=== design 1 ===
### Register map, names as in the netlist, design 1

The bar under the picture is 20 µm long. Other sequential cells in the stronger grey, the rest of the logic in the fainter grey.
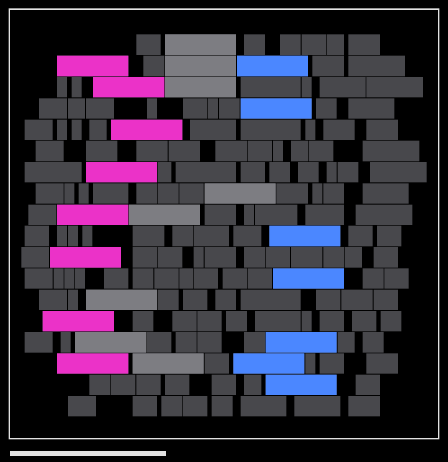
### Track usage over the die, design 1

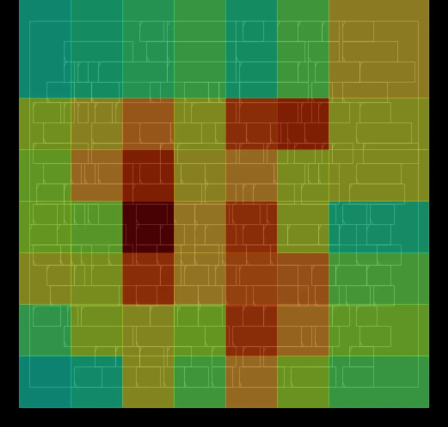
### Placed cells, one colour a class, design 1

The bar under the picture is 20 µm long. Fill, decap, tap and diode cells in grey.
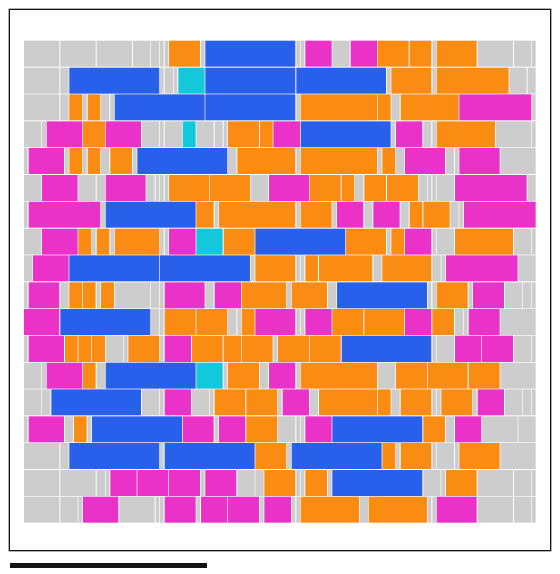
File: config.mk
export PLATFORM = sky130hd
export DESIGN_NAME = branch_fwd_ctrl_flat
export DESIGN_NICKNAME = d
export VERILOG_FILES = /design/src/rtl/branch_fwd_pkg.sv /design/src/rtl/branch_fwd_ctrl_if.sv /design/src/rtl/fwd_src_sel.sv /design/src/rtl/branch_fwd_ctrl.sv /design/src/flat_wrapper.sv
export SDC_FILE = /design/constraint.sdc
export NUM_CORES = 1
export LEC_CHECK = 0
export CORE_UTILIZATION = 44
export DETAILED_ROUTE_END_ITERATION = 10
export HOLD_SLACK_MARGIN = 0.05
export PLACE_DENSITY = 0.85
export SLEW_MARGIN = 20
export SYNTH_ARGS = -nofsm -noshare
export SYNTH_HDL_FRONTEND = slang
export SYNTH_SLANG_ARGS = --single-unit
export TNS_END_PERCENT = 10
File: constraint.sdc
create_clock -name clk_i -period 1.7 [get_ports clk_i]
set_input_delay 0.17 -clock clk_i [delete_from_list [all_inputs] [get_ports clk_i]]
set_output_delay 0.17 -clock clk_i [all_outputs]
set_load 0.05 [all_outputs]
File: src/rtl/branch_fwd_pkg.sv
// Shared types for the branch-operand forwarding controller: forward-select
// codes, per-operand source selection, and the tracked pipeline stage record.
package branch_fwd_pkg;

  localparam int unsigned REG_AW = 5;
  localparam int unsigned CODE_W = 4;

  // Forward-select code driven to the D-stage branch mux, named {A,B}
  // (R = register file, M = memory stage, W = writeback stage).
  typedef enum logic [CODE_W-1:0] {
    FWD_NONE  = 4'd0,
    FWD_MA_MB = 4'd1,
    FWD_WA_WB = 4'd2,
    FWD_MA_RB = 4'd3,
    FWD_RA_MB = 4'd4,
    FWD_WA_RB = 4'd5,
    FWD_RA_WB = 4'd8,
    FWD_WA_MB = 4'd9,
    FWD_MA_WB = 4'd10
  } fwd_code_e;

  typedef enum logic [1:0] {
    SRC_REG = 2'd0,
    SRC_MEM = 2'd1,
    SRC_WB  = 2'd2
  } fwd_src_e;

  typedef struct packed {
    logic              valid;
    logic [REG_AW-1:0] rd;
    logic              regwrite;
    logic              memread;
  } stage_info_t;

  // A stage produces register r when it holds a valid writer of r; x0 never counts.
  function automatic logic stage_writes(stage_info_t s, logic [REG_AW-1:0] r);
    return s.valid & s.regwrite & (s.rd == r) & (r != '0);
  endfunction

endpackage

File: src/rtl/branch_fwd_ctrl_if.sv
// D-stage request / forward-select response bundle of branch_fwd_ctrl.
interface branch_fwd_ctrl_if;

  logic                                   flush_i;
  logic                                   id_valid_i;
  logic                                   id_branch_i;
  logic [branch_fwd_pkg::REG_AW-1:0]      id_rs1_i;
  logic [branch_fwd_pkg::REG_AW-1:0]      id_rs2_i;
  logic [branch_fwd_pkg::REG_AW-1:0]      id_rd_i;
  logic                                   id_regwrite_i;
  logic                                   id_memread_i;
  logic [branch_fwd_pkg::CODE_W-1:0]      opforward_o;
  logic                                   stall_o;

  modport master (
    output flush_i, id_valid_i, id_branch_i, id_rs1_i, id_rs2_i, id_rd_i,
           id_regwrite_i, id_memread_i,
    input  opforward_o, stall_o
  );

  modport slave (
    input  flush_i, id_valid_i, id_branch_i, id_rs1_i, id_rs2_i, id_rd_i,
           id_regwrite_i, id_memread_i,
    output opforward_o, stall_o
  );

endinterface

File: src/rtl/fwd_src_sel.sv
// Per-operand forwarding source: M (non-load) beats W, otherwise register file.
module fwd_src_sel
  import branch_fwd_pkg::*;
(
  input  logic [REG_AW-1:0] rs_i,
  input  stage_info_t       m_i,
  input  stage_info_t       w_i,
  output fwd_src_e          src_o
);

  // W's load flag is irrelevant: its data is already available.
  logic unused_w_memread;
  assign unused_w_memread = w_i.memread;

  // Youngest forwardable producer wins.
  always_comb begin
    src_o = SRC_REG;
    if (stage_writes(m_i, rs_i) && !m_i.memread) begin
      src_o = SRC_MEM;
    end else if (stage_writes(w_i, rs_i)) begin
      src_o = SRC_WB;
    end
  end

endmodule

File: src/rtl/branch_fwd_ctrl.sv
// Branch-operand forwarding / stall controller for the D stage.
// Tracks EX/M/W destinations, stalls D on unresolvable RAW hazards and
// otherwise drives the forward-select code for the branch mux.
// Optional: define BRANCH_FWD_STATS_EN for stall_cnt_o / fwd_cnt_o counters.
module branch_fwd_ctrl
  import branch_fwd_pkg::*;
(
  input  logic clk_i,
  input  logic rst_ni,
  branch_fwd_ctrl_if.slave bus
`ifdef BRANCH_FWD_STATS_EN
  ,
  output logic [31:0] stall_cnt_o,
  output logic [31:0] fwd_cnt_o
`endif
);

  stage_info_t ex_d, ex_q;
  stage_info_t m_d,  m_q;
  stage_info_t w_d,  w_q;

  logic      is_branch;
  logic      stall;
  fwd_src_e  src_a, src_b;
  fwd_code_e code;

  assign is_branch = bus.id_valid_i & bus.id_branch_i;

  // Stall when EX produces an operand, or M holds a load producing one.
  always_comb begin
    stall = 1'b0;
    if (is_branch) begin
      if (stage_writes(ex_q, bus.id_rs1_i) || stage_writes(ex_q, bus.id_rs2_i)) begin
        stall = 1'b1;
      end
      if (m_q.memread &&
          (stage_writes(m_q, bus.id_rs1_i) || stage_writes(m_q, bus.id_rs2_i))) begin
        stall = 1'b1;
      end
    end
  end

  fwd_src_sel u_sel_a (
    .rs_i  (bus.id_rs1_i),
    .m_i   (m_q),
    .w_i   (w_q),
    .src_o (src_a)
  );

  fwd_src_sel u_sel_b (
    .rs_i  (bus.id_rs2_i),
    .m_i   (m_q),
    .w_i   (w_q),
    .src_o (src_b)
  );

  // Encode the per-operand sources into the mux select code.
  always_comb begin
    code = FWD_NONE;
    if (is_branch && !stall) begin
      case ({src_a, src_b})
        {SRC_MEM, SRC_MEM}: code = FWD_MA_MB;
        {SRC_WB,  SRC_WB }: code = FWD_WA_WB;
        {SRC_MEM, SRC_REG}: code = FWD_MA_RB;
        {SRC_REG, SRC_MEM}: code = FWD_RA_MB;
        {SRC_WB,  SRC_REG}: code = FWD_WA_RB;
        {SRC_REG, SRC_WB }: code = FWD_RA_WB;
        {SRC_WB,  SRC_MEM}: code = FWD_WA_MB;
        {SRC_MEM, SRC_WB }: code = FWD_MA_WB;
        default:            code = FWD_NONE;
      endcase
    end
  end

  assign bus.stall_o     = stall;
  assign bus.opforward_o = code;

  // Next tracking-pipe contents; a stalled or flushed D slot enters EX as a bubble.
  always_comb begin
    ex_d = '0;
    if (bus.id_valid_i && !stall && !bus.flush_i) begin
      ex_d.valid    = 1'b1;
      ex_d.rd       = bus.id_rd_i;
      ex_d.regwrite = bus.id_regwrite_i;
      ex_d.memread  = bus.id_memread_i;
    end
    m_d = ex_q;
    w_d = m_q;
  end

  // Tracking pipe registers; advance every clock.
  always_ff @(posedge clk_i or negedge rst_ni) begin
    if (!rst_ni) begin
      ex_q <= '0;
      m_q  <= '0;
      w_q  <= '0;
    end else begin
      ex_q <= ex_d;
      m_q  <= m_d;
      w_q  <= w_d;
    end
  end

`ifdef BRANCH_FWD_STATS_EN
  logic [31:0] stall_cnt_d, stall_cnt_q;
  logic [31:0] fwd_cnt_d,   fwd_cnt_q;

  // Saturating event counters.
  always_comb begin
    stall_cnt_d = stall_cnt_q;
    fwd_cnt_d   = fwd_cnt_q;
    if (stall && (stall_cnt_q != '1)) begin
      stall_cnt_d = stall_cnt_q + 32'd1;
    end
    if ((code != FWD_NONE) && (fwd_cnt_q != '1)) begin
      fwd_cnt_d = fwd_cnt_q + 32'd1;
    end
  end

  // Counter registers.
  always_ff @(posedge clk_i or negedge rst_ni) begin
    if (!rst_ni) begin
      stall_cnt_q <= '0;
      fwd_cnt_q   <= '0;
    end else begin
      stall_cnt_q <= stall_cnt_d;
      fwd_cnt_q   <= fwd_cnt_d;
    end
  end

  assign stall_cnt_o = stall_cnt_q;
  assign fwd_cnt_o   = fwd_cnt_q;
`endif

endmodule

File: src/flat_wrapper.sv
// flat-port wrapper written by rule: the top's interface ports become plain ports
module branch_fwd_ctrl_flat import branch_fwd_pkg::*;
  (clk_i, rst_ni, bus_flush_i, bus_id_valid_i, bus_id_branch_i, bus_id_rs1_i, bus_id_rs2_i, bus_id_rd_i, bus_id_regwrite_i, bus_id_memread_i, bus_opforward_o, bus_stall_o);
  branch_fwd_ctrl_if bus_i ();
  input  logic clk_i;
  input  logic rst_ni;
  input wire logic [$bits(bus_i.flush_i)-1:0] bus_flush_i;
  input wire logic [$bits(bus_i.id_valid_i)-1:0] bus_id_valid_i;
  input wire logic [$bits(bus_i.id_branch_i)-1:0] bus_id_branch_i;
  input wire logic [$bits(bus_i.id_rs1_i)-1:0] bus_id_rs1_i;
  input wire logic [$bits(bus_i.id_rs2_i)-1:0] bus_id_rs2_i;
  input wire logic [$bits(bus_i.id_rd_i)-1:0] bus_id_rd_i;
  input wire logic [$bits(bus_i.id_regwrite_i)-1:0] bus_id_regwrite_i;
  input wire logic [$bits(bus_i.id_memread_i)-1:0] bus_id_memread_i;
  output wire logic [$bits(bus_i.opforward_o)-1:0] bus_opforward_o;
  output wire logic [$bits(bus_i.stall_o)-1:0] bus_stall_o;
  assign bus_i.flush_i = bus_flush_i;
  assign bus_i.id_valid_i = bus_id_valid_i;
  assign bus_i.id_branch_i = bus_id_branch_i;
  assign bus_i.id_rs1_i = bus_id_rs1_i;
  assign bus_i.id_rs2_i = bus_id_rs2_i;
  assign bus_i.id_rd_i = bus_id_rd_i;
  assign bus_i.id_regwrite_i = bus_id_regwrite_i;
  assign bus_i.id_memread_i = bus_id_memread_i;
  assign bus_opforward_o = bus_i.opforward_o;
  assign bus_stall_o = bus_i.stall_o;
  branch_fwd_ctrl u_core (.clk_i(clk_i), .rst_ni(rst_ni), .bus(bus_i));
endmodule
==> flow_summary.json <==
{
  "die_x_um": 54.76,
  "setup_violations": 13,
  "h-tree-depth": 1,
  "synth_seq_share_pct": 46.99,
  "startpoint": "u_core.m_q[5]",
  "yosys_warnings": 0,
  "antenna_left": 0,
  "fin_cells": 201,
  "pwr-share-clk_pct": 24.1,
  "synthArstFlopShare_pct": 100.0,
  "slew_violations": 0,
  "worst_slack_ns": -0.6984,
  "fin_nets": 194,
  "ys_sh_aoi_pct": 8.580,
  "clkTransAtPathRegs_ns": 0.13,
  "dpl_cell_area_mm2": 0.001799,
  "status": "complete, but fails checks",
  "hp-class": "input port to asynchronous set/reset pin",
  "failed_checks": "setup timing",
  "wl_met2_um": 1773,
  "flop_cell": "dfrtp_1"
}
## Picture notes: 'Register map, names as in the netlist' of design 1
u_core.ex_q -> magenta  # sequential cells 8
u_core.w_q -> blue  # sequential cells 7
not coloured = 8

## Picture notes: 'Track usage over the die' of design 1
met1 GRT Util: 30.86%
grt peak-use layer: met2
wire per inst: 16.77 µm

## Picture notes: 'Placed cells, one colour a class' of design 1
clock drivers and dummy loads -> cyan  # cells 4, share of their area 1.4%
remaining buffers and delay cells -> magenta  # cells 56, share of their area 28%
registers -> blue  # cells 23, share of their area 30%
remaining logic cells -> orange  # cells 88, share of their area 40%
Seq/total area: 29.22%
fin area: 0.001969 mm²
FP Rows: 18
final core utilization: 77.38%
Core Region: 0.002545 mm²


=== design 2 ===
**config.mk**
```make
export PLATFORM = sky130hd
export DESIGN_NAME = serial_paralelo_align_flat
export DESIGN_NICKNAME = d
export VERILOG_FILES = /design/src/rtl/serial_paralelo_align_if.sv /design/src/rtl/serial_paralelo_align.sv /design/src/flat_wrapper.sv
export SDC_FILE = /design/constraint.sdc
export NUM_CORES = 1
export LEC_CHECK = 0
export ABC_AREA = 1
export ABC_CLOCK_PERIOD_IN_PS = 2300
export CORE_ASPECT_RATIO = 0.9
export CORE_MARGIN = 10
export CORE_UTILIZATION = 30
export CTS_BUF_LIST = sky130_fd_sc_hd__clkbuf_16
export CTS_CLUSTER_SIZE = 28
export DETAILED_ROUTE_END_ITERATION = 6
export MAX_ROUTING_LAYER = met4
export PLACE_DENSITY = 0.53
export SKIP_CTS_REPAIR_TIMING = 1
export SLEW_MARGIN = 20
export SYNTH_ARGS = -nofsm -noshare
export SYNTH_HDL_FRONTEND = slang
export SYNTH_SLANG_ARGS = --single-unit
```
**constraint.sdc**
```tcl
create_clock -name clk_32f -period 2.3 [get_ports clk_32f]
set_clock_uncertainty 0.2 [all_clocks]
set_input_delay 0.23 -clock clk_32f [delete_from_list [all_inputs] [get_ports clk_32f]]
set_output_delay 0.23 -clock clk_32f [all_outputs]
set_load 0.005 [all_outputs]
```
**src/rtl/serial_paralelo_align_if.sv**
```systemverilog
// serial_paralelo_align_if: serial input and aligned parallel output bundle of the receiver.
// The receiver sits on the slave side; the serial source and the consumer sit on the master side.
interface serial_paralelo_align_if #(
    parameter int WIDTH = 8
) ();
    logic             data_in;
    logic [WIDTH-1:0] data_out;
    logic             valid_out;
    logic             active;
    logic             word_strobe;
    modport master (output data_in, input data_out, valid_out, active, word_strobe);
    modport slave (input data_in, output data_out, valid_out, active, word_strobe);
endinterface

```
**src/rtl/serial_paralelo_align.sv**
```systemverilog
// serial_paralelo_align: serial-to-parallel receiver with comma word alignment and lock/loss tracking.
// Optional SP_COMMA_FILTER_EN: comma words seen while locked update data_out without pulsing valid_out.
module serial_paralelo_align #(
    parameter int               WIDTH      = 8,
    parameter logic [WIDTH-1:0] COMMA      = 8'hBC,
    parameter int               LOCK_COUNT = 4,
    parameter int               LOSS_COUNT = 3
) (
    input logic                    clk_32f,
    input logic                    reset_L,
    serial_paralelo_align_if.slave bus
);
    localparam int CW = $clog2(WIDTH);
    localparam int KW = $clog2(LOCK_COUNT + 1);
    localparam int MW = $clog2(LOSS_COUNT + 1);
    typedef enum logic [1:0] {HUNT, SYNC, LOCKED} state_t;
    state_t           state_q;
    logic [WIDTH-1:0] sr_q, sr_d, data_q;
    logic [CW-1:0]    bit_cnt_q, bit_cnt_d;
    logic [KW-1:0]    comma_cnt_q, comma_cnt_d;
    logic [MW-1:0]    miss_cnt_q;
    logic             valid_q, active_q, hit, boundary, emit_ok;
    always_comb begin
        sr_d        = {sr_q[WIDTH-2:0], bus.data_in};
        bit_cnt_d   = (bit_cnt_q == CW'(WIDTH - 1)) ? '0 : bit_cnt_q + CW'(1);
        comma_cnt_d = (comma_cnt_q == KW'(LOCK_COUNT)) ? comma_cnt_q : comma_cnt_q + KW'(1);
    end
    assign hit      = sr_q == COMMA;
    assign boundary = bit_cnt_q == '0;
`ifdef SP_COMMA_FILTER_EN
    assign emit_ok = !hit;
`else
    assign emit_ok = 1'b1;
`endif
    // A boundary comma clears miss_cnt, so loss is only ever detected off-boundary.
    always_ff @(posedge clk_32f or negedge reset_L) begin
        if (!reset_L) begin
            state_q     <= HUNT;
            sr_q        <= '0;
            bit_cnt_q   <= '0;
            comma_cnt_q <= '0;
            miss_cnt_q  <= '0;
            data_q      <= '0;
            valid_q     <= 1'b0;
            active_q    <= 1'b0;
        end else begin
            sr_q      <= sr_d;
            bit_cnt_q <= bit_cnt_d;
            valid_q   <= 1'b0;
            case (state_q)
                HUNT: if (hit) begin
                    bit_cnt_q   <= CW'(1);
                    comma_cnt_q <= KW'(1);
                    state_q     <= SYNC;
                end
                SYNC: if (boundary) begin
                    if (!hit) begin
                        state_q     <= HUNT;
                        comma_cnt_q <= '0;
                    end else begin
                        comma_cnt_q <= comma_cnt_d;
                        if (comma_cnt_q == KW'(LOCK_COUNT - 1)) begin
                            state_q    <= LOCKED;
                            active_q   <= 1'b1;
                            miss_cnt_q <= '0;
                        end
                    end
                end
                LOCKED: if (boundary) begin
                    data_q  <= sr_q;
                    valid_q <= emit_ok;
                    if (hit) miss_cnt_q <= '0;
                end else if (hit) begin
                    if (miss_cnt_q == MW'(LOSS_COUNT - 1)) begin
                        state_q     <= HUNT;
                        active_q    <= 1'b0;
                        comma_cnt_q <= '0;
                        miss_cnt_q  <= '0;
                    end else begin
                        miss_cnt_q <= miss_cnt_q + MW'(1);
                    end
                end
                default: begin
                    state_q  <= HUNT;
                    active_q <= 1'b0;
                end
            endcase
        end
    end
    assign bus.data_out    = data_q;
    assign bus.valid_out   = valid_q;
    assign bus.active      = active_q;
    assign bus.word_strobe = boundary && state_q != HUNT;
endmodule

```
**src/flat_wrapper.sv**
```systemverilog
// flat-port wrapper written by rule: the top's interface ports become plain ports
module serial_paralelo_align_flat 
#(
    parameter int               WIDTH      = 8,
    parameter logic [WIDTH-1:0] COMMA      = 8'hBC,
    parameter int               LOCK_COUNT = 4,
    parameter int               LOSS_COUNT = 3
)
  (clk_32f, reset_L, bus_data_in, bus_data_out, bus_valid_out, bus_active, bus_word_strobe);
  serial_paralelo_align_if #(.WIDTH(WIDTH)) bus_i ();
  input logic clk_32f;
  input logic reset_L;
  input wire logic [$bits(bus_i.data_in)-1:0] bus_data_in;
  output wire logic [$bits(bus_i.data_out)-1:0] bus_data_out;
  output wire logic [$bits(bus_i.valid_out)-1:0] bus_valid_out;
  output wire logic [$bits(bus_i.active)-1:0] bus_active;
  output wire logic [$bits(bus_i.word_strobe)-1:0] bus_word_strobe;
  assign bus_i.data_in = bus_data_in;
  assign bus_data_out = bus_i.data_out;
  assign bus_valid_out = bus_i.valid_out;
  assign bus_active = bus_i.active;
  assign bus_word_strobe = bus_i.word_strobe;
  serial_paralelo_align #(.WIDTH(WIDTH), .COMMA(COMMA), .LOCK_COUNT(LOCK_COUNT), .LOSS_COUNT(LOSS_COUNT)) u_core (.clk_32f(clk_32f), .reset_L(reset_L), .bus(bus_i));
endmodule
```
### Placed cells, one colour a class, design 2

The bar under the picture is 20 µm long. Fill, decap, tap and diode cells in grey.
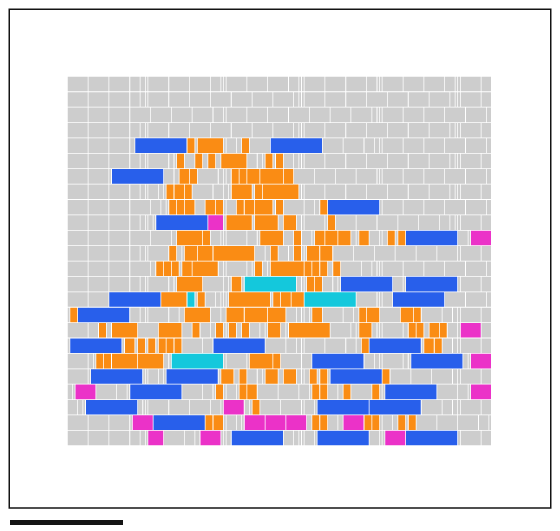
remaining logic cells -> orange  # cells 137, share of their area 47%
remaining buffers and delay cells -> magenta  # cells 15, share of their area 8.3%
clock drivers and dummy loads -> cyan  # cells 4, share of their area 4.5%
registers -> blue  # cells 28, share of their area 40%

### Register map, names as in the netlist, design 2

The bar under the picture is 20 µm long. Other sequential cells in the stronger grey, the rest of the logic in the fainter grey.
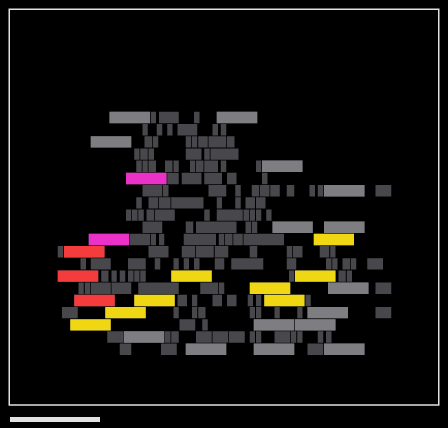
u_core.bit_cnt_q -> red  # sequential cells 3
u_core.state_q -> magenta  # sequential cells 2
u_core.sr_q -> yellow  # sequential cells 8
not coloured = 15
final core utilization: 37.19%
Seq/total area: 38.49%
Seq power: 0.000604 W
register area: 700.7 µm²

==> flow_summary.json <==
{
  "status": "complete, but fails checks",
  "failed_checks": "DRC",
  "cp-start-kind": "flop",
  "r2r_slack_ns": 0.48,
  "ys_cells": 168,
  "ys_sh_aoi_pct": 4.153,
  "cts_buffers": 3,
  "rows": 24,
  "dpl_cell_area_mm2": 0.001742,
  "syn_area_per_cell_um2": 9.146,
  "wl_per_cell_um": 10.92,
  "layout.nonclk_buf_share_pct": 7.972,
  "r2r_cells": 9,
  "grt_pass1_wl_um": 5050,
  "areaGrowthSynthToFinish_pct": 18.49,
  "largestClassByArea": "multi-input combinational cells",
  "hold_ws_ns": 0.1474,
  "placedCellCount": 245,
  "setup_violations": 0,
  "cp.depth": 4,
  "synth.logic.top_family": "simple AND/OR/NAND/NOR gates",
  "grt_max_degree": 29,
  "nNonClkBuffers": 15,
  "internal-power_w": 0.001008,
  "slowest_delay_ns": 0.52,
  "r2r-end": "u_core.state_q[1]",
  "ys_area_mm2": 0.001536,
  "yosysTopAreaCell": "dfrtp_1",
  "hp-class": "input port to asynchronous set/reset pin",
  "pwr-share-clk_pct": 25.2,
  "dieArea_mm2": 0.008388,
  "n_clock_buffer": 3,
  "slew_headroom_pct": 76.17,
  "syn_nets": 182,
  "yosysUniqueCellTypes": 29,
  "firstDrtPassIters": 7,
  "clkSinkCount": 28,
  "drc": 1,
  "ir_worst_vdd_v": 0.0005176,
  "clock_power_w": 0.000392,
  "comb_share_pct": 38.63,
  "synth_top_area_share_pct": 45.60,
  "crit_buf_inv": 2,
  "crit_path_end_kind": "output port"
}

=== design 3 ===
### Placed cells, one colour a class, design 3

The bar under the picture is 20 µm long. Fill, decap, tap and diode cells in grey.
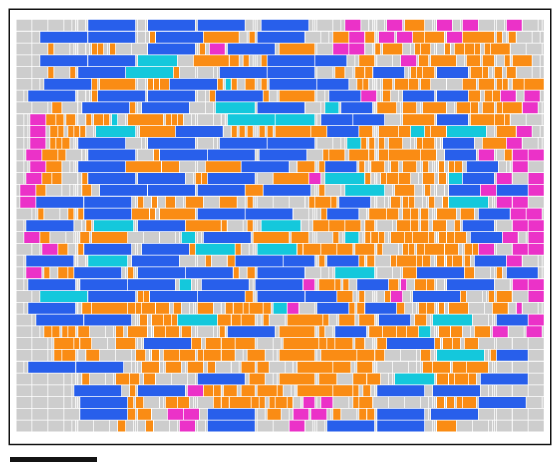
### Track usage over the die, design 3

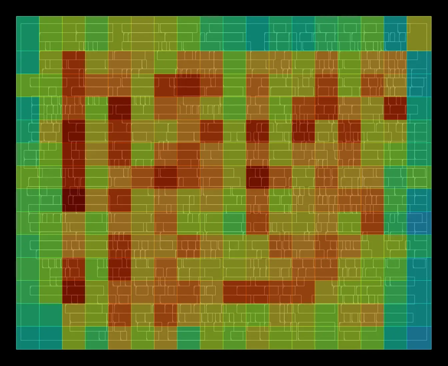
`src/rtl/vend_pkg.sv`:
```
// Shared state encoding and default widths for the vending controller slice.
// The optional inactivity timeout is enabled with VEND_TIMEOUT_EN.
package vend_pkg;

    localparam int STATE_W = 2;

    typedef enum logic [STATE_W-1:0] {
        ST_IDLE     = 2'd0,
        ST_PAY      = 2'd1,
        ST_DISPENSE = 2'd2,
        ST_REFUND   = 2'd3
    } vend_state_e;

    localparam int DEF_N_PRODUCTS     = 8;
    localparam int DEF_PRICE_W        = 8;
    localparam int DEF_STOCK_W        = 4;
    localparam int DEF_INIT_STOCK     = 4;
    localparam int DEF_TIMEOUT_CYCLES = 255;

endpackage

```
`src/rtl/vend_slot_table.sv`:
```
// Price and stock storage per product slot with write, restock and decrement ports.
// Reads are combinational; an out-of-range index reads as price 0 / stock 0 (sold out).
module vend_slot_table #(
    parameter int N_PRODUCTS = vend_pkg::DEF_N_PRODUCTS,
    parameter int PRICE_W    = vend_pkg::DEF_PRICE_W,
    parameter int STOCK_W    = vend_pkg::DEF_STOCK_W,
    parameter int INIT_STOCK = vend_pkg::DEF_INIT_STOCK,
    localparam int ID_W      = $clog2(N_PRODUCTS)
) (
    input  logic               clk,
    input  logic               reset,
    input  logic               i_price_wr_en,
    input  logic [ID_W-1:0]    i_price_wr_id,
    input  logic [PRICE_W-1:0] i_price_wr_data,
    input  logic               i_restock_en,
    input  logic [ID_W-1:0]    i_restock_id,
    input  logic               i_dec_en,
    input  logic [ID_W-1:0]    i_dec_id,
    input  logic [ID_W-1:0]    i_rd_id,
    output logic [PRICE_W-1:0] o_rd_price,
    output logic [STOCK_W-1:0] o_rd_stock
);

    logic [PRICE_W-1:0] r_price [N_PRODUCTS];
    logic [STOCK_W-1:0] r_stock [N_PRODUCTS];

    // Restock has priority over a same-cycle decrement; stock saturates at zero.
    always_ff @(posedge clk) begin
        if (reset) begin
            for (int i = 0; i < N_PRODUCTS; i++) begin
                r_price[i] <= '0;
                r_stock[i] <= STOCK_W'(INIT_STOCK);
            end
        end else begin
            for (int i = 0; i < N_PRODUCTS; i++) begin
                if (i_price_wr_en && (int'(i_price_wr_id) == i))
                    r_price[i] <= i_price_wr_data;
                if (i_restock_en && (int'(i_restock_id) == i))
                    r_stock[i] <= '1;
                else if (i_dec_en && (int'(i_dec_id) == i) && (r_stock[i] != '0))
                    r_stock[i] <= r_stock[i] - STOCK_W'(1);
            end
        end
    end

    assign o_rd_price = (int'(i_rd_id) < N_PRODUCTS) ? r_price[i_rd_id] : '0;
    assign o_rd_stock = (int'(i_rd_id) < N_PRODUCTS) ? r_stock[i_rd_id] : '0;

endmodule

```
`src/rtl/vend_controller.sv`:
```
// Select/pay/dispense vending FSM with credit accumulation, cancel/refund and change.
// Define VEND_TIMEOUT_EN to refund automatically after TIMEOUT_CYCLES idle PAY cycles.
module vend_controller
    import vend_pkg::*;
#(
    parameter int N_PRODUCTS     = DEF_N_PRODUCTS,
    parameter int PRICE_W        = DEF_PRICE_W,
    parameter int STOCK_W        = DEF_STOCK_W,
    parameter int INIT_STOCK     = DEF_INIT_STOCK,
    parameter int TIMEOUT_CYCLES = DEF_TIMEOUT_CYCLES,
    localparam int ID_W          = $clog2(N_PRODUCTS)
) (
    input  logic               clk,
    input  logic               reset,
    input  logic               price_wr_en,
    input  logic [ID_W-1:0]    price_wr_id,
    input  logic [PRICE_W-1:0] price_wr_data,
    input  logic               restock_en,
    input  logic [ID_W-1:0]    restock_id,
    input  logic               sel_valid,
    input  logic [ID_W-1:0]    sel_id,
    input  logic               coin_valid,
    input  logic [PRICE_W-1:0] coin_value,
    input  logic               cancel,
    output logic [STATE_W-1:0] state,
    output logic [PRICE_W-1:0] credit,
    output logic [PRICE_W-1:0] sel_price,
    output logic               dispense_valid,
    output logic [ID_W-1:0]    dispense_id,
    output logic               change_valid,
    output logic [PRICE_W-1:0] change,
    output logic               coin_reject,
    output logic               sold_out
);

    localparam logic [STATE_W-1:0] S_IDLE     = ST_IDLE;
    localparam logic [STATE_W-1:0] S_PAY      = ST_PAY;
    localparam logic [STATE_W-1:0] S_DISPENSE = ST_DISPENSE;
    localparam logic [STATE_W-1:0] S_REFUND   = ST_REFUND;

    logic [STATE_W-1:0] r_state;
    logic [PRICE_W-1:0] r_credit;
    logic [ID_W-1:0]    r_sel_id;
    logic [PRICE_W-1:0] r_sel_price;
    logic               r_dispense_valid;
    logic [ID_W-1:0]    r_dispense_id;
    logic               r_change_valid;
    logic [PRICE_W-1:0] r_change;
    logic               r_coin_reject;
    logic               r_sold_out;

    logic [PRICE_W-1:0] w_rd_price;
    logic [STOCK_W-1:0] w_rd_stock;
    logic [PRICE_W:0]   w_sum;
    logic               w_carry;
    logic               w_timeout;
    logic               w_abort;
    logic               w_sel_accept;
    logic               w_coin_accept;

    vend_slot_table #(
        .N_PRODUCTS (N_PRODUCTS),
        .PRICE_W    (PRICE_W),
        .STOCK_W    (STOCK_W),
        .INIT_STOCK (INIT_STOCK)
    ) u_slots (
        .clk             (clk),
        .reset           (reset),
        .i_price_wr_en   (price_wr_en),
        .i_price_wr_id   (price_wr_id),
        .i_price_wr_data (price_wr_data),
        .i_restock_en    (restock_en),
        .i_restock_id    (restock_id),
        .i_dec_en        (r_state == S_DISPENSE),
        .i_dec_id        (r_sel_id),
        .i_rd_id         (sel_id),
        .o_rd_price      (w_rd_price),
        .o_rd_stock      (w_rd_stock)
    );

    assign w_sum         = {1'b0, r_credit} + {1'b0, coin_value};
    assign w_carry       = w_sum[PRICE_W];
    assign w_abort       = cancel || w_timeout;
    assign w_sel_accept  = (r_state == S_IDLE) && sel_valid && (w_rd_stock != '0);
    assign w_coin_accept = (r_state == S_PAY) && coin_valid && !w_abort && !w_carry;

`ifdef VEND_TIMEOUT_EN
    localparam int TMR_W = $clog2(TIMEOUT_CYCLES + 1);
    logic [TMR_W-1:0] r_timer;

    // Saturates at the limit so the refund decision stays stable until the FSM leaves PAY.
    always_ff @(posedge clk) begin
        if (reset || w_sel_accept || w_coin_accept)
            r_timer <= '0;
        else if ((r_state == S_PAY) && (r_timer != TMR_W'(TIMEOUT_CYCLES)))
            r_timer <= r_timer + TMR_W'(1);
    end

    assign w_timeout = (r_state == S_PAY) && (r_timer == TMR_W'(TIMEOUT_CYCLES));
`else
    localparam int unused_timeout_cycles = TIMEOUT_CYCLES;
    assign w_timeout = 1'b0;
`endif

    // Pulse outputs are registered, so they appear the cycle after the deciding edge.
    always_ff @(posedge clk) begin
        if (reset) begin
            r_state          <= S_IDLE;
            r_credit         <= '0;
            r_sel_id         <= '0;
            r_sel_price      <= '0;
            r_dispense_valid <= 1'b0;
            r_dispense_id    <= '0;
            r_change_valid   <= 1'b0;
            r_change         <= '0;
            r_coin_reject    <= 1'b0;
            r_sold_out       <= 1'b0;
        end else begin
            r_dispense_valid <= 1'b0;
            r_change_valid   <= 1'b0;
            r_change         <= '0;
            r_coin_reject    <= 1'b0;
            r_sold_out       <= 1'b0;
            case (r_state)
                S_IDLE: begin
                    if (w_sel_accept) begin
                        r_sel_id    <= sel_id;
                        r_sel_price <= w_rd_price;
                        r_state     <= S_PAY;
                    end else if (sel_valid) begin
                        r_sold_out <= 1'b1;
                    end
                    if (coin_valid)
                        r_coin_reject <= 1'b1;
                end
                S_PAY: begin
                    if (w_abort) begin
                        r_coin_reject <= coin_valid;
                        r_state       <= S_REFUND;
                    end else begin
                        if (w_coin_accept)
                            r_credit <= w_sum[PRICE_W-1:0];
                        else if (coin_valid)
                            r_coin_reject <= 1'b1;
                        if (r_credit >= r_sel_price)
                            r_state <= S_DISPENSE;
                    end
                end
                S_DISPENSE: begin
                    r_dispense_valid <= 1'b1;
                    r_dispense_id    <= r_sel_id;
                    r_change_valid   <= 1'b1;
                    r_change         <= r_credit - r_sel_price;
                    r_credit         <= '0;
                    r_state          <= S_IDLE;
                end
                default: begin
                    r_change_valid <= 1'b1;
                    r_change       <= r_credit;
                    r_credit       <= '0;
                    r_state        <= S_IDLE;
                end
            endcase
        end
    end

    assign state          = r_state;
    assign credit         = r_credit;
    assign sel_price      = r_sel_price;
    assign dispense_valid = r_dispense_valid;
    assign dispense_id    = r_dispense_id;
    assign change_valid   = r_change_valid;
    assign change         = r_change;
    assign coin_reject    = r_coin_reject;
    assign sold_out       = r_sold_out;

endmodule

```
`config.mk`:
```
export PLATFORM = sky130hd
export DESIGN_NAME = vend_controller
export DESIGN_NICKNAME = d
export VERILOG_FILES = /design/src/rtl/vend_pkg.sv /design/src/rtl/vend_slot_table.sv /design/src/rtl/vend_controller.sv
export SDC_FILE = /design/constraint.sdc
export NUM_CORES = 1
export LEC_CHECK = 0
export CAP_MARGIN = 40
export CORE_ASPECT_RATIO = 0.8
export CORE_UTILIZATION = 58
export DETAILED_ROUTE_END_ITERATION = 8
export HOLD_SLACK_MARGIN = 0.15
export PLACE_DENSITY_LB_ADDON = 0.12
export RECOVER_POWER = 25
export SYNTH_ARGS = -nofsm -noshare
export SYNTH_HDL_FRONTEND = slang
export SYNTH_HIERARCHICAL = 1
export SYNTH_SLANG_ARGS = --single-unit
```
`constraint.sdc`:
```
create_clock -name clk -period 3.7 [get_ports clk]
set_clock_uncertainty 0.1 [all_clocks]
set_input_delay 0.37 -clock clk [delete_from_list [all_inputs] [get_ports clk]]
set_output_delay 0.37 -clock clk [all_outputs]
set_load 0.05 [all_outputs]
```
==> flow_summary.json <==
{
  "status": "complete, no violations",
  "tap_cells": 148,
  "pg_seq_w": 0.00175,
  "r2r-end": "u_slots/r_stock[2][2]",
  "critical_path.top_delay_family": "multiplexers",
  "first_iter_violations": 495,
  "warning_count": 26,
  "hold_end": "dispense_id[0]",
  "synth_seq_share_pct": 51.64,
  "syn_area_per_cell_um2": 11.69,
  "internal-power_w": 0.003105,
  "slowest_delay_ns": 0.72,
  "drc": 0,
  "cp.depth": 7,
  "reg_top3": "u_slots/r_price x64, u_slots/r_stock x32",
  "cts_tree": "yes",
  "post_cts_resized": 0,
  "flops": 132,
  "gr-total-overflow": 0,
  "initCoreUtil_pct": 60.13,
  "numPortBuffers": 64,
  "wl_met3_um": 1325,
  "die.size.y_um": 100.1,
  "rows": 35,
  "rsz0062_at_grt": "no",
  "clock_path_buffers": 2,
  "flop_cell": "edfxtp_1",
  "regMostFlops": "u_slots/r_price",
  "areaGrowthSynthToFinish_pct": 19.92,
  "pwr-share-clk_pct": 42.4,
  "startpoint": "sel_id[1]",
  "yosysMostFrequentCell": "edfxtp_1",
  "synth.logic.top_family": "simple AND/OR/NAND/NOR gates",
  "maxCapViolCount": 0,
  "grt_max_degree": 42,
  "seq_power_share_pct": 41.7,
  "n_clock_buffer": 19,
  "slew_violations": 0,
  "met1Wirelength_um": 7173,
  "ys_sh_xor_pct": 2.761,
  "ir_worst_vdd_v": 0.0003385,
  "clkTransAtPathRegs_ns": 0.06,
  "fin_nets": 720,
  "nNonClkBuffers": 71
}
About 'Placed cells, one colour a class' of design 3:
clock drivers and dummy loads -> cyan  # cells 32, share of their area 7.7%
registers -> blue  # cells 132, share of their area 44%
remaining logic cells -> orange  # cells 440, share of their area 40%
remaining buffers and delay cells -> magenta  # cells 71, share of their area 8.3%

About 'Track usage over the die' of design 3:
met1 GRT Util: 36.96%
gr usage total: 26.86%
wire per inst: 19.49 µm
final core utilization: 72.11%
grt peak-use layer: met2


=== design 4 ===
[src/rtl/matrix_pkg.sv]
// -----------------------------------------------------------------------------
// matrix_pkg
// Shared definitions for the matrixMult result path: default matrix geometry,
// the serializer state encoding and the element-count helper.
// -----------------------------------------------------------------------------
package matrix_pkg;

  localparam int DSIZE  = 8;
  localparam int ROWS_A = 3;
  localparam int COLS_B = 3;

  typedef enum logic {
    IDLE = 1'b0,
    SEND = 1'b1
  } ser_state_t;

  // Number of elements in a rowsA x colsB result matrix.
  function automatic int elem_count(input int rows, input int cols);
    return rows * cols;
  endfunction

  localparam int N = ROWS_A * COLS_B;

endpackage

[src/rtl/matrix_result_serializer.sv]
// -----------------------------------------------------------------------------
// matrix_result_serializer
// Captures the flat result bus C on the single-cycle vin strobe from matrixMult
// and streams its rowsA*colsB elements, element 0 first, one per valid/ready
// handshake. This lets a stalling consumer sit behind matrixMult.
//
// Ports
//   clk        sole clock, rising edge
//   rst_n      asynchronous active-low reset
//   vin        capture strobe; C is valid in this cycle
//   C          flat row-major matrix, element i at [(i+1)*dsize-1 -: dsize]
//   dout       current element (registered)
//   dvalid     dout holds a valid element
//   dready     consumer accepts when dvalid && dready
//   dlast      high with the final element
//   busy       a matrix is held or being sent
//   overrun    sticky: a vin arrived that could not be accepted
//   drow_last  (only with MATRIX_SER_ROW_MARK_EN) high with the last element
//              of each row
//
// Build option: define MATRIX_SER_ROW_MARK_EN to add the drow_last output.
// -----------------------------------------------------------------------------
module matrix_result_serializer
  import matrix_pkg::*;
#(
  parameter int dsize = DSIZE,
  parameter int rowsA = ROWS_A,
  parameter int colsB = COLS_B
) (
  input  logic                         clk,
  input  logic                         rst_n,
  input  logic                         vin,
  input  logic [rowsA*colsB*dsize-1:0] C,
  output logic [dsize-1:0]             dout,
  output logic                         dvalid,
  input  logic                         dready,
  output logic                         dlast,
  output logic                         busy,
  output logic                         overrun
`ifdef MATRIX_SER_ROW_MARK_EN
  ,
  output logic                         drow_last
`endif
);

  localparam int NE    = elem_count(rowsA, colsB);
  localparam int IDX_W = (NE > 1) ? $clog2(NE) : 1;
  localparam int CW    = NE * dsize;
  localparam logic [IDX_W-1:0] LAST_IDX = IDX_W'(NE - 1);

  ser_state_t        r_state;
  logic [IDX_W-1:0]  r_idx;
  logic [CW-1:0]     r_shadow;
  logic [dsize-1:0]  r_dout;
  logic              r_dvalid;
  logic              r_dlast;
  logic              r_overrun;

  logic              w_hs;
  logic              w_at_last;
  logic              w_accept;
  logic [IDX_W-1:0]  w_idx_inc;

  function automatic logic [dsize-1:0] elem_sel(input logic [CW-1:0] m,
                                                input logic [IDX_W-1:0] i);
    return m[int'(i)*dsize +: dsize];
  endfunction

`ifdef MATRIX_SER_ROW_MARK_EN
  logic r_drow_last;

  function automatic logic row_end(input logic [IDX_W-1:0] i);
    return (int'(i) % colsB) == (colsB - 1);
  endfunction
`endif

  assign w_hs      = r_dvalid & dready;
  assign w_at_last = (r_idx == LAST_IDX);
  assign w_idx_inc = r_idx + IDX_W'(1);
  // A new matrix is taken when idle, or when the final element hands off in
  // the same cycle (back-to-back, no bubble).
  assign w_accept  = vin & ((r_state == IDLE) | (w_hs & w_at_last));

  always_ff @(posedge clk or negedge rst_n) begin
    if (!rst_n) begin
      r_state     <= IDLE;
      r_idx       <= '0;
      r_shadow    <= '0;
      r_dout      <= '0;
      r_dvalid    <= 1'b0;
      r_dlast     <= 1'b0;
      r_overrun   <= 1'b0;
`ifdef MATRIX_SER_ROW_MARK_EN
      r_drow_last <= 1'b0;
`endif
    end else if (w_accept) begin
      r_state     <= SEND;
      r_shadow    <= C;
      r_idx       <= '0;
      // Element 0 comes straight from C so it appears the cycle after vin.
      r_dout      <= elem_sel(C, '0);
      r_dvalid    <= 1'b1;
      r_dlast     <= (NE == 1);
`ifdef MATRIX_SER_ROW_MARK_EN
      r_drow_last <= row_end('0);
`endif
    end else begin
      case (r_state)
        IDLE: ;
        SEND: begin
          // Rejected capture: shadow is untouched, only the sticky flag moves.
          if (vin) r_overrun <= 1'b1;
          if (w_hs) begin
            if (w_at_last) begin
              r_state     <= IDLE;
              r_dvalid    <= 1'b0;
              r_dlast     <= 1'b0;
`ifdef MATRIX_SER_ROW_MARK_EN
              r_drow_last <= 1'b0;
`endif
            end else begin
              r_idx       <= w_idx_inc;
              r_dout      <= elem_sel(r_shadow, w_idx_inc);
              r_dlast     <= (w_idx_inc == LAST_IDX);
`ifdef MATRIX_SER_ROW_MARK_EN
              r_drow_last <= row_end(w_idx_inc);
`endif
            end
          end
        end
        default: r_state <= IDLE;
      endcase
    end
  end

  assign dout    = r_dout;
  assign dvalid  = r_dvalid;
  assign dlast   = r_dlast;
  assign busy    = (r_state == SEND);
  assign overrun = r_overrun;
`ifdef MATRIX_SER_ROW_MARK_EN
  assign drow_last = r_drow_last;
`endif

endmodule

[config.mk]
export PLATFORM = sky130hd
export DESIGN_NAME = matrix_result_serializer
export DESIGN_NICKNAME = d
export VERILOG_FILES = /design/src/rtl/matrix_pkg.sv /design/src/rtl/matrix_result_serializer.sv
export SDC_FILE = /design/constraint.sdc
export NUM_CORES = 1
export LEC_CHECK = 0
export CAP_MARGIN = 10
export CELL_PAD_IN_SITES_DETAIL_PLACEMENT = 1
export CELL_PAD_IN_SITES_GLOBAL_PLACEMENT = 2
export CORE_UTILIZATION = 35
export CTS_CLUSTER_SIZE = 20
export DETAILED_ROUTE_END_ITERATION = 7
export PLACE_DENSITY = 0.79
export SYNTH_ARGS = -nofsm -noshare
export SYNTH_HDL_FRONTEND = slang
export SYNTH_SLANG_ARGS = --single-unit
[constraint.sdc]
create_clock -name clk -period 3.5 [get_ports clk]
set_input_delay 0.7 -clock clk [delete_from_list [all_inputs] [get_ports clk]]
set_output_delay 0.7 -clock clk [all_outputs]
set_load 0.005 [all_outputs]
### Track usage over the die, design 4

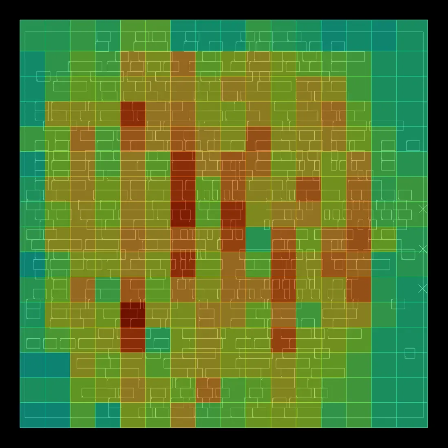
wire per inst: 18.80 µm
met3 GRT Util: 3.564%
final core utilization: 47.88%

==> flow_summary.json <==
{
  "r2r_slack_ns": 0.64,
  "drc": 3,
  "gr-total-overflow": 0,
  "rows": 39,
  "dpl_cell_area_mm2": 0.005256,
  "met2_usage_pct": 30.19,
  "wirelength_um": 10210,
  "p_comb_w": 0.000815,
  "post_cts_resized": 0,
  "internal-power_w": 0.002271,
  "failed_checks": "DRC",
  "tns_ns": 0,
  "cts_setup_buffers": 0,
  "gp_congestion": 0.7699,
  "slowest_delay_ns": 0.58,
  "clkSinkCount": 88,
  "crit_path_end_kind": "flop",
  "seq_power_share_pct": 41.1,
  "n_clock_buffer": 12,
  "cts_buffers": 9,
  "nNonClkBuffers": 95,
  "via_per_inst": 5.249,
  "status": "complete, but fails checks",
  "combPwrFrac_pct": 26.5,
  "synth.cell_area_mm2": 0.004239,
  "clkTransAtPathRegs_ns": 0.06,
  "use_met1_pct": 23.79,
  "yosysUniqueCellTypes": 39,
  "worst-endpoint-required_ns": 3.71,
  "slew_violations": 0,
  "fin_cells": 543
}

=== design 5 ===
### Track usage over the die, design 5

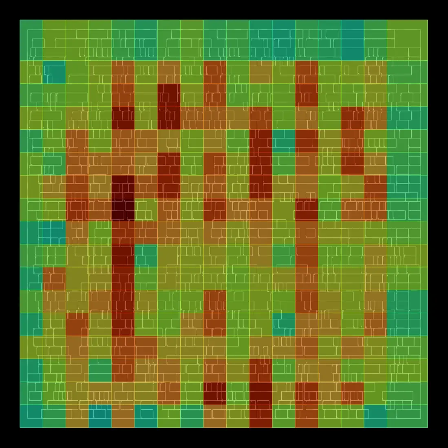
### Placed cells, one colour a class, design 5

The bar under the picture is 20 µm long. Fill, decap, tap and diode cells in grey.
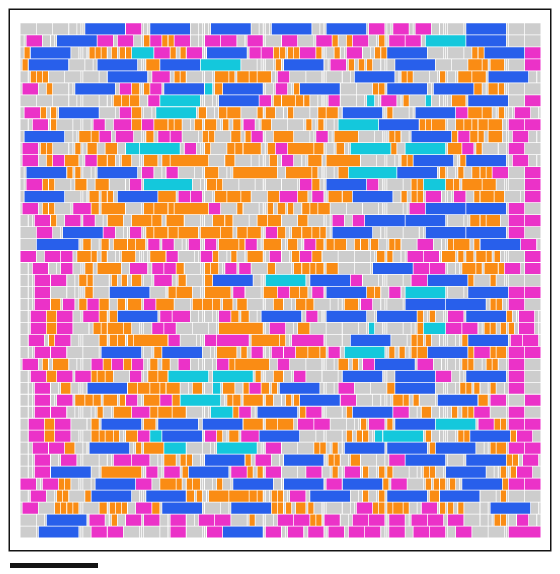
### Cell density map, design 5

12 x 12 tiles, from black (low) to pale yellow (high), 0 to 100% covered.
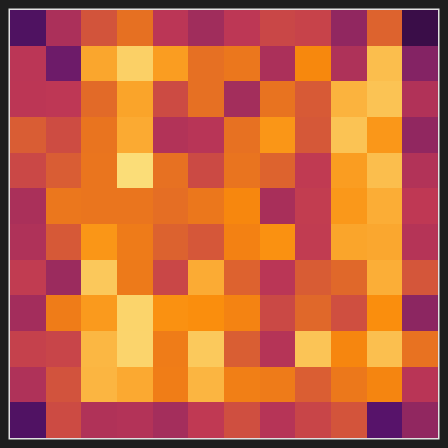
**src/rtl/fetch_pkg.sv**
```systemverilog
// Shared types and helpers for the instruction fetch sequencer.
package fetch_pkg;

   typedef enum logic [1:0] {
      IDLE   = 2'd0,
      FETCH  = 2'd1,
      HALTED = 2'd2,
      FAULT  = 2'd3
   } fetch_state_t;

   localparam int unsigned WORD_BYTES = 4;

   // A redirect target must be word aligned and address a whole word inside memory.
   function automatic logic target_ok(input logic [31:0] target, input logic [31:0] mem_bytes);
      return (target[1:0] == 2'b00) && (target <= mem_bytes - 32'(WORD_BYTES));
   endfunction

endpackage

```
**src/rtl/fetch_out_reg.sv**
```systemverilog
// One-entry valid/ready holding register for fetched instruction words and their PCs.
module fetch_out_reg (
   input  logic        clk,
   input  logic        rst_n,
   input  logic        load,
   input  logic        flush,
   input  logic        pop,
   input  logic [31:0] load_data,
   input  logic [31:0] load_pc,
   output logic        valid,
   output logic        valid_next,
   output logic [31:0] data,
   output logic [31:0] pc
);

   // Flush beats load beats pop; data and pc only change on a load.
   always_comb begin
      valid_next = valid;
      if (flush)
         valid_next = 1'b0;
      else if (load)
         valid_next = 1'b1;
      else if (pop)
         valid_next = 1'b0;
   end

   always_ff @(posedge clk or negedge rst_n) begin
      if (!rst_n) begin
         valid <= 1'b0;
         data  <= '0;
         pc    <= '0;
      end else begin
         valid <= valid_next;
         if (load && !flush) begin
            data <= load_data;
            pc   <= load_pc;
         end
      end
   end

endmodule

```
**src/rtl/fetch_sequencer.sv**
```systemverilog
// Instruction fetch sequencer: owns the PC, fetches one word per cycle into a
// one-entry output register, and handles redirects, halting and faults.
module fetch_sequencer
   import fetch_pkg::*;
#(
   parameter int unsigned MEM_BYTES = 60,
   parameter logic [31:0] RESET_PC  = 32'h0,
   parameter logic [31:0] HALT_WORD = 32'hFFFF_FFFF,
   parameter int unsigned CNT_W     = 16
) (
   input  logic             clk,
   input  logic             rst_n,
   input  logic             start,
   output logic [31:0]      imem_addr,
   input  logic [31:0]      imem_instr,
   input  logic             redirect,
   input  logic [31:0]      redirect_target,
   output logic             inst_valid,
   input  logic             inst_ready,
   output logic [31:0]      inst_data,
   output logic [31:0]      inst_pc,
   output logic             halted,
   output logic             fault,
   output logic [CNT_W-1:0] fetch_count
);

   fetch_state_t state, state_n;
   logic [31:0]  pc, pc_n;
   logic [32:0]  pc_plus4;
   logic         slot_free, transfer, redirect_act, start_act, load, at_end, valid_next;

   assign imem_addr = pc;

   always_comb begin
      slot_free    = !inst_valid || inst_ready;
      transfer     = inst_valid && inst_ready;
      redirect_act = redirect && (state == FETCH || state == HALTED);
      start_act    = start && !redirect_act && (state == IDLE || state == HALTED);
      load         = (state == FETCH) && slot_free && !redirect_act;
      // 33-bit sum so the end-of-memory test cannot be fooled by PC wrap.
      pc_plus4     = {1'b0, pc} + 33'(WORD_BYTES);
      at_end       = (imem_instr == HALT_WORD) || (pc_plus4 >= 33'(MEM_BYTES));
      state_n      = state;
      pc_n         = pc;
      if (redirect_act) begin
         if (target_ok(redirect_target, 32'(MEM_BYTES))) begin
            state_n = FETCH;
            pc_n    = redirect_target;
         end else begin
            state_n = FAULT;
         end
      end else if (start_act) begin
         state_n = FETCH;
         pc_n    = RESET_PC;
      end else if (load) begin
         pc_n = pc_plus4[31:0];
         if (at_end)
            state_n = HALTED;
      end
   end

   always_ff @(posedge clk or negedge rst_n) begin
      if (!rst_n) begin
         state       <= IDLE;
         pc          <= RESET_PC;
         halted      <= 1'b0;
         fault       <= 1'b0;
         fetch_count <= '0;
      end else begin
         state  <= state_n;
         pc     <= pc_n;
         halted <= (state_n == HALTED) && !valid_next;
         fault  <= (state_n == FAULT);
         if (start_act)
            fetch_count <= '0;
         else if (transfer && fetch_count != '1)
            fetch_count <= fetch_count + CNT_W'(1);
      end
   end

   fetch_out_reg u_out_reg (
      .clk        (clk),
      .rst_n      (rst_n),
      .load       (load),
      .flush      (redirect_act),
      .pop        (transfer),
      .load_data  (imem_instr),
      .load_pc    (pc),
      .valid      (inst_valid),
      .valid_next (valid_next),
      .data       (inst_data),
      .pc         (inst_pc)
   );

endmodule
```
**config.mk**
```make
export PLATFORM = sky130hd
export DESIGN_NAME = fetch_sequencer
export DESIGN_NICKNAME = d
export VERILOG_FILES = /design/src/rtl/fetch_pkg.sv /design/src/rtl/fetch_out_reg.sv /design/src/rtl/fetch_sequencer.sv
export SDC_FILE = /design/constraint.sdc
export NUM_CORES = 1
export LEC_CHECK = 0
export CORE_MARGIN = 2
export CORE_UTILIZATION = 43
export CTS_CLUSTER_DIAMETER = 120
export DETAILED_ROUTE_END_ITERATION = 10
export PLACE_DENSITY_LB_ADDON = 0.08
export SYNTH_ARGS = -nofsm -noshare
export SYNTH_HDL_FRONTEND = slang
export SYNTH_SLANG_ARGS = --single-unit
```
**constraint.sdc**
```tcl
create_clock -name clk -period 2.5 [get_ports clk]
set_input_delay 0.75 -clock clk [delete_from_list [all_inputs] [get_ports clk]]
set_output_delay 0.75 -clock clk [all_outputs]
set_load 0.005 [all_outputs]
```
==> flow_summary.json <==
{
  "gr-total-overflow": 0,
  "vias": 6238,
  "maxUsedRoutingLayer": "met4",
  "slowest_delay_ns": 0.40,
  "failed_checks": "setup timing",
  "wl_met2_um": 9550,
  "synth_top_area_share_pct": 48.40,
  "yosysTopAreaCell": "dfrtp_1",
  "endpoint": "halted",
  "placedCellCount": 1116,
  "status": "complete, but fails checks",
  "simple_gate_area_share_pct": 29.41,
  "fin_nets": 1048,
  "seq_power_share_pct": 42.0,
  "worst_slack_ns": -0.08481,
  "cp.depth": 12,
  "setup_violations": 4
}
Notes on 'Track usage over the die' of design 5 above:
gr usage total: 26.70%
met2 Usage GRT: 45.17%
grt peak-use layer: met2
met3 GRT Util: 5.623%
wire per inst: 16.80 µm

Notes on 'Placed cells, one colour a class' of design 5 above:
registers -> blue  # cells 117, share of their area 31%
remaining buffers and delay cells -> magenta  # cells 294, share of their area 29%
clock drivers and dummy loads -> cyan  # cells 32, share of their area 6.4%
remaining logic cells -> orange  # cells 543, share of their area 33%
fin area: 0.009587 mm²
FP Rows: 43
Seq/total area: 30.55%
Core Region: 0.01383 mm²
final core utilization: 69.33%

Notes on 'Cell density map' of design 5 above:
mean over tiles = 62%
fullest tile = 93%
tiles over 75% full = 25%
fp util: 43.75%


=== design 6 ===
`config.mk`:
```
export PLATFORM = sky130hd
export DESIGN_NAME = systolic_tile_controller
export DESIGN_NICKNAME = d
export VERILOG_FILES = /design/src/rtl/systolic_tile_controller.sv
export SDC_FILE = /design/constraint.sdc
export NUM_CORES = 1
export LEC_CHECK = 0
export CORE_MARGIN = 2
export CORE_UTILIZATION = 47
export CTS_BUF_LIST = sky130_fd_sc_hd__clkbuf_2
export DETAILED_ROUTE_END_ITERATION = 12
export PLACE_DENSITY_LB_ADDON = 0.25
export SLEW_MARGIN = 20
export SYNTH_ARGS = -nofsm -noshare
export SYNTH_HDL_FRONTEND = slang
export SYNTH_SLANG_ARGS = --single-unit
```
`constraint.sdc`:
```
create_clock -name clk -period 3.5 [get_ports clk]
set_input_delay 0.7 -clock clk [delete_from_list [all_inputs] [get_ports clk]]
set_output_delay 0.7 -clock clk [all_outputs]
set_load 0.03 [all_outputs]
```
`src/rtl/systolic_tile_controller.sv`:
```
// systolic_tile_controller: multi-tile weight-stationary systolic array sequencer
// Ports: clk/rst (async active-high); start/abort/cfg_* job control from scheduler;
//        wt_valid/wt_ready weight handshake, sys_wt_en weight shift;
//        in_valid/sys_en/rd_addr activation stream; we/acc_en/wr_addr output buffer;
//        tile_idx, ready, busy, done, err status.
module systolic_tile_controller #(
    parameter int N_SIZE = 32,
    parameter int MAX_ROWS = 512,
    parameter int MAX_TILES = 16,
    parameter int ADDR_WIDTH = 10,
    localparam int ROW_W = $clog2(MAX_ROWS + 1),
    localparam int TILE_W = $clog2(MAX_TILES + 1)
) (
    input  logic                  clk,
    input  logic                  rst,
    input  logic                  start,
    input  logic                  abort,
    input  logic [ROW_W-1:0]      cfg_rows,
    input  logic [TILE_W-1:0]     cfg_tiles,
    input  logic                  cfg_accum,
    input  logic                  wt_valid,
    output logic                  wt_ready,
    input  logic                  in_valid,
    output logic                  sys_wt_en,
    output logic                  sys_en,
    output logic [ADDR_WIDTH-1:0] rd_addr,
    output logic                  we,
    output logic                  acc_en,
    output logic [ADDR_WIDTH-1:0] wr_addr,
    output logic [TILE_W-1:0]     tile_idx,
    output logic                  ready,
    output logic                  busy,
    output logic                  done,
    output logic                  err
);
    localparam int LAT = 2 * N_SIZE - 2;
    localparam int K_W = $clog2(MAX_ROWS + LAT + 1);
    localparam int B_W = $clog2(N_SIZE + 1);
    typedef enum logic [1:0] {IDLE, LOAD_WT, COMPUTE, DONE} state_t;
    state_t state, state_n;
    logic [B_W-1:0] beat;
    logic [K_W-1:0] k;
    logic [ROW_W-1:0] rows;
    logic [TILE_W-1:0] tiles;
    logic accum;
    logic [ADDR_WIDTH-1:0] wr_base;
    logic comp, cfg_bad, go, feeding, last_beat, last_step, last_tile, kill;
    assign comp = state == COMPUTE;
    assign cfg_bad = cfg_rows == '0 || cfg_rows > ROW_W'(MAX_ROWS) || cfg_tiles == '0 || cfg_tiles > TILE_W'(MAX_TILES);
    assign go = state == IDLE && start && !cfg_bad;
    assign kill = abort && state != IDLE;
    // k below rows: feeding activations; at or above rows: draining the array pipeline
    assign feeding = k < K_W'(rows);
    assign ready = state == IDLE;
    assign busy = !ready;
    assign wt_ready = state == LOAD_WT;
    assign sys_wt_en = wt_ready && wt_valid;
    assign sys_en = comp && (feeding ? in_valid : 1'b1);
    assign we = sys_en && k >= K_W'(LAT);
    assign acc_en = we && accum && tile_idx != '0;
    assign rd_addr = !comp ? '0 : feeding ? ADDR_WIDTH'(k) : ADDR_WIDTH'(rows - ROW_W'(1));
    assign wr_addr = comp ? wr_base + ADDR_WIDTH'(k - K_W'(LAT)) : '0;
    assign last_beat = sys_wt_en && beat == B_W'(N_SIZE - 1);
    assign last_step = sys_en && k == K_W'(rows) + K_W'(LAT - 1);
    assign last_tile = tile_idx == tiles - TILE_W'(1);
    always_comb begin
        state_n = state;
        case (state)
            IDLE:    state_n = go ? LOAD_WT : IDLE;
            LOAD_WT: state_n = last_beat ? COMPUTE : LOAD_WT;
            COMPUTE: state_n = !last_step ? COMPUTE : last_tile ? DONE : LOAD_WT;
            default: state_n = IDLE;
        endcase
        if (kill)
            state_n = IDLE;
    end
    always_ff @(posedge clk or posedge rst) begin
        if (rst)
            state <= IDLE;
        else
            state <= state_n;
    end
    always_ff @(posedge clk or posedge rst) begin
        if (rst) begin
            beat <= '0;
            k <= '0;
            rows <= '0;
            tiles <= '0;
            accum <= 1'b0;
            tile_idx <= '0;
            wr_base <= '0;
            err <= 1'b0;
            done <= 1'b0;
        end else begin
            err <= state == IDLE && start && cfg_bad;
            // DONE is only ever entered for one cycle, so this is a single-cycle pulse
            done <= state_n == DONE;
            if (kill) begin
                beat <= '0;
                k <= '0;
                tile_idx <= '0;
                wr_base <= '0;
            end else begin
                if (go) begin
                    rows <= cfg_rows;
                    tiles <= cfg_tiles;
                    accum <= cfg_accum;
                    tile_idx <= '0;
                    wr_base <= '0;
                    beat <= '0;
                    k <= '0;
                end
                if (sys_wt_en)
                    beat <= last_beat ? '0 : beat + B_W'(1);
                if (sys_en)
                    k <= last_step ? '0 : k + K_W'(1);
                if (last_step && !last_tile) begin
                    tile_idx <= tile_idx + TILE_W'(1);
                    wr_base <= accum ? wr_base : wr_base + ADDR_WIDTH'(rows);
                end
            end
        end
    end
endmodule

```
### Placed cells, one colour a class, design 6

The bar under the picture is 20 µm long. Fill, decap, tap and diode cells in grey.
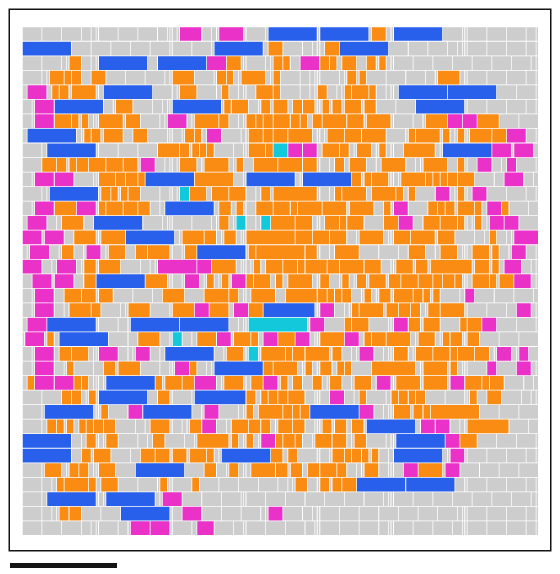
remaining buffers and delay cells -> magenta  # cells 98, share of their area 16%
remaining logic cells -> orange  # cells 432, share of their area 59%
clock drivers and dummy loads -> cyan  # cells 7, share of their area 1.2%
registers -> blue  # cells 51, share of their area 24%

==> flow_summary.json <==
{
  "ioPinCount": 56,
  "clk_share_pct": 1.150,
  "edf_count": 0,
  "failed_checks": "setup timing",
  "r2r-end": "wr_base[9]",
  "top_power_group": "combinational logic",
  "clkSinkCount": 51,
  "hold_ws_ns": 0.5027,
  "r2r_cells": 8,
  "status": "complete, but fails checks",
  "nNonClkBuffers": 98,
  "yosysTopAreaCell": "dfrtp_1",
  "pg_seq_w": 0.000712,
  "tap_cells": 111,
  "setup_violations": 1,
  "layout.nonclk_buf_share_pct": 15.57,
  "grt_pass1_vias": 4011,
  "ys_sh_xor_pct": 8.508,
  "cts_setup_buffers": 14,
  "final_cell_mix": "51 x buf_4, 49 x dfrtp_1, 45 x nand2_1, 41 x ha_1, 37 x inv_1",
  "sh_seq_area_pct": 23.50,
  "flop_cell": "dfrtp_1",
  "num-nonclk-inverters": 44,
  "worst_pin_slew_ns": 0.7457,
  "simple_gate_area_share_pct": 19.98,
  "maxUsedRoutingLayer": "met4",
  "worst_slack_ns": -0.04254
}

=== design 7 ===
### Register map, names as in the netlist, design 7

The bar under the picture is 50 µm long. Other sequential cells in the stronger grey, the rest of the logic in the fainter grey.
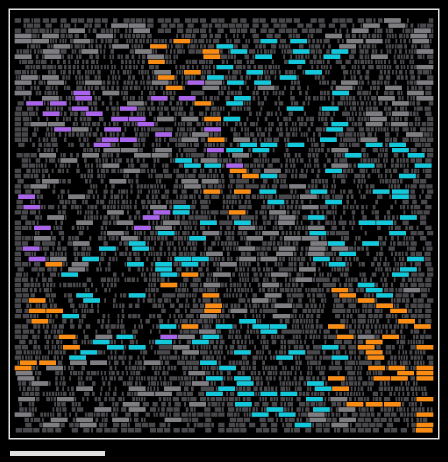
### Track usage over the die, design 7

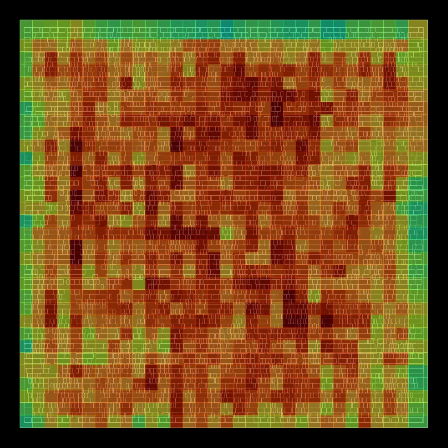
===== config.mk =====
export PLATFORM = sky130hd
export DESIGN_NAME = dma_channel_scheduler
export DESIGN_NICKNAME = d
export VERILOG_FILES = /design/src/rtl/dma_channel_scheduler.sv
export SDC_FILE = /design/constraint.sdc
export NUM_CORES = 1
export LEC_CHECK = 0
export ABC_AREA = 1
export CORE_MARGIN = 2
export CORE_UTILIZATION = 57
export CTS_BUF_LIST = sky130_fd_sc_hd__clkbuf_4
export DETAILED_ROUTE_END_ITERATION = 10
export PLACE_DENSITY = 0.83
export SETUP_SLACK_MARGIN = 0.15
export SYNTH_ARGS = -nofsm -noshare
export SYNTH_HDL_FRONTEND = slang
export SYNTH_SLANG_ARGS = --single-unit
export TNS_END_PERCENT = 50

===== constraint.sdc =====
create_clock -name clk_main_200mhz -period 3.5 [get_ports clk_main_200mhz]
set_clock_uncertainty 0.2 [all_clocks]
set_input_delay 0.7 -clock clk_main_200mhz [delete_from_list [all_inputs] [get_ports clk_main_200mhz]]
set_output_delay 0.7 -clock clk_main_200mhz [all_outputs]
set_load 0.02 [all_outputs]

===== src/rtl/dma_channel_scheduler.sv =====
// dma_channel_scheduler
//   Shares one burst engine between NUM_CH DMA channels. Each channel latches a
//   descriptor on ch_start; the scheduler splits transfers into bursts of at
//   most MAX_BURST beats, grants channels round-robin per burst and issues one
//   command at a time over cmd_valid/cmd_ready, waiting for cmd_done before
//   the next grant.
//
//   Optional feature macro: DMA_SCHED_PRIORITY_EN
//     defined   : channel 0 wins whenever busy, channels 1..3 round-robin.
//     undefined : pure round-robin over all channels.
//
//   Ports
//     clk_main_200mhz, reset_n (async, active low)
//     ch_start/ch_src_addr/ch_dst_addr/ch_length : per-channel descriptors
//     ch_busy, ch_done                          : per-channel status/pulse
//     cmd_valid/cmd_ready, cmd_ch/src/dst/beats : burst command handshake
//     cmd_done                                  : engine finished burst
//     sched_error                               : sticky cmd_done-outside-WAIT

// Per-channel context: descriptor capture and post-burst update.
module dma_ch_ctx #(
  parameter int ADDR_W     = 32,
  parameter int LEN_W      = 16,
  parameter int BW         = 5,
  parameter int BEAT_BYTES = 4
) (
  input  logic              clk_i,
  input  logic              rst_ni,
  input  logic              start_i,
  input  logic [ADDR_W-1:0] src_i,
  input  logic [ADDR_W-1:0] dst_i,
  input  logic [LEN_W-1:0]  len_i,
  input  logic              upd_i,
  input  logic [BW-1:0]     beats_i,
  output logic [ADDR_W-1:0] src_o,
  output logic [ADDR_W-1:0] dst_o,
  output logic [LEN_W-1:0]  rem_o,
  output logic              busy_o,
  output logic              done_o
);
  logic [ADDR_W-1:0] src_q, src_d, dst_q, dst_d, step;
  logic [LEN_W-1:0]  rem_q, rem_d, beats_ext;
  logic              busy_q, busy_d, done_q, done_d;

  assign step      = ADDR_W'(beats_i) * ADDR_W'(BEAT_BYTES);
  assign beats_ext = LEN_W'(beats_i);

  always_comb begin
    src_d  = src_q;
    dst_d  = dst_q;
    rem_d  = rem_q;
    busy_d = busy_q;
    done_d = 1'b0;
    if (start_i && !busy_q) begin
      // zero-length requests complete immediately without being captured
      if (len_i != '0) begin
        src_d  = src_i;
        dst_d  = dst_i;
        rem_d  = len_i;
        busy_d = 1'b1;
      end else begin
        done_d = 1'b1;
      end
    end else if (upd_i && busy_q) begin
      src_d = src_q + step;
      dst_d = dst_q + step;
      rem_d = rem_q - beats_ext;
      if (rem_q == beats_ext) begin
        busy_d = 1'b0;
        done_d = 1'b1;
      end
    end
  end

  always_ff @(posedge clk_i or negedge rst_ni) begin
    if (!rst_ni) begin
      src_q  <= '0;
      dst_q  <= '0;
      rem_q  <= '0;
      busy_q <= 1'b0;
      done_q <= 1'b0;
    end else begin
      src_q  <= src_d;
      dst_q  <= dst_d;
      rem_q  <= rem_d;
      busy_q <= busy_d;
      done_q <= done_d;
    end
  end

  assign src_o  = src_q;
  assign dst_o  = dst_q;
  assign rem_o  = rem_q;
  assign busy_o = busy_q;
  assign done_o = done_q;
endmodule

module dma_channel_scheduler #(
  parameter int NUM_CH     = 4,
  parameter int ADDR_W     = 32,
  parameter int LEN_W      = 16,
  parameter int MAX_BURST  = 16,
  parameter int BEAT_BYTES = 4
) (
  input  logic                       clk_main_200mhz,
  input  logic                       reset_n,
  input  logic [NUM_CH-1:0]          ch_start,
  input  logic [NUM_CH*ADDR_W-1:0]   ch_src_addr,
  input  logic [NUM_CH*ADDR_W-1:0]   ch_dst_addr,
  input  logic [NUM_CH*LEN_W-1:0]    ch_length,
  output logic [NUM_CH-1:0]          ch_busy,
  output logic [NUM_CH-1:0]          ch_done,
  output logic                       cmd_valid,
  input  logic                       cmd_ready,
  output logic [1:0]                 cmd_ch,
  output logic [ADDR_W-1:0]          cmd_src,
  output logic [ADDR_W-1:0]          cmd_dst,
  output logic [$clog2(MAX_BURST):0] cmd_beats,
  input  logic                       cmd_done,
  output logic                       sched_error
);
  localparam int BW = $clog2(MAX_BURST) + 1;

  typedef enum logic [1:0] {S_IDLE, S_ISSUE, S_WAIT} state_t;

  state_t            state_q;
  logic [1:0]        last_grant_q, cmd_ch_q;
  logic              cmd_valid_q, err_q;
  logic [ADDR_W-1:0] cmd_src_q, cmd_dst_q;
  logic [BW-1:0]     cmd_beats_q;

  logic [NUM_CH-1:0][ADDR_W-1:0] ctx_src, ctx_dst;
  logic [NUM_CH-1:0][LEN_W-1:0]  ctx_rem;
  logic [NUM_CH-1:0]             ctx_upd;

  for (genvar i = 0; i < NUM_CH; i++) begin : g_ch
    assign ctx_upd[i] = (state_q == S_WAIT) && cmd_done && (cmd_ch_q == 2'(i));
    dma_ch_ctx #(
      .ADDR_W(ADDR_W), .LEN_W(LEN_W), .BW(BW), .BEAT_BYTES(BEAT_BYTES)
    ) u_ctx (
      .clk_i   (clk_main_200mhz),
      .rst_ni  (reset_n),
      .start_i (ch_start[i]),
      .src_i   (ch_src_addr[i*ADDR_W +: ADDR_W]),
      .dst_i   (ch_dst_addr[i*ADDR_W +: ADDR_W]),
      .len_i   (ch_length[i*LEN_W +: LEN_W]),
      .upd_i   (ctx_upd[i]),
      .beats_i (cmd_beats_q),
      .src_o   (ctx_src[i]),
      .dst_o   (ctx_dst[i]),
      .rem_o   (ctx_rem[i]),
      .busy_o  (ch_busy[i]),
      .done_o  (ch_done[i])
    );
  end

  // Round-robin search from last_grant+1; k == NUM_CH wraps back to
  // last_grant itself so a lone busy channel keeps being served.
  logic [1:0]       gnt, idx;
  logic             gnt_vld;
  logic [LEN_W-1:0] gnt_rem;
  logic [BW-1:0]    gnt_beats;

  always_comb begin
    gnt_vld = 1'b0;
    gnt     = last_grant_q;
    idx     = '0;
    for (int k = 1; k <= NUM_CH; k++) begin
      idx = last_grant_q + 2'(k);
      if (!gnt_vld && ch_busy[idx]) begin
        gnt_vld = 1'b1;
        gnt     = idx;
      end
    end
`ifdef DMA_SCHED_PRIORITY_EN
    if (ch_busy[0]) begin
      gnt_vld = 1'b1;
      gnt     = 2'd0;
    end
`endif
  end

  assign gnt_rem   = ctx_rem[gnt];
  assign gnt_beats = (gnt_rem > LEN_W'(MAX_BURST)) ? BW'(MAX_BURST) : BW'(gnt_rem);

  always_ff @(posedge clk_main_200mhz or negedge reset_n) begin
    if (!reset_n) begin
      state_q      <= S_IDLE;
      last_grant_q <= 2'(NUM_CH - 1);
      cmd_valid_q  <= 1'b0;
      cmd_ch_q     <= '0;
      cmd_src_q    <= '0;
      cmd_dst_q    <= '0;
      cmd_beats_q  <= '0;
      err_q        <= 1'b0;
    end else begin
      // a stray cmd_done only raises the flag; the FSM does not react to it
      if (cmd_done && state_q != S_WAIT) err_q <= 1'b1;
      case (state_q)
        S_IDLE: if (gnt_vld) begin
          cmd_ch_q     <= gnt;
          cmd_src_q    <= ctx_src[gnt];
          cmd_dst_q    <= ctx_dst[gnt];
          cmd_beats_q  <= gnt_beats;
          cmd_valid_q  <= 1'b1;
          last_grant_q <= gnt;
          state_q      <= S_ISSUE;
        end
        S_ISSUE: if (cmd_ready) begin
          cmd_valid_q <= 1'b0;
          state_q     <= S_WAIT;
        end
        S_WAIT: if (cmd_done) state_q <= S_IDLE;
        default: state_q <= S_IDLE;
      endcase
    end
  end

  assign cmd_valid   = cmd_valid_q;
  assign cmd_ch      = cmd_ch_q;
  assign cmd_src     = cmd_src_q;
  assign cmd_dst     = cmd_dst_q;
  assign cmd_beats   = cmd_beats_q;
  assign sched_error = err_q;
endmodule


==> flow_summary.json <==
{
  "status": "complete, no violations",
  "worst_slack_ns": 0.2841,
  "die.size.y_um": 224.4,
  "dpl_cell_area_mm2": 0.03276,
  "syn_area_per_cell_um2": 6.978,
  "comb_share_pct": 44.30,
  "yosys_warnings": 0,
  "nNonClkBuffers": 520,
  "flops": 405,
  "wl_met3_um": 14680,
  "hp-class": "input port to flop",
  "internal-power_w": 0.01540,
  "areaGrowthSynthToFinish_pct": 23.37,
  "fin_crit_ns": 3.216,
  "clock_path_buffers": 3,
  "edf_count": 0,
  "fmax_ghz": 0.3110,
  "tns_ns": 0,
  "synth_top_area_share_pct": 36.41,
  "r2r_slack_ns": 0.30,
  "tap_cells": 615
}
## Picture notes: 'Register map, names as in the netlist' of design 7
g_ch.u_ctx.rem_o -> orange  # sequential cells 64, where widely spread
g_ch.u_ctx.dst_o -> cyan  # sequential cells 128
cmd_src -> purple  # sequential cells 32
register area: 0.01014 mm²
final core utilization: 71.42%
Seq power: 0.00966 W

## Picture notes: 'Track usage over the die' of design 7
gr usage total: 45.93%
grt peak-use layer: met2
met2 Usage GRT: 67.39%
met3 GRT Util: 12.27%
wire per inst: 22.74 µm


=== design 8 ===
### Track usage over the die, design 8

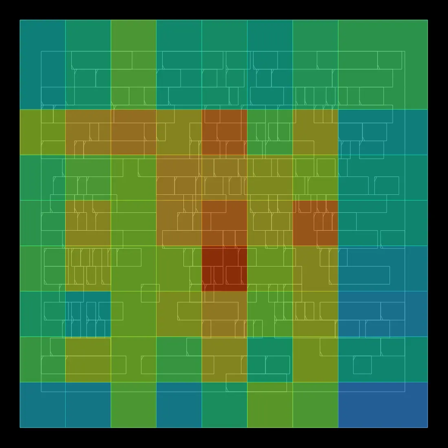
==> src/rtl/bcm_frame_loader.sv <==
// Ping-pong frame loader: streams one frame of brightness bytes into the bank the BCM
// reader is not scanning, and swaps banks only on the reader's wrap. Optional macro: BCM_GAMMA_EN.
module bcm_frame_loader #(
  parameter int ADDR_W = 8,
  parameter int DATA_W = 8
) (
  input  logic              clk,
  input  logic              rst_n,
  input  logic              in_valid,
  input  logic [DATA_W-1:0] in_data,
  input  logic              in_last,
  output logic              in_ready,
  input  logic              rd_wrap,
  output logic              wr_en,
  output logic [ADDR_W:0]   wr_addr,
  output logic [DATA_W-1:0] wr_data,
  output logic              rd_bank,
  output logic              frame_done,
  output logic              err_short
);

  typedef enum logic {
    FILL      = 1'b0,
    WAIT_SWAP = 1'b1
  } state_t;

  localparam logic [ADDR_W-1:0] PTR_MAX = '1;

  state_t            state_reg, state_next;
  logic [ADDR_W-1:0] ptr_reg, ptr_next;
  logic              rd_bank_reg, rd_bank_next;
  logic              frame_done_reg, frame_done_next;
  logic              err_short_reg, err_short_next;
  logic              wr_en_reg;
  logic [ADDR_W:0]   wr_addr_reg;
  logic [DATA_W-1:0] wr_data_reg;
  logic [DATA_W-1:0] data_in;
  logic              accept;

`ifdef BCM_GAMMA_EN
  // g = (d*d + 255) >> 8 with a 16-bit product; maps 0->0 and 255->255 exactly.
  assign data_in = DATA_W'((16'(in_data) * 16'(in_data) + 16'd255) >> 8);
`else
  assign data_in = in_data;
`endif

  assign in_ready = (state_reg == FILL);
  assign accept   = in_valid & in_ready;

  always_comb begin
    state_next      = state_reg;
    ptr_next        = ptr_reg;
    rd_bank_next    = rd_bank_reg;
    frame_done_next = 1'b0;
    err_short_next  = 1'b0;
    case (state_reg)
      FILL: begin
        // rd_wrap is deliberately ignored here so the reader never sees a partial frame.
        if (accept) begin
          if (ptr_reg == PTR_MAX) begin
            state_next = WAIT_SWAP;
            ptr_next   = '0;
          end else if (in_last) begin
            ptr_next       = '0;
            err_short_next = 1'b1;
          end else begin
            ptr_next = ptr_reg + 1'b1;
          end
        end
      end
      WAIT_SWAP: begin
        if (rd_wrap) begin
          rd_bank_next    = ~rd_bank_reg;
          state_next      = FILL;
          frame_done_next = 1'b1;
        end
      end
      default: state_next = FILL;
    endcase
  end

  always_ff @(posedge clk or negedge rst_n) begin
    if (!rst_n) begin
      state_reg      <= FILL;
      ptr_reg        <= '0;
      rd_bank_reg    <= 1'b0;
      frame_done_reg <= 1'b0;
      err_short_reg  <= 1'b0;
      wr_en_reg      <= 1'b0;
      wr_addr_reg    <= '0;
      wr_data_reg    <= '0;
    end else begin
      state_reg      <= state_next;
      ptr_reg        <= ptr_next;
      rd_bank_reg    <= rd_bank_next;
      frame_done_reg <= frame_done_next;
      err_short_reg  <= err_short_next;
      wr_en_reg      <= accept;
      // Address and data hold between writes; only wr_en qualifies them.
      if (accept) begin
        wr_addr_reg <= {~rd_bank_reg, ptr_reg};
        wr_data_reg <= data_in;
      end
    end
  end

  assign wr_en      = wr_en_reg;
  assign wr_addr    = wr_addr_reg;
  assign wr_data    = wr_data_reg;
  assign rd_bank    = rd_bank_reg;
  assign frame_done = frame_done_reg;
  assign err_short  = err_short_reg;

endmodule

==> config.mk <==
export PLATFORM = sky130hd
export DESIGN_NAME = bcm_frame_loader
export DESIGN_NICKNAME = d
export VERILOG_FILES = /design/src/rtl/bcm_frame_loader.sv
export SDC_FILE = /design/constraint.sdc
export NUM_CORES = 1
export LEC_CHECK = 0
export CAP_MARGIN = 5
export CORE_MARGIN = 3
export CORE_UTILIZATION = 40
export DETAILED_ROUTE_END_ITERATION = 7
export HOLD_SLACK_MARGIN = 0.1
export MAX_ROUTING_LAYER = met4
export PLACE_DENSITY = 0.69
export SYNTH_ARGS = -nofsm -noshare
export SYNTH_HDL_FRONTEND = slang
export SYNTH_SLANG_ARGS = --single-unit
==> constraint.sdc <==
create_clock -name clk -period 1.64 [get_ports clk]
set_input_delay 0.164 -clock clk [delete_from_list [all_inputs] [get_ports clk]]
set_output_delay 0.164 -clock clk [all_outputs]
set_load 0.03 [all_outputs]
==> flow_summary.json <==
{
  "n_antenna_cell": 0,
  "pg_seq_w": 0.000866,
  "ys_sh_xor_pct": 0.7014,
  "clock_path_buffers": 2,
  "areaGrowthSynthToFinish_pct": 37.68,
  "wl_met3_um": 202,
  "mostFrequentLayoutCell": "nand2_1",
  "initCoreUtil_pct": 43.77,
  "grt_pass1_wl_um": 4443,
  "post_cts_resized": 1,
  "status": "complete, no violations",
  "cts_hold_buf": 0,
  "firstDrtPassIters": 4,
  "slowest_delay_ns": 0.69,
  "met2_usage_pct": 24.96,
  "worst_path_max_delay_cell": "clkdlybuf4s50_1",
  "worst-endpoint-required_ns": 1.48,
  "antenna_left": 0,
  "use_met1_pct": 20.05,
  "cts_root_buf": "clkbuf_4",
  "sh_seq_area_pct": 43.67,
  "seq_power_share_pct": 48.1,
  "hold_viol_final": 0,
  "drive_gt1_share_pct": 10.12,
  "ioPinCount": 35,
  "hp-class": "input port to asynchronous set/reset pin",
  "tns_ns": 0,
  "comb.multi_input.count": 89,
  "placedCellCount": 191
}
## Picture notes: 'Track usage over the die' of design 8
met3 GRT Util: 6.405%
grt peak-use layer: met2
gr usage total: 16.58%
final core utilization: 60.26%


=== design 9 ===
### Placed cells, one colour a class, design 9

The bar under the picture is 50 µm long. Fill, decap, tap and diode cells in grey.
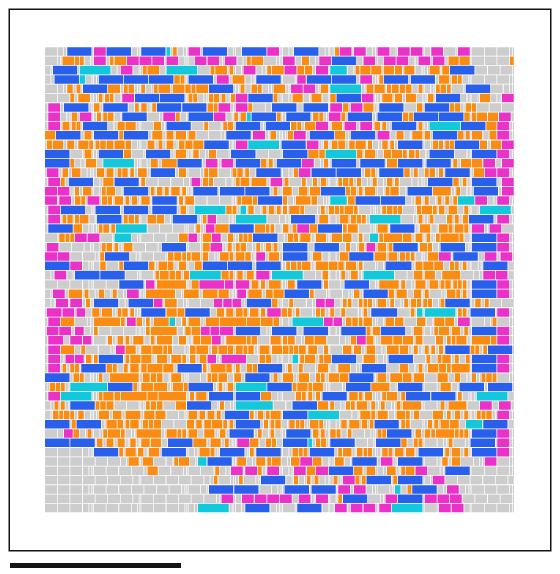
$ cat src/rtl/sp_ram_fill_engine_if.sv
// Single-port data RAM port as driven by sp_ram_fill_engine (master) and served by the RAM (slave).
// Tag sideband exists only when SP_RAM_FILL_TAG_EN is defined.
interface sp_ram_fill_engine_if #(
  parameter int unsigned ADDR_WIDTH = 15,
  parameter int unsigned DATA_WIDTH = 32
);
  localparam int unsigned BE_WIDTH = DATA_WIDTH / 8;

  logic                  ram_en_o;
  logic [ADDR_WIDTH-1:0] ram_addr_o;
  logic [DATA_WIDTH-1:0] ram_wdata_o;
  logic                  ram_we_o;
  logic [BE_WIDTH-1:0]   ram_be_o;
  logic [DATA_WIDTH-1:0] ram_rdata_i;
`ifdef SP_RAM_FILL_TAG_EN
  logic                  ram_we_tag_o;
  logic                  ram_wdata_tag_o;
  logic [BE_WIDTH-1:0]   ram_rdata_tag_i;
`endif

  modport master (
    output ram_en_o, ram_addr_o, ram_wdata_o, ram_we_o, ram_be_o,
`ifdef SP_RAM_FILL_TAG_EN
    output ram_we_tag_o, ram_wdata_tag_o,
    input  ram_rdata_tag_i,
`endif
    input  ram_rdata_i
  );

  modport slave (
    input  ram_en_o, ram_addr_o, ram_wdata_o, ram_we_o, ram_be_o,
`ifdef SP_RAM_FILL_TAG_EN
    input  ram_we_tag_o, ram_wdata_tag_o,
    output ram_rdata_tag_i,
`endif
    output ram_rdata_i
  );
endinterface

$ cat src/rtl/sp_ram_fill_engine.sv
// Fills a word-aligned RAM region with a constant/incrementing pattern and optionally reads it back.
// Optional DIFT tag write/check is enabled by defining SP_RAM_FILL_TAG_EN.
module sp_ram_fill_engine #(
  parameter int unsigned RAM_SIZE   = 32768,
  parameter int unsigned ADDR_WIDTH = $clog2(RAM_SIZE),
  parameter int unsigned DATA_WIDTH = 32
) (
  input  logic                  clk,
  input  logic                  rst_i,
  input  logic                  start_i,
  input  logic                  verify_i,
  input  logic                  incr_i,
  input  logic [ADDR_WIDTH-1:0] base_addr_i,
  input  logic [ADDR_WIDTH-2:0] num_words_i,
  input  logic [DATA_WIDTH-1:0] pattern_i,
`ifdef SP_RAM_FILL_TAG_EN
  input  logic                  tag_i,
`endif
  output logic                  busy_o,
  output logic                  done_o,
  output logic                  error_o,
  output logic [ADDR_WIDTH-1:0] err_addr_o,
  sp_ram_fill_engine_if.master  ram
);

  localparam int unsigned BE_WIDTH  = DATA_WIDTH / 8;
  localparam int unsigned CNT_WIDTH = ADDR_WIDTH - 1;

  typedef enum logic [2:0] {
    ST_IDLE,
    ST_FILL,
    ST_VERIFY,
    ST_VDRAIN,
    ST_DONE
  } state_e;

  state_e                state_q, state_d;
  logic [ADDR_WIDTH-1:0] base_q, base_d;
  logic [CNT_WIDTH-1:0]  num_q, num_d;
  logic [DATA_WIDTH-1:0] pat_q, pat_d;
  logic                  incr_q, incr_d;
  logic                  verify_q, verify_d;
  logic                  tag_q, tag_d;
  logic [CNT_WIDTH-1:0]  idx_q, idx_d;
  logic [DATA_WIDTH-1:0] cur_q, cur_d;

  logic                  busy_q, busy_d;
  logic                  done_q, done_d;
  logic                  error_q, error_d;
  logic [ADDR_WIDTH-1:0] err_addr_q, err_addr_d;

  logic                  ram_en_q, ram_en_d;
  logic                  ram_we_q, ram_we_d;
  logic [ADDR_WIDTH-1:0] ram_addr_q, ram_addr_d;
  logic [DATA_WIDTH-1:0] ram_wdata_q, ram_wdata_d;
  logic [BE_WIDTH-1:0]   ram_be_q, ram_be_d;
  logic                  ram_we_tag_q, ram_we_tag_d;
  logic                  ram_wdata_tag_q, ram_wdata_tag_d;

  // Read-back compare stage, one cycle behind the read it belongs to
  logic                  cmp_vld_q, cmp_vld_d;
  logic [ADDR_WIDTH-1:0] cmp_addr_q, cmp_addr_d;
  logic [DATA_WIDTH-1:0] cmp_data_q, cmp_data_d;

  logic                  tag_in_c;
  logic                  tag_bad_c;
  logic                  last_c;
  logic [DATA_WIDTH-1:0] step_c;
  logic [ADDR_WIDTH-1:0] base_in_c;
  logic [1:0]            unused_base_c;

  assign unused_base_c = base_addr_i[1:0];
  assign base_in_c     = {base_addr_i[ADDR_WIDTH-1:2], 2'b00};
  assign last_c        = (idx_q == (num_q - CNT_WIDTH'(1)));
  assign step_c        = DATA_WIDTH'(incr_q);

`ifdef SP_RAM_FILL_TAG_EN
  assign tag_in_c  = tag_i;
  assign tag_bad_c = (ram.ram_rdata_tag_i != {BE_WIDTH{tag_q}});
  assign ram.ram_we_tag_o    = ram_we_tag_q;
  assign ram.ram_wdata_tag_o = ram_wdata_tag_q;
`else
  assign tag_in_c  = 1'b0;
  assign tag_bad_c = 1'b0;
  logic unused_tag_c;
  assign unused_tag_c = ^{tag_q, ram_we_tag_q, ram_wdata_tag_q};
`endif

  always_comb begin
    state_d         = state_q;
    base_d          = base_q;
    num_d           = num_q;
    pat_d           = pat_q;
    incr_d          = incr_q;
    verify_d        = verify_q;
    tag_d           = tag_q;
    idx_d           = idx_q;
    cur_d           = cur_q;
    busy_d          = 1'b0;
    done_d          = 1'b0;
    error_d         = error_q;
    err_addr_d      = err_addr_q;
    ram_en_d        = 1'b0;
    ram_we_d        = 1'b0;
    ram_addr_d      = '0;
    ram_wdata_d     = '0;
    ram_be_d        = '0;
    ram_we_tag_d    = 1'b0;
    ram_wdata_tag_d = 1'b0;
    cmp_vld_d       = 1'b0;
    cmp_addr_d      = cmp_addr_q;
    cmp_data_d      = cmp_data_q;

    // Sticky error; only the first mismatching address is kept
    if (cmp_vld_q && ((ram.ram_rdata_i != cmp_data_q) || tag_bad_c)) begin
      error_d = 1'b1;
      if (!error_q) begin
        err_addr_d = cmp_addr_q;
      end
    end

    unique case (state_q)
      ST_IDLE: begin
        if (start_i) begin
          base_d     = base_in_c;
          num_d      = num_words_i;
          pat_d      = pattern_i;
          incr_d     = incr_i;
          verify_d   = verify_i;
          tag_d      = tag_in_c;
          error_d    = 1'b0;
          err_addr_d = '0;
          busy_d     = 1'b1;
          if (num_words_i == '0) begin
            state_d = ST_DONE;
            done_d  = 1'b1;
          end else begin
            state_d         = ST_FILL;
            idx_d           = '0;
            cur_d           = pattern_i;
            ram_en_d        = 1'b1;
            ram_we_d        = 1'b1;
            ram_be_d        = '1;
            ram_addr_d      = base_in_c;
            ram_wdata_d     = pattern_i;
            ram_we_tag_d    = 1'b1;
            ram_wdata_tag_d = tag_in_c;
          end
        end
      end

      ST_FILL: begin
        busy_d = 1'b1;
        if (last_c) begin
          if (verify_q) begin
            state_d    = ST_VERIFY;
            idx_d      = '0;
            cur_d      = pat_q;
            ram_en_d   = 1'b1;
            ram_be_d   = '1;
            ram_addr_d = base_q;
          end else begin
            state_d = ST_DONE;
            done_d  = 1'b1;
          end
        end else begin
          idx_d           = idx_q + CNT_WIDTH'(1);
          cur_d           = cur_q + step_c;
          ram_en_d        = 1'b1;
          ram_we_d        = 1'b1;
          ram_be_d        = '1;
          ram_addr_d      = ram_addr_q + ADDR_WIDTH'(4);
          ram_wdata_d     = cur_q + step_c;
          ram_we_tag_d    = 1'b1;
          ram_wdata_tag_d = tag_q;
        end
      end

      ST_VERIFY: begin
        busy_d     = 1'b1;
        cmp_vld_d  = 1'b1;
        cmp_addr_d = ram_addr_q;
        cmp_data_d = cur_q;
        if (last_c) begin
          state_d = ST_VDRAIN;
        end else begin
          idx_d      = idx_q + CNT_WIDTH'(1);
          cur_d      = cur_q + step_c;
          ram_en_d   = 1'b1;
          ram_be_d   = '1;
          ram_addr_d = ram_addr_q + ADDR_WIDTH'(4);
        end
      end

      ST_VDRAIN: begin
        busy_d  = 1'b1;
        state_d = ST_DONE;
        done_d  = 1'b1;
      end

      ST_DONE: begin
        state_d = ST_IDLE;
      end

      default: begin
        state_d = ST_IDLE;
      end
    endcase
  end

  always_ff @(posedge clk) begin
    if (rst_i) begin
      state_q         <= ST_IDLE;
      base_q          <= '0;
      num_q           <= '0;
      pat_q           <= '0;
      incr_q          <= 1'b0;
      verify_q        <= 1'b0;
      tag_q           <= 1'b0;
      idx_q           <= '0;
      cur_q           <= '0;
      busy_q          <= 1'b0;
      done_q          <= 1'b0;
      error_q         <= 1'b0;
      err_addr_q      <= '0;
      ram_en_q        <= 1'b0;
      ram_we_q        <= 1'b0;
      ram_addr_q      <= '0;
      ram_wdata_q     <= '0;
      ram_be_q        <= '0;
      ram_we_tag_q    <= 1'b0;
      ram_wdata_tag_q <= 1'b0;
      cmp_vld_q       <= 1'b0;
      cmp_addr_q      <= '0;
      cmp_data_q      <= '0;
    end else begin
      state_q         <= state_d;
      base_q          <= base_d;
      num_q           <= num_d;
      pat_q           <= pat_d;
      incr_q          <= incr_d;
      verify_q        <= verify_d;
      tag_q           <= tag_d;
      idx_q           <= idx_d;
      cur_q           <= cur_d;
      busy_q          <= busy_d;
      done_q          <= done_d;
      error_q         <= error_d;
      err_addr_q      <= err_addr_d;
      ram_en_q        <= ram_en_d;
      ram_we_q        <= ram_we_d;
      ram_addr_q      <= ram_addr_d;
      ram_wdata_q     <= ram_wdata_d;
      ram_be_q        <= ram_be_d;
      ram_we_tag_q    <= ram_we_tag_d;
      ram_wdata_tag_q <= ram_wdata_tag_d;
      cmp_vld_q       <= cmp_vld_d;
      cmp_addr_q      <= cmp_addr_d;
      cmp_data_q      <= cmp_data_d;
    end
  end

  assign busy_o          = busy_q;
  assign done_o          = done_q;
  assign error_o         = error_q;
  assign err_addr_o      = err_addr_q;
  assign ram.ram_en_o    = ram_en_q;
  assign ram.ram_we_o    = ram_we_q;
  assign ram.ram_addr_o  = ram_addr_q;
  assign ram.ram_wdata_o = ram_wdata_q;
  assign ram.ram_be_o    = ram_be_q;

endmodule

$ cat src/flat_wrapper.sv
// flat-port wrapper written by rule: the top's interface ports become plain ports
module sp_ram_fill_engine_flat 
#(
  parameter int unsigned RAM_SIZE   = 32768,
  parameter int unsigned ADDR_WIDTH = $clog2(RAM_SIZE),
  parameter int unsigned DATA_WIDTH = 32
)
  (clk, rst_i, start_i, verify_i, incr_i, base_addr_i, num_words_i, pattern_i, busy_o, done_o, error_o, err_addr_o, ram_ram_en_o, ram_ram_addr_o, ram_ram_wdata_o, ram_ram_we_o, ram_ram_be_o, ram_ram_rdata_i);
  sp_ram_fill_engine_if #(.ADDR_WIDTH(ADDR_WIDTH), .DATA_WIDTH(DATA_WIDTH)) ram_i ();
  input  logic clk;
  input  logic rst_i;
  input  logic start_i;
  input  logic verify_i;
  input  logic incr_i;
  input  logic [ADDR_WIDTH-1:0] base_addr_i;
  input  logic [ADDR_WIDTH-2:0] num_words_i;
  input  logic [DATA_WIDTH-1:0] pattern_i;
  output logic busy_o;
  output logic done_o;
  output logic error_o;
  output logic [ADDR_WIDTH-1:0] err_addr_o;
  output wire logic [$bits(ram_i.ram_en_o)-1:0] ram_ram_en_o;
  output wire logic [$bits(ram_i.ram_addr_o)-1:0] ram_ram_addr_o;
  output wire logic [$bits(ram_i.ram_wdata_o)-1:0] ram_ram_wdata_o;
  output wire logic [$bits(ram_i.ram_we_o)-1:0] ram_ram_we_o;
  output wire logic [$bits(ram_i.ram_be_o)-1:0] ram_ram_be_o;
  input wire logic [$bits(ram_i.ram_rdata_i)-1:0] ram_ram_rdata_i;
  assign ram_ram_en_o = ram_i.ram_en_o;
  assign ram_ram_addr_o = ram_i.ram_addr_o;
  assign ram_ram_wdata_o = ram_i.ram_wdata_o;
  assign ram_ram_we_o = ram_i.ram_we_o;
  assign ram_ram_be_o = ram_i.ram_be_o;
  assign ram_i.ram_rdata_i = ram_ram_rdata_i;
  sp_ram_fill_engine #(.RAM_SIZE(RAM_SIZE), .ADDR_WIDTH(ADDR_WIDTH), .DATA_WIDTH(DATA_WIDTH)) u_core (.clk(clk), .rst_i(rst_i), .start_i(start_i), .verify_i(verify_i), .incr_i(incr_i), .base_addr_i(base_addr_i), .num_words_i(num_words_i), .pattern_i(pattern_i), .busy_o(busy_o), .done_o(done_o), .error_o(error_o), .err_addr_o(err_addr_o), .ram(ram_i));
endmodule
$ cat config.mk
export PLATFORM = sky130hd
export DESIGN_NAME = sp_ram_fill_engine_flat
export DESIGN_NICKNAME = d
export VERILOG_FILES = /design/src/rtl/sp_ram_fill_engine_if.sv /design/src/rtl/sp_ram_fill_engine.sv /design/src/flat_wrapper.sv
export SDC_FILE = /design/constraint.sdc
export NUM_CORES = 1
export LEC_CHECK = 0
export ABC_CLOCK_PERIOD_IN_PS = 3550
export CAP_MARGIN = 5
export CORE_MARGIN = 10
export CORE_UTILIZATION = 54
export DETAILED_ROUTE_END_ITERATION = 16
export GPL_TIMING_DRIVEN = 1
export HOLD_SLACK_MARGIN = 0.1
export PLACE_DENSITY_LB_ADDON = 0.2
export SETUP_SLACK_MARGIN = 0.5
export SLEW_MARGIN = 20
export SYNTH_ARGS = -nofsm -noshare
export SYNTH_HDL_FRONTEND = slang
export SYNTH_SLANG_ARGS = --single-unit
$ cat constraint.sdc
create_clock -name clk -period 3.55 [get_ports clk]
set_input_delay 1.065 -clock clk [delete_from_list [all_inputs] [get_ports clk]]
set_output_delay 1.065 -clock clk [all_outputs]
set_load 0.03 [all_outputs]
==> flow_summary.json <==
{
  "status": "complete, no violations",
  "cp.depth": 9,
  "grt_pass1_vias": 8990,
  "slew_violations": 0,
  "clk_share_pct": 5.872,
  "finalClockPeriodUsage_pct": 83.92,
  "tns_ns": 0,
  "fin_crit_ns": 2.979,
  "cts_hold_buf": 0,
  "r2r_start": "u_core.cur_q[7]",
  "placedCellCount": 1585,
  "cts_root_buf": "clkbuf_16",
  "grt_usage_pct": 22.82,
  "slowest_delay_ns": 0.52,
  "drive_gt1_share_pct": 9.397,
  "cts_setup_buffers": 2,
  "n_clock_buffer": 31,
  "n_antenna_cell": 0,
  "hold_end": "u_core.cur_q[1]"
}
Notes on 'Placed cells, one colour a class' of design 9 above:
registers -> blue  # cells 221, share of their area 35%
clock drivers and dummy loads -> cyan  # cells 41, share of their area 6.0%
remaining logic cells -> orange  # cells 931, share of their area 44%
remaining buffers and delay cells -> magenta  # cells 201, share of their area 15%
final core utilization: 69.50%
Seq/total area: 34.17%
fin area: 0.01296 mm²
FP Rows: 50


=== design 10 ===
### Placed cells, one colour a class, design 10

The bar under the picture is 20 µm long. Fill, decap, tap and diode cells in grey.
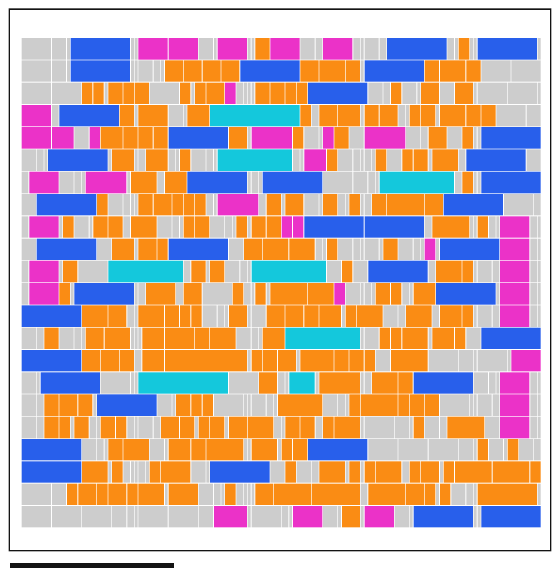
### Wiring by layer, design 10

The bar under the picture is 20 µm long. Only two layers are drawn.
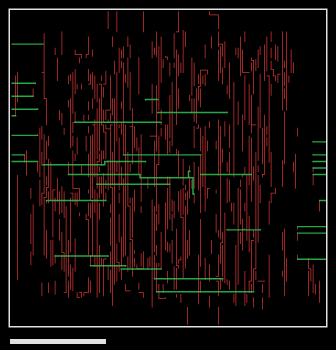
### Cell density map, design 10

7 x 7 tiles, from black (low) to pale yellow (high), 0 to 100% covered.
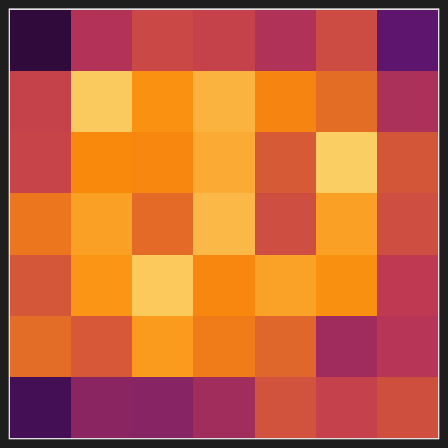
`src/rtl/ss_decoder_5bit.sv`:
```
// ss_decoder_5bit
// Receive end of the stochastic-symbol path: accumulates one frame of 2^FRAME_LOG2 symbols
// and returns the rounded binary estimate of the frame mean on a valid/ready handshake.
//
// Ports:
//   clk        rising-edge clock
//   rst        synchronous active-high reset
//   start      begin a frame (honoured in IDLE, or in HOLD together with out_ready)
//   ss_valid   ss_in carries a symbol this cycle
//   ss_in      symbol value, unsigned
//   busy       high while a frame is being accumulated
//   out_valid  z_output holds a completed frame result
//   out_ready  consumer accepts z_output
//   z_output   decoded binary value (kept until the next frame completes)
module ss_decoder_5bit #(
    parameter int unsigned SS_WIDTH   = 5,
    parameter int unsigned OUT_WIDTH  = 12,
    parameter int unsigned FRAME_LOG2 = 8
) (
    input  logic                 clk,
    input  logic                 rst,
    input  logic                 start,
    input  logic                 ss_valid,
    input  logic [SS_WIDTH-1:0]  ss_in,
    output logic                 busy,
    output logic                 out_valid,
    input  logic                 out_ready,
    output logic [OUT_WIDTH-1:0] z_output
);

    // Sum of a full frame of maximum symbols fits exactly, so no overflow handling is needed.
    localparam int unsigned ACC_WIDTH = SS_WIDTH + FRAME_LOG2;
    localparam int SHIFT_S = int'(FRAME_LOG2) - (int'(OUT_WIDTH) - int'(SS_WIDTH));

    if (SHIFT_S < 0) begin : g_bad_params
        $error("ss_decoder_5bit: FRAME_LOG2 must be >= OUT_WIDTH - SS_WIDTH");
    end

    typedef enum logic [1:0] {
        StIdle,
        StAccum,
        StHold
    } state_e;

    state_e                 state_q;
    logic [ACC_WIDTH-1:0]   acc_q;
    logic [FRAME_LOG2-1:0]  cnt_q;
    logic                   busy_q;
    logic                   out_valid_q;
    logic [OUT_WIDTH-1:0]   z_q;

    logic [ACC_WIDTH-1:0]   final_sum;
    logic [OUT_WIDTH-1:0]   result;

    assign final_sum = acc_q + ACC_WIDTH'(ss_in);

    if (SHIFT_S > 0) begin : g_round
        localparam int unsigned SHIFT = unsigned'(SHIFT_S);
        logic [ACC_WIDTH-1:0] sum_rnd;
        // Round half up; the add cannot carry out since the frame sum is bounded below 2^ACC_WIDTH
        // by at least 2^FRAME_LOG2.
        assign sum_rnd = final_sum + (ACC_WIDTH'(1) << (SHIFT - 1));
        assign result  = OUT_WIDTH'(sum_rnd >> SHIFT);
    end else begin : g_no_round
        assign result = OUT_WIDTH'(final_sum);
    end

    always_ff @(posedge clk) begin
        if (rst) begin
            state_q     <= StIdle;
            acc_q       <= '0;
            cnt_q       <= '0;
            busy_q      <= 1'b0;
            out_valid_q <= 1'b0;
            z_q         <= '0;
        end else begin
            case (state_q)
                StIdle: begin
                    if (start) begin
                        acc_q   <= '0;
                        cnt_q   <= '0;
                        busy_q  <= 1'b1;
                        state_q <= StAccum;
                    end
                end
                StAccum: begin
                    if (ss_valid) begin
                        // Terminal beat: counter all ones means this is symbol 2^FRAME_LOG2.
                        if (&cnt_q) begin
                            z_q         <= result;
                            busy_q      <= 1'b0;
                            out_valid_q <= 1'b1;
                            state_q     <= StHold;
                        end else begin
                            acc_q <= final_sum;
                            cnt_q <= cnt_q + FRAME_LOG2'(1);
                        end
                    end
                end
                StHold: begin
                    if (out_ready) begin
                        out_valid_q <= 1'b0;
                        if (start) begin
                            acc_q   <= '0;
                            cnt_q   <= '0;
                            busy_q  <= 1'b1;
                            state_q <= StAccum;
                        end else begin
                            state_q <= StIdle;
                        end
                    end
                end
                default: begin
                    state_q <= StIdle;
                end
            endcase
        end
    end

    assign busy      = busy_q;
    assign out_valid = out_valid_q;
    assign z_output  = z_q;

endmodule

```
`config.mk`:
```
export PLATFORM = sky130hd
export DESIGN_NAME = ss_decoder_5bit
export DESIGN_NICKNAME = d
export VERILOG_FILES = /design/src/rtl/ss_decoder_5bit.sv
export SDC_FILE = /design/constraint.sdc
export NUM_CORES = 1
export LEC_CHECK = 0
export CORE_MARGIN = 1
export CORE_UTILIZATION = 55
export CTS_BUF_LIST = sky130_fd_sc_hd__clkbuf_16
export DETAILED_ROUTE_END_ITERATION = 7
export GPL_TIMING_DRIVEN = 0
export PLACE_DENSITY = 0.75
export SYNTH_ARGS = -nofsm -noshare
export SYNTH_HDL_FRONTEND = slang
export SYNTH_SLANG_ARGS = --single-unit
```
`constraint.sdc`:
```
create_clock -name clk -period 3.4 [get_ports clk]
set_input_delay 0.34 -clock clk [delete_from_list [all_inputs] [get_ports clk]]
set_output_delay 0.34 -clock clk [all_outputs]
set_load 0.02 [all_outputs]
```
==> flow_summary.json <==
{
  "n_clock_buffer": 5,
  "placedCellCount": 346,
  "tap_cells": 48,
  "n_antenna_cell": 0,
  "crit_path_end_kind": "flop",
  "dpl_cell_area_mm2": 0.002529,
  "ir_worst_vdd_v": 0.0003445,
  "design_area_mm2": 0.002723,
  "met2_usage_pct": 41.07,
  "combPwrFrac_pct": 10.3,
  "die_x_um": 65.94,
  "status": "complete, no violations",
  "synth-seq-cells": 37,
  "p_sw_share_pct": 22.51,
  "hp-start": "rst",
  "clkSinkCount": 37
}
Notes on 'Placed cells, one colour a class' of design 10 above:
clock drivers and dummy loads -> cyan  # cells 8, share of their area 7.3%
registers -> blue  # cells 37, share of their area 28%
remaining logic cells -> orange  # cells 225, share of their area 53%
remaining buffers and delay cells -> magenta  # cells 36, share of their area 12%
Core Region: 0.003799 mm²
Seq/total area: 27.21%

Notes on 'Wiring by layer' of design 10 above:
M3 -> green  # wire length 277 µm
M2 -> red  # wire length 2300 µm
total number of vias: 2062
final wirelength: 5187 µm
wire per inst: 14.65 µm

Notes on 'Cell density map' of design 10 above:
fullest tile = 89%
mean over tiles = 61%
tiles over 75% full = 27%


=== design 11 ===
### Track usage over the die, design 11

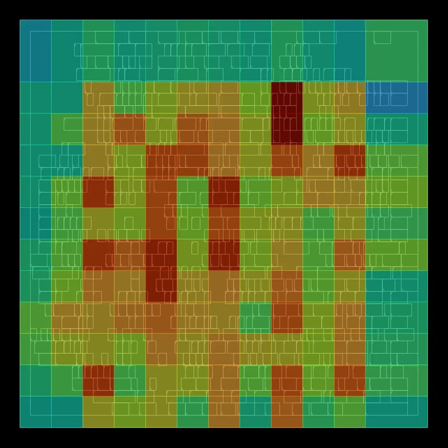
### Placed cells, one colour a class, design 11

The bar under the picture is 20 µm long. Fill, decap, tap and diode cells in grey.
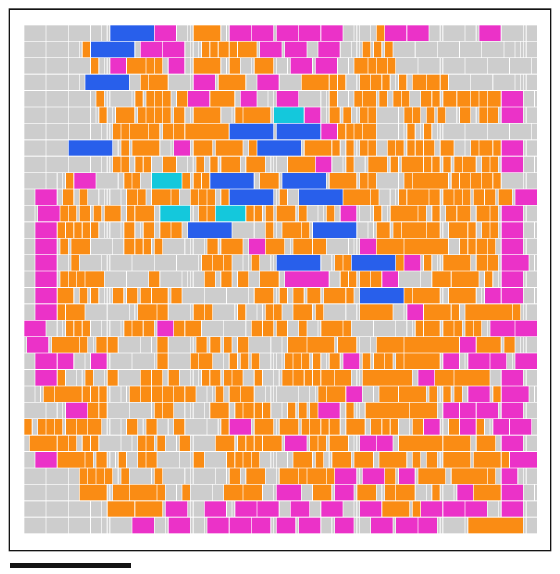
### Cell density map, design 11

9 x 9 tiles, from black (low) to pale yellow (high), 0 to 100% covered.
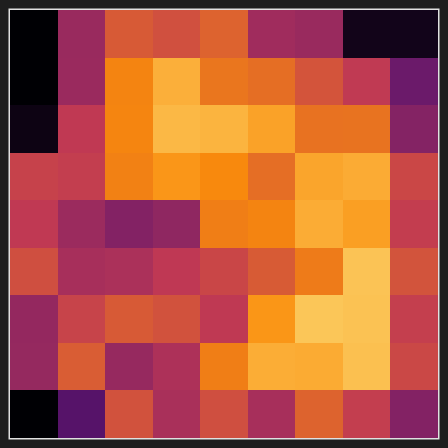
[src/rtl/dsp_pkg.sv]
// Shared helpers for the dispatch ID allocators: age compare, popcounts and default queue depths.
package dsp_pkg;

  localparam int unsigned ROB_DEPTH = 128;
  localparam int unsigned LDQ_DEPTH = 32;
  localparam int unsigned STQ_DEPTH = 32;

  // a is older than b; idw is the full ID width, its MSB being the wrap bit
  function automatic logic id_older(input logic [31:0] a, input logic [31:0] b,
                                    input int unsigned idw);
    logic [31:0] mask;
    mask = (32'd1 << (idw - 1)) - 32'd1;
    if (a[idw-1] != b[idw-1]) return (a & mask) >= (b & mask);
    else                      return (a & mask) <  (b & mask);
  endfunction

  function automatic int unsigned popcnt(input logic [31:0] v, input int unsigned n);
    int unsigned c;
    c = 0;
    for (int unsigned i = 0; i < 32; i++) begin
      if (i < n && v[i]) c = c + 1;
    end
    return c;
  endfunction

  // number of set bits strictly below position lane
  function automatic int unsigned prefix_popcnt(input logic [31:0] v, input int unsigned lane);
    return popcnt(v, lane);
  endfunction

endpackage

[src/rtl/dsp_idq_prefix_cnt.sv]
// Per-lane exclusive prefix popcount plus total, used for both allocation offsets and retire counts.
module dsp_idq_prefix_cnt
  import dsp_pkg::*;
#(
  parameter int unsigned LANES = 4,
  parameter int unsigned CW    = 8
) (
  input  logic [LANES-1:0]    i_vld,
  output logic [LANES*CW-1:0] o_off,
  output logic [CW-1:0]       o_total
);

  always_comb begin
    o_off = '0;
    for (int unsigned i = 0; i < LANES; i++) begin
      o_off[i*CW +: CW] = CW'(prefix_popcnt(32'(i_vld), i));
    end
    o_total = CW'(popcnt(32'(i_vld), LANES));
  end

endmodule

[src/rtl/dsp_idq_alloc.sv]
// Circular wrap-tagged ID allocator: compacted multi-lane allocation, multi-lane retire,
// and age-resolved rollback of the allocation pointer on trap / mispredict / replay flush.
module dsp_idq_alloc
  import dsp_pkg::*;
#(
  parameter int unsigned LANES    = 4,
  parameter int unsigned DEPTH    = ROB_DEPTH,
  parameter int unsigned IDW      = $clog2(DEPTH) + 1,
  parameter int unsigned MIS_KEEP = 1,
  parameter int unsigned LS_KEEP  = 0
) (
  input  logic                 clk,
  input  logic                 rst,
  input  logic                 i_trap_flush,
  input  logic                 i_mis_flush,
  input  logic [IDW-1:0]       i_mis_id,
  input  logic                 i_ls_flush,
  input  logic [IDW-1:0]       i_ls_id,
  input  logic                 i_stall,
  input  logic [LANES-1:0]     i_req_vld,
  input  logic [LANES-1:0]     i_ret_vld,
  output logic [LANES*IDW-1:0] o_id,
  output logic [IDW-1:0]       o_dsp_id,
  output logic [IDW-1:0]       o_ret_id,
  output logic [IDW-1:0]       o_cnt,
  output logic                 o_alloc_rdy,
  output logic                 o_full,
  output logic                 o_empty
);

  logic [IDW-1:0]       dsp_ptr_q, dsp_ptr_d;
  logic [IDW-1:0]       ret_ptr_q, ret_ptr_d;
  logic [LANES*IDW-1:0] req_off, ret_off;
  logic [IDW-1:0]       req_total, ret_total;
  logic [IDW-1:0]       cnt, free_cnt, tm, tl, mis_rel, ls_rel;
  logic                 any_flush, alloc_fire, ret_contig;

  dsp_idq_prefix_cnt #(.LANES(LANES), .CW(IDW)) u_req_cnt (
    .i_vld   (i_req_vld),
    .o_off   (req_off),
    .o_total (req_total)
  );

  dsp_idq_prefix_cnt #(.LANES(LANES), .CW(IDW)) u_ret_cnt (
    .i_vld   (i_ret_vld),
    .o_off   (ret_off),
    .o_total (ret_total)
  );

  always_comb begin
    cnt         = dsp_ptr_q - ret_ptr_q;
    free_cnt    = IDW'(DEPTH) - cnt;
    o_cnt       = cnt;
    o_dsp_id    = dsp_ptr_q;
    o_ret_id    = ret_ptr_q;
    o_alloc_rdy = free_cnt >= req_total;
    o_full      = free_cnt < IDW'(LANES);
    o_empty     = cnt == '0;
    o_id        = '0;
    for (int unsigned i = 0; i < LANES; i++) begin
      o_id[i*IDW +: IDW] = dsp_ptr_q + req_off[i*IDW +: IDW];
    end
  end

  always_comb begin
    any_flush  = i_trap_flush | i_mis_flush | i_ls_flush;
    alloc_fire = (|i_req_vld) & ~i_stall & o_alloc_rdy & ~any_flush;
    tm         = i_mis_id + IDW'(MIS_KEEP);
    tl         = i_ls_id + IDW'(LS_KEEP);
    ret_ptr_d  = ret_ptr_q + ret_total;
    dsp_ptr_d  = dsp_ptr_q;
    // trap rollback targets the post-retire pointer so same-cycle retires are not resurrected
    if (i_trap_flush)                  dsp_ptr_d = ret_ptr_d;
    else if (i_mis_flush && i_ls_flush) dsp_ptr_d = id_older(32'(tm), 32'(tl), IDW) ? tm : tl;
    else if (i_mis_flush)              dsp_ptr_d = tm;
    else if (i_ls_flush)               dsp_ptr_d = tl;
    else if (alloc_fire)               dsp_ptr_d = dsp_ptr_q + req_total;
  end

  always_ff @(posedge clk) begin
    if (rst) begin
      dsp_ptr_q <= '0;
      ret_ptr_q <= '0;
    end else begin
      dsp_ptr_q <= dsp_ptr_d;
      ret_ptr_q <= ret_ptr_d;
    end
  end

  // a set retire bit is contiguous from bit 0 iff its prefix count equals its lane number
  always_comb begin
    ret_contig = 1'b1;
    for (int unsigned i = 0; i < LANES; i++) begin
      if (i_ret_vld[i] && ret_off[i*IDW +: IDW] != IDW'(i)) ret_contig = 1'b0;
    end
    mis_rel = i_mis_id - ret_ptr_q;
    ls_rel  = i_ls_id - ret_ptr_q;
  end

  a_ret_le_cnt: assert property (@(posedge clk) disable iff (rst) ret_total <= cnt);
  a_ret_contig: assert property (@(posedge clk) disable iff (rst) ret_contig);
  a_mis_range:  assert property (@(posedge clk) disable iff (rst) !i_mis_flush || mis_rel < cnt);
  a_ls_range:   assert property (@(posedge clk) disable iff (rst) !i_ls_flush || ls_rel < cnt);

endmodule

[config.mk]
export PLATFORM = sky130hd
export DESIGN_NAME = dsp_idq_alloc
export DESIGN_NICKNAME = d
export VERILOG_FILES = /design/src/rtl/dsp_pkg.sv /design/src/rtl/dsp_idq_prefix_cnt.sv /design/src/rtl/dsp_idq_alloc.sv
export SDC_FILE = /design/constraint.sdc
export NUM_CORES = 1
export LEC_CHECK = 0
export ABC_AREA = 1
export CAP_MARGIN = 15
export CORE_MARGIN = 2
export CORE_UTILIZATION = 45
export CTS_CLUSTER_DIAMETER = 150
export DETAILED_ROUTE_END_ITERATION = 16
export PLACE_DENSITY = 0.75
export SYNTH_ARGS = -nofsm -noshare
export SYNTH_HDL_FRONTEND = slang
export SYNTH_SLANG_ARGS = --single-unit
[constraint.sdc]
create_clock -name clk -period 3.6 [get_ports clk]
set_input_delay 0.54 -clock clk [delete_from_list [all_inputs] [get_ports clk]]
set_output_delay 0.54 -clock clk [all_outputs]
set_load 0.02 [all_outputs]
==> flow_summary.json <==
{
  "status": "complete, no violations",
  "path_max_fanout": 2,
  "cts_setup_buffers": 0,
  "ys_sh_xor_pct": 9.582,
  "r2r_start": "o_dsp_id[0]",
  "n_clock_buffer": 4,
  "die_x_um": 89.52,
  "power_w": 0.002706,
  "tap_cells": 99,
  "wl_per_cell_um": 12.71,
  "ys_sh_aoi_pct": 12.13,
  "hold_ws_ns": 0.5949,
  "num-nonclk-inverters": 90,
  "pg_seq_w": 0.000258,
  "cts_buffers": 3,
  "placedCellCount": 732,
  "preCtsSetupSlack_ns": -0.4601,
  "place_hpwl_um": 7981,
  "antenna_left": 0,
  "wl_met2_um": 4993,
  "worst_slack_ns": 0.2353,
  "drive_gt1_share_pct": 14.40,
  "ir_worst_vdd_v": 0.0002252,
  "firstDrtPassIters": 4,
  "die.size.y_um": 89.52,
  "cts_hold_buf": 0,
  "via_per_inst": 4.940,
  "seq_area_um2": 320.3,
  "final_cell_mix": "112 x nand2_1, 86 x inv_1, 77 x clkdlybuf4s50_1, 56 x nand3_1, 48 x nor2_1",
  "hp-class": "flop to flop",
  "flop_cell": "dfxtp_1"
}
## Picture notes: 'Track usage over the die' of design 11
gr usage total: 23.98%
met1 GRT Util: 28.90%

## Picture notes: 'Placed cells, one colour a class' of design 11
clock drivers and dummy loads -> cyan  # cells 4, share of their area 1.2%
remaining logic cells -> orange  # cells 497, share of their area 66%
remaining buffers and delay cells -> magenta  # cells 122, share of their area 26%
registers -> blue  # cells 16, share of their area 7.2%
Core Region: 0.007176 mm²
final core utilization: 63.73%

## Picture notes: 'Cell density map' of design 11
mean over tiles = 56%
tiles over 75% full = 20%
nearly empty tiles = 3.7%
fullest tile = 88%


=== design 12 ===
==> config.mk <==
export PLATFORM = sky130hd
export DESIGN_NAME = pc_sequencer
export DESIGN_NICKNAME = d
export VERILOG_FILES = /design/src/rtl/pc_sequencer.sv
export SDC_FILE = /design/constraint.sdc
export NUM_CORES = 1
export LEC_CHECK = 0
export ABC_CLOCK_PERIOD_IN_PS = 3100
export CORE_MARGIN = 3
export CORE_UTILIZATION = 40
export CTS_BUF_LIST = sky130_fd_sc_hd__clkbuf_16
export DETAILED_ROUTE_END_ITERATION = 16
export GPL_TIMING_DRIVEN = 0
export PLACE_DENSITY = 0.62
export SYNTH_ARGS = -nofsm -noshare
export SYNTH_HDL_FRONTEND = slang
export SYNTH_SLANG_ARGS = --single-unit
==> constraint.sdc <==
create_clock -name clk -period 3.1 [get_ports clk]
set_input_delay 0.93 -clock clk [delete_from_list [all_inputs] [get_ports clk]]
set_output_delay 0.93 -clock clk [all_outputs]
set_load 0.02 [all_outputs]
==> src/rtl/pc_sequencer.sv <==
// Fetch-stage program counter with handshake advance, redirects and a circular
// return-address stack that predicts return targets.
module pc_sequencer #(
  parameter int unsigned       ADDR_W      = 32,
  parameter logic [ADDR_W-1:0] RESET_VEC   = '0,
  parameter int unsigned       INSTR_BYTES = 4,
  parameter int unsigned       RAS_DEPTH   = 4
) (
  input  logic                         clk,
  input  logic                         rst_n,
  input  logic                         fetch_ready,
  input  logic                         stall,
  input  logic                         redir_valid,
  input  logic [1:0]                   redir_type,
  input  logic [ADDR_W-1:0]            redir_base,
  input  logic [ADDR_W-1:0]            redir_offset,
  output logic [ADDR_W-1:0]            pc,
  output logic                         pc_valid,
  output logic [$clog2(RAS_DEPTH):0]   ras_count,
  output logic                         misalign,
  output logic                         ras_underflow
);

  localparam int unsigned       PtrW    = $clog2(RAS_DEPTH);
  localparam logic [ADDR_W-1:0] Step    = ADDR_W'(INSTR_BYTES);
  localparam logic [ADDR_W-1:0] LowMask = Step - 1'b1;
  localparam logic [PtrW:0]     Full    = (PtrW + 1)'(RAS_DEPTH);

  logic [ADDR_W-1:0] ras_q [RAS_DEPTH];
  logic [PtrW-1:0]   top_q, top_d;
  logic [PtrW:0]     count_q, count_d;
  logic [ADDR_W-1:0] pc_d, sum, target;
  logic              push, pop, mis_d, uf_d;

  always_comb begin
    sum     = redir_base + redir_offset;
    target  = sum & ~LowMask;
    pc_d    = pc;
    push    = 1'b0;
    pop     = 1'b0;
    mis_d   = 1'b0;
    uf_d    = 1'b0;
    top_d   = top_q;
    count_d = count_q;

    if (redir_valid) begin
      pc_d  = target;
      mis_d = |(sum & LowMask);
      unique case (redir_type)
        2'b10: push = 1'b1;
        2'b11: begin
          if (count_q != '0) begin
            // Predicted return: the computed target is not used, so no misalign.
            pc_d  = ras_q[top_q];
            pop   = 1'b1;
            mis_d = 1'b0;
          end else begin
            uf_d = 1'b1;
          end
        end
        default: ;
      endcase
    end else if (!stall && pc_valid && fetch_ready) begin
      pc_d = pc + Step;
    end

    if (push) begin
      top_d = top_q + 1'b1;
      if (count_q != Full) count_d = count_q + 1'b1;
    end
    if (pop) begin
      top_d   = top_q - 1'b1;
      count_d = count_q - 1'b1;
    end
  end

  always_ff @(posedge clk or negedge rst_n) begin
    if (!rst_n) begin
      pc            <= RESET_VEC;
      pc_valid      <= 1'b0;
      misalign      <= 1'b0;
      ras_underflow <= 1'b0;
      top_q         <= '0;
      count_q       <= '0;
      for (int i = 0; i < RAS_DEPTH; i++) ras_q[i] <= '0;
    end else begin
      pc            <= pc_d;
      pc_valid      <= 1'b1;
      misalign      <= mis_d;
      ras_underflow <= uf_d;
      top_q         <= top_d;
      count_q       <= count_d;
      // Wrapping top pointer makes a push on a full stack overwrite the oldest entry.
      if (push) ras_q[top_d] <= redir_base + Step;
    end
  end

  assign ras_count = count_q;

endmodule

### Track usage over the die, design 12

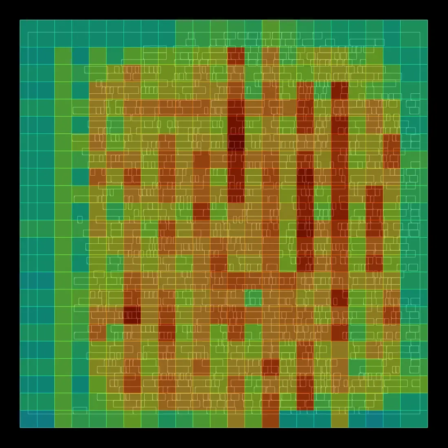
gr usage total: 23.55%
met1 GRT Util: 33.06%
wire per inst: 20.94 µm
met3 GRT Util: 3.891%

==> flow_summary.json <==
{
  "wl_met3_um": 1733,
  "met2_usage_pct": 38.76,
  "maxCapViolCount": 0,
  "startpoint": "redir_offset[0]",
  "clk_share_pct": 5.099,
  "areaGrowthSynthToFinish_pct": 25.25,
  "logic_area_mm2": 0.005613,
  "regMostFlops": "ras_q",
  "clkTransAtPathRegs_ns": 0.07,
  "largest_reg_flops": 128,
  "busiest_layer": "met2",
  "worst_slack_ns": -0.1058,
  "setup_violations": 1,
  "met1Wirelength_um": 13720,
  "place_hpwl_um": 22970,
  "yosysMostFrequentCell": "dfrtp_1",
  "grt_antenna_before_repair": 0,
  "status": "complete, but fails checks",
  "clock_path_buffers": 2,
  "firstDrtPassIters": 5,
  "failed_checks": "setup timing",
  "endpoint": "pc[28]",
  "r2r-end": "pc[27]",
  "largestClassByArea": "multi-input combinational cells"
}
### Cell density map, design 12

16 x 16 tiles, from black (low) to pale yellow (high), 0 to 100% covered.
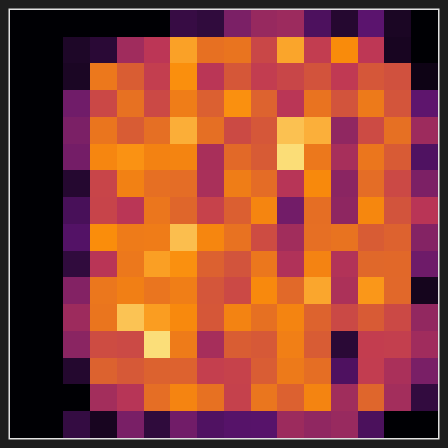
emptiest ninth of the die = upper left
mean over tiles = 45%
fullest tile = 93%
densest ninth of the die = centre



==> gallery <==
Register map, names as in the netlist.
image #1
The bar under the picture is 20 µm long. Other sequential cells in the stronger grey, the rest of the logic in the fainter grey.
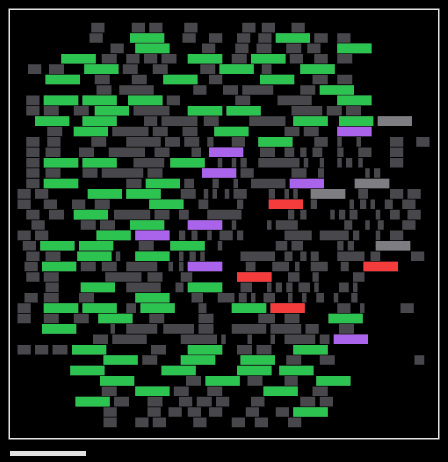
image #2
The bar under the picture is 20 µm long. Other sequential cells in the stronger grey, the rest of the logic in the fainter grey.
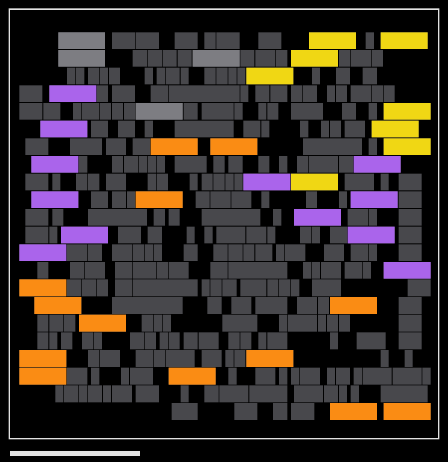
image #3
The bar under the picture is 20 µm long. Other sequential cells in the stronger grey, the rest of the logic in the fainter grey.
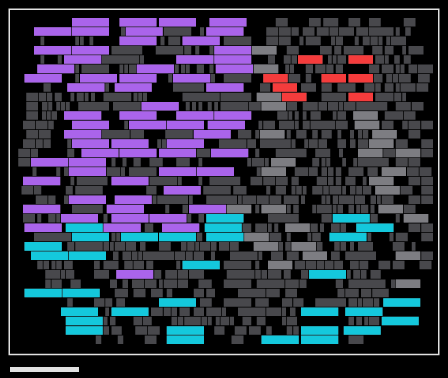
image #4
The bar under the picture is 50 µm long. Other sequential cells in the stronger grey, the rest of the logic in the fainter grey.
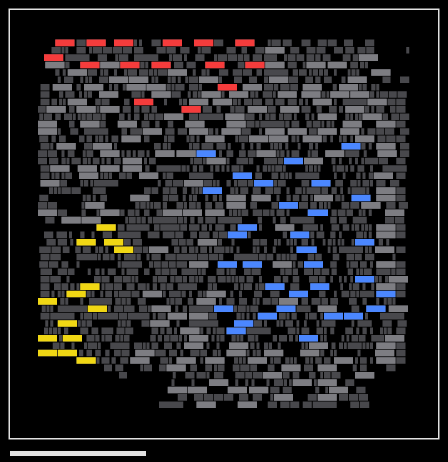
image #5
The bar under the picture is 50 µm long. Other sequential cells in the stronger grey, the rest of the logic in the fainter grey.
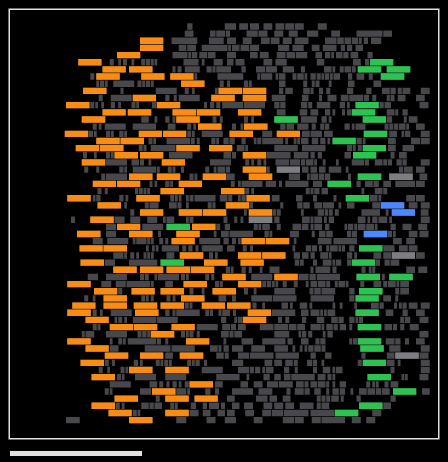
image #6
The bar under the picture is 20 µm long. Other sequential cells in the stronger grey, the rest of the logic in the fainter grey.
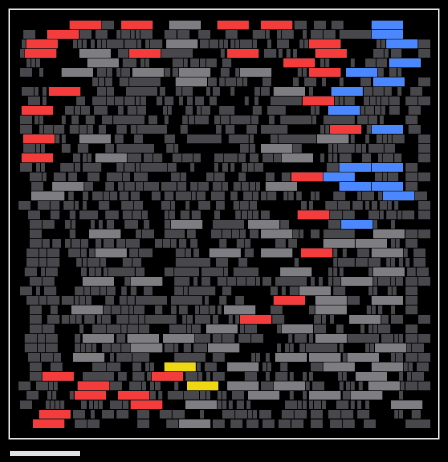
Of these, fewest cells: image #2
Of these, fewest sequential cells: image #2
design 4 -> image #1
design 5 -> image #6
design 3 -> image #3
design 10 -> image #2
design 9 -> image #4
design 12 -> image #5

Key to image #3:
credit -> red  # sequential cells 8, where upper right
u_slots/r_stock -> cyan  # sequential cells 32
u_slots/r_price -> purple  # sequential cells 64


==> gallery <==
Wiring by layer.
panel A
The bar under the picture is 20 µm long. Only two layers are drawn.
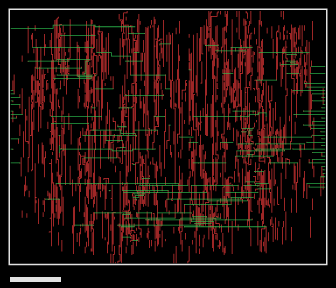
panel B
The bar under the picture is 20 µm long. Only two layers are drawn.
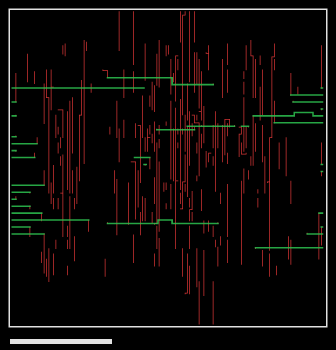
panel C
The bar under the picture is 50 µm long. Only two layers are drawn.
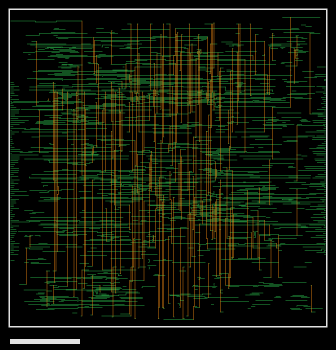
panel D
The bar under the picture is 20 µm long. Only two layers are drawn.
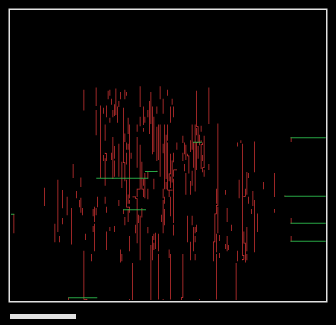
panel E
The bar under the picture is 20 µm long. Only two layers are drawn.
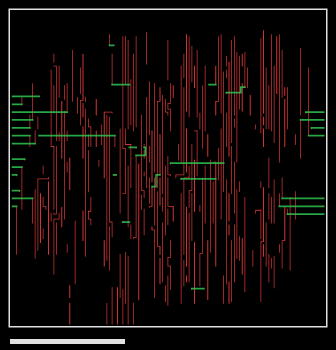
panel F
The bar under the picture is 20 µm long. Only two layers are drawn.
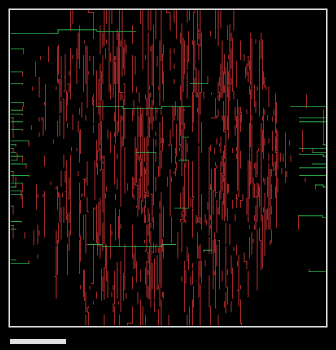
| from | picture |
|---|---|
| design 7 | panel C |
| design 3 | panel A |
| design 1 | panel E |
| design 2 | panel D |
| design 4 | panel F |
| design 8 | panel B |

Power is estimated from default activity; no workload was simulated.
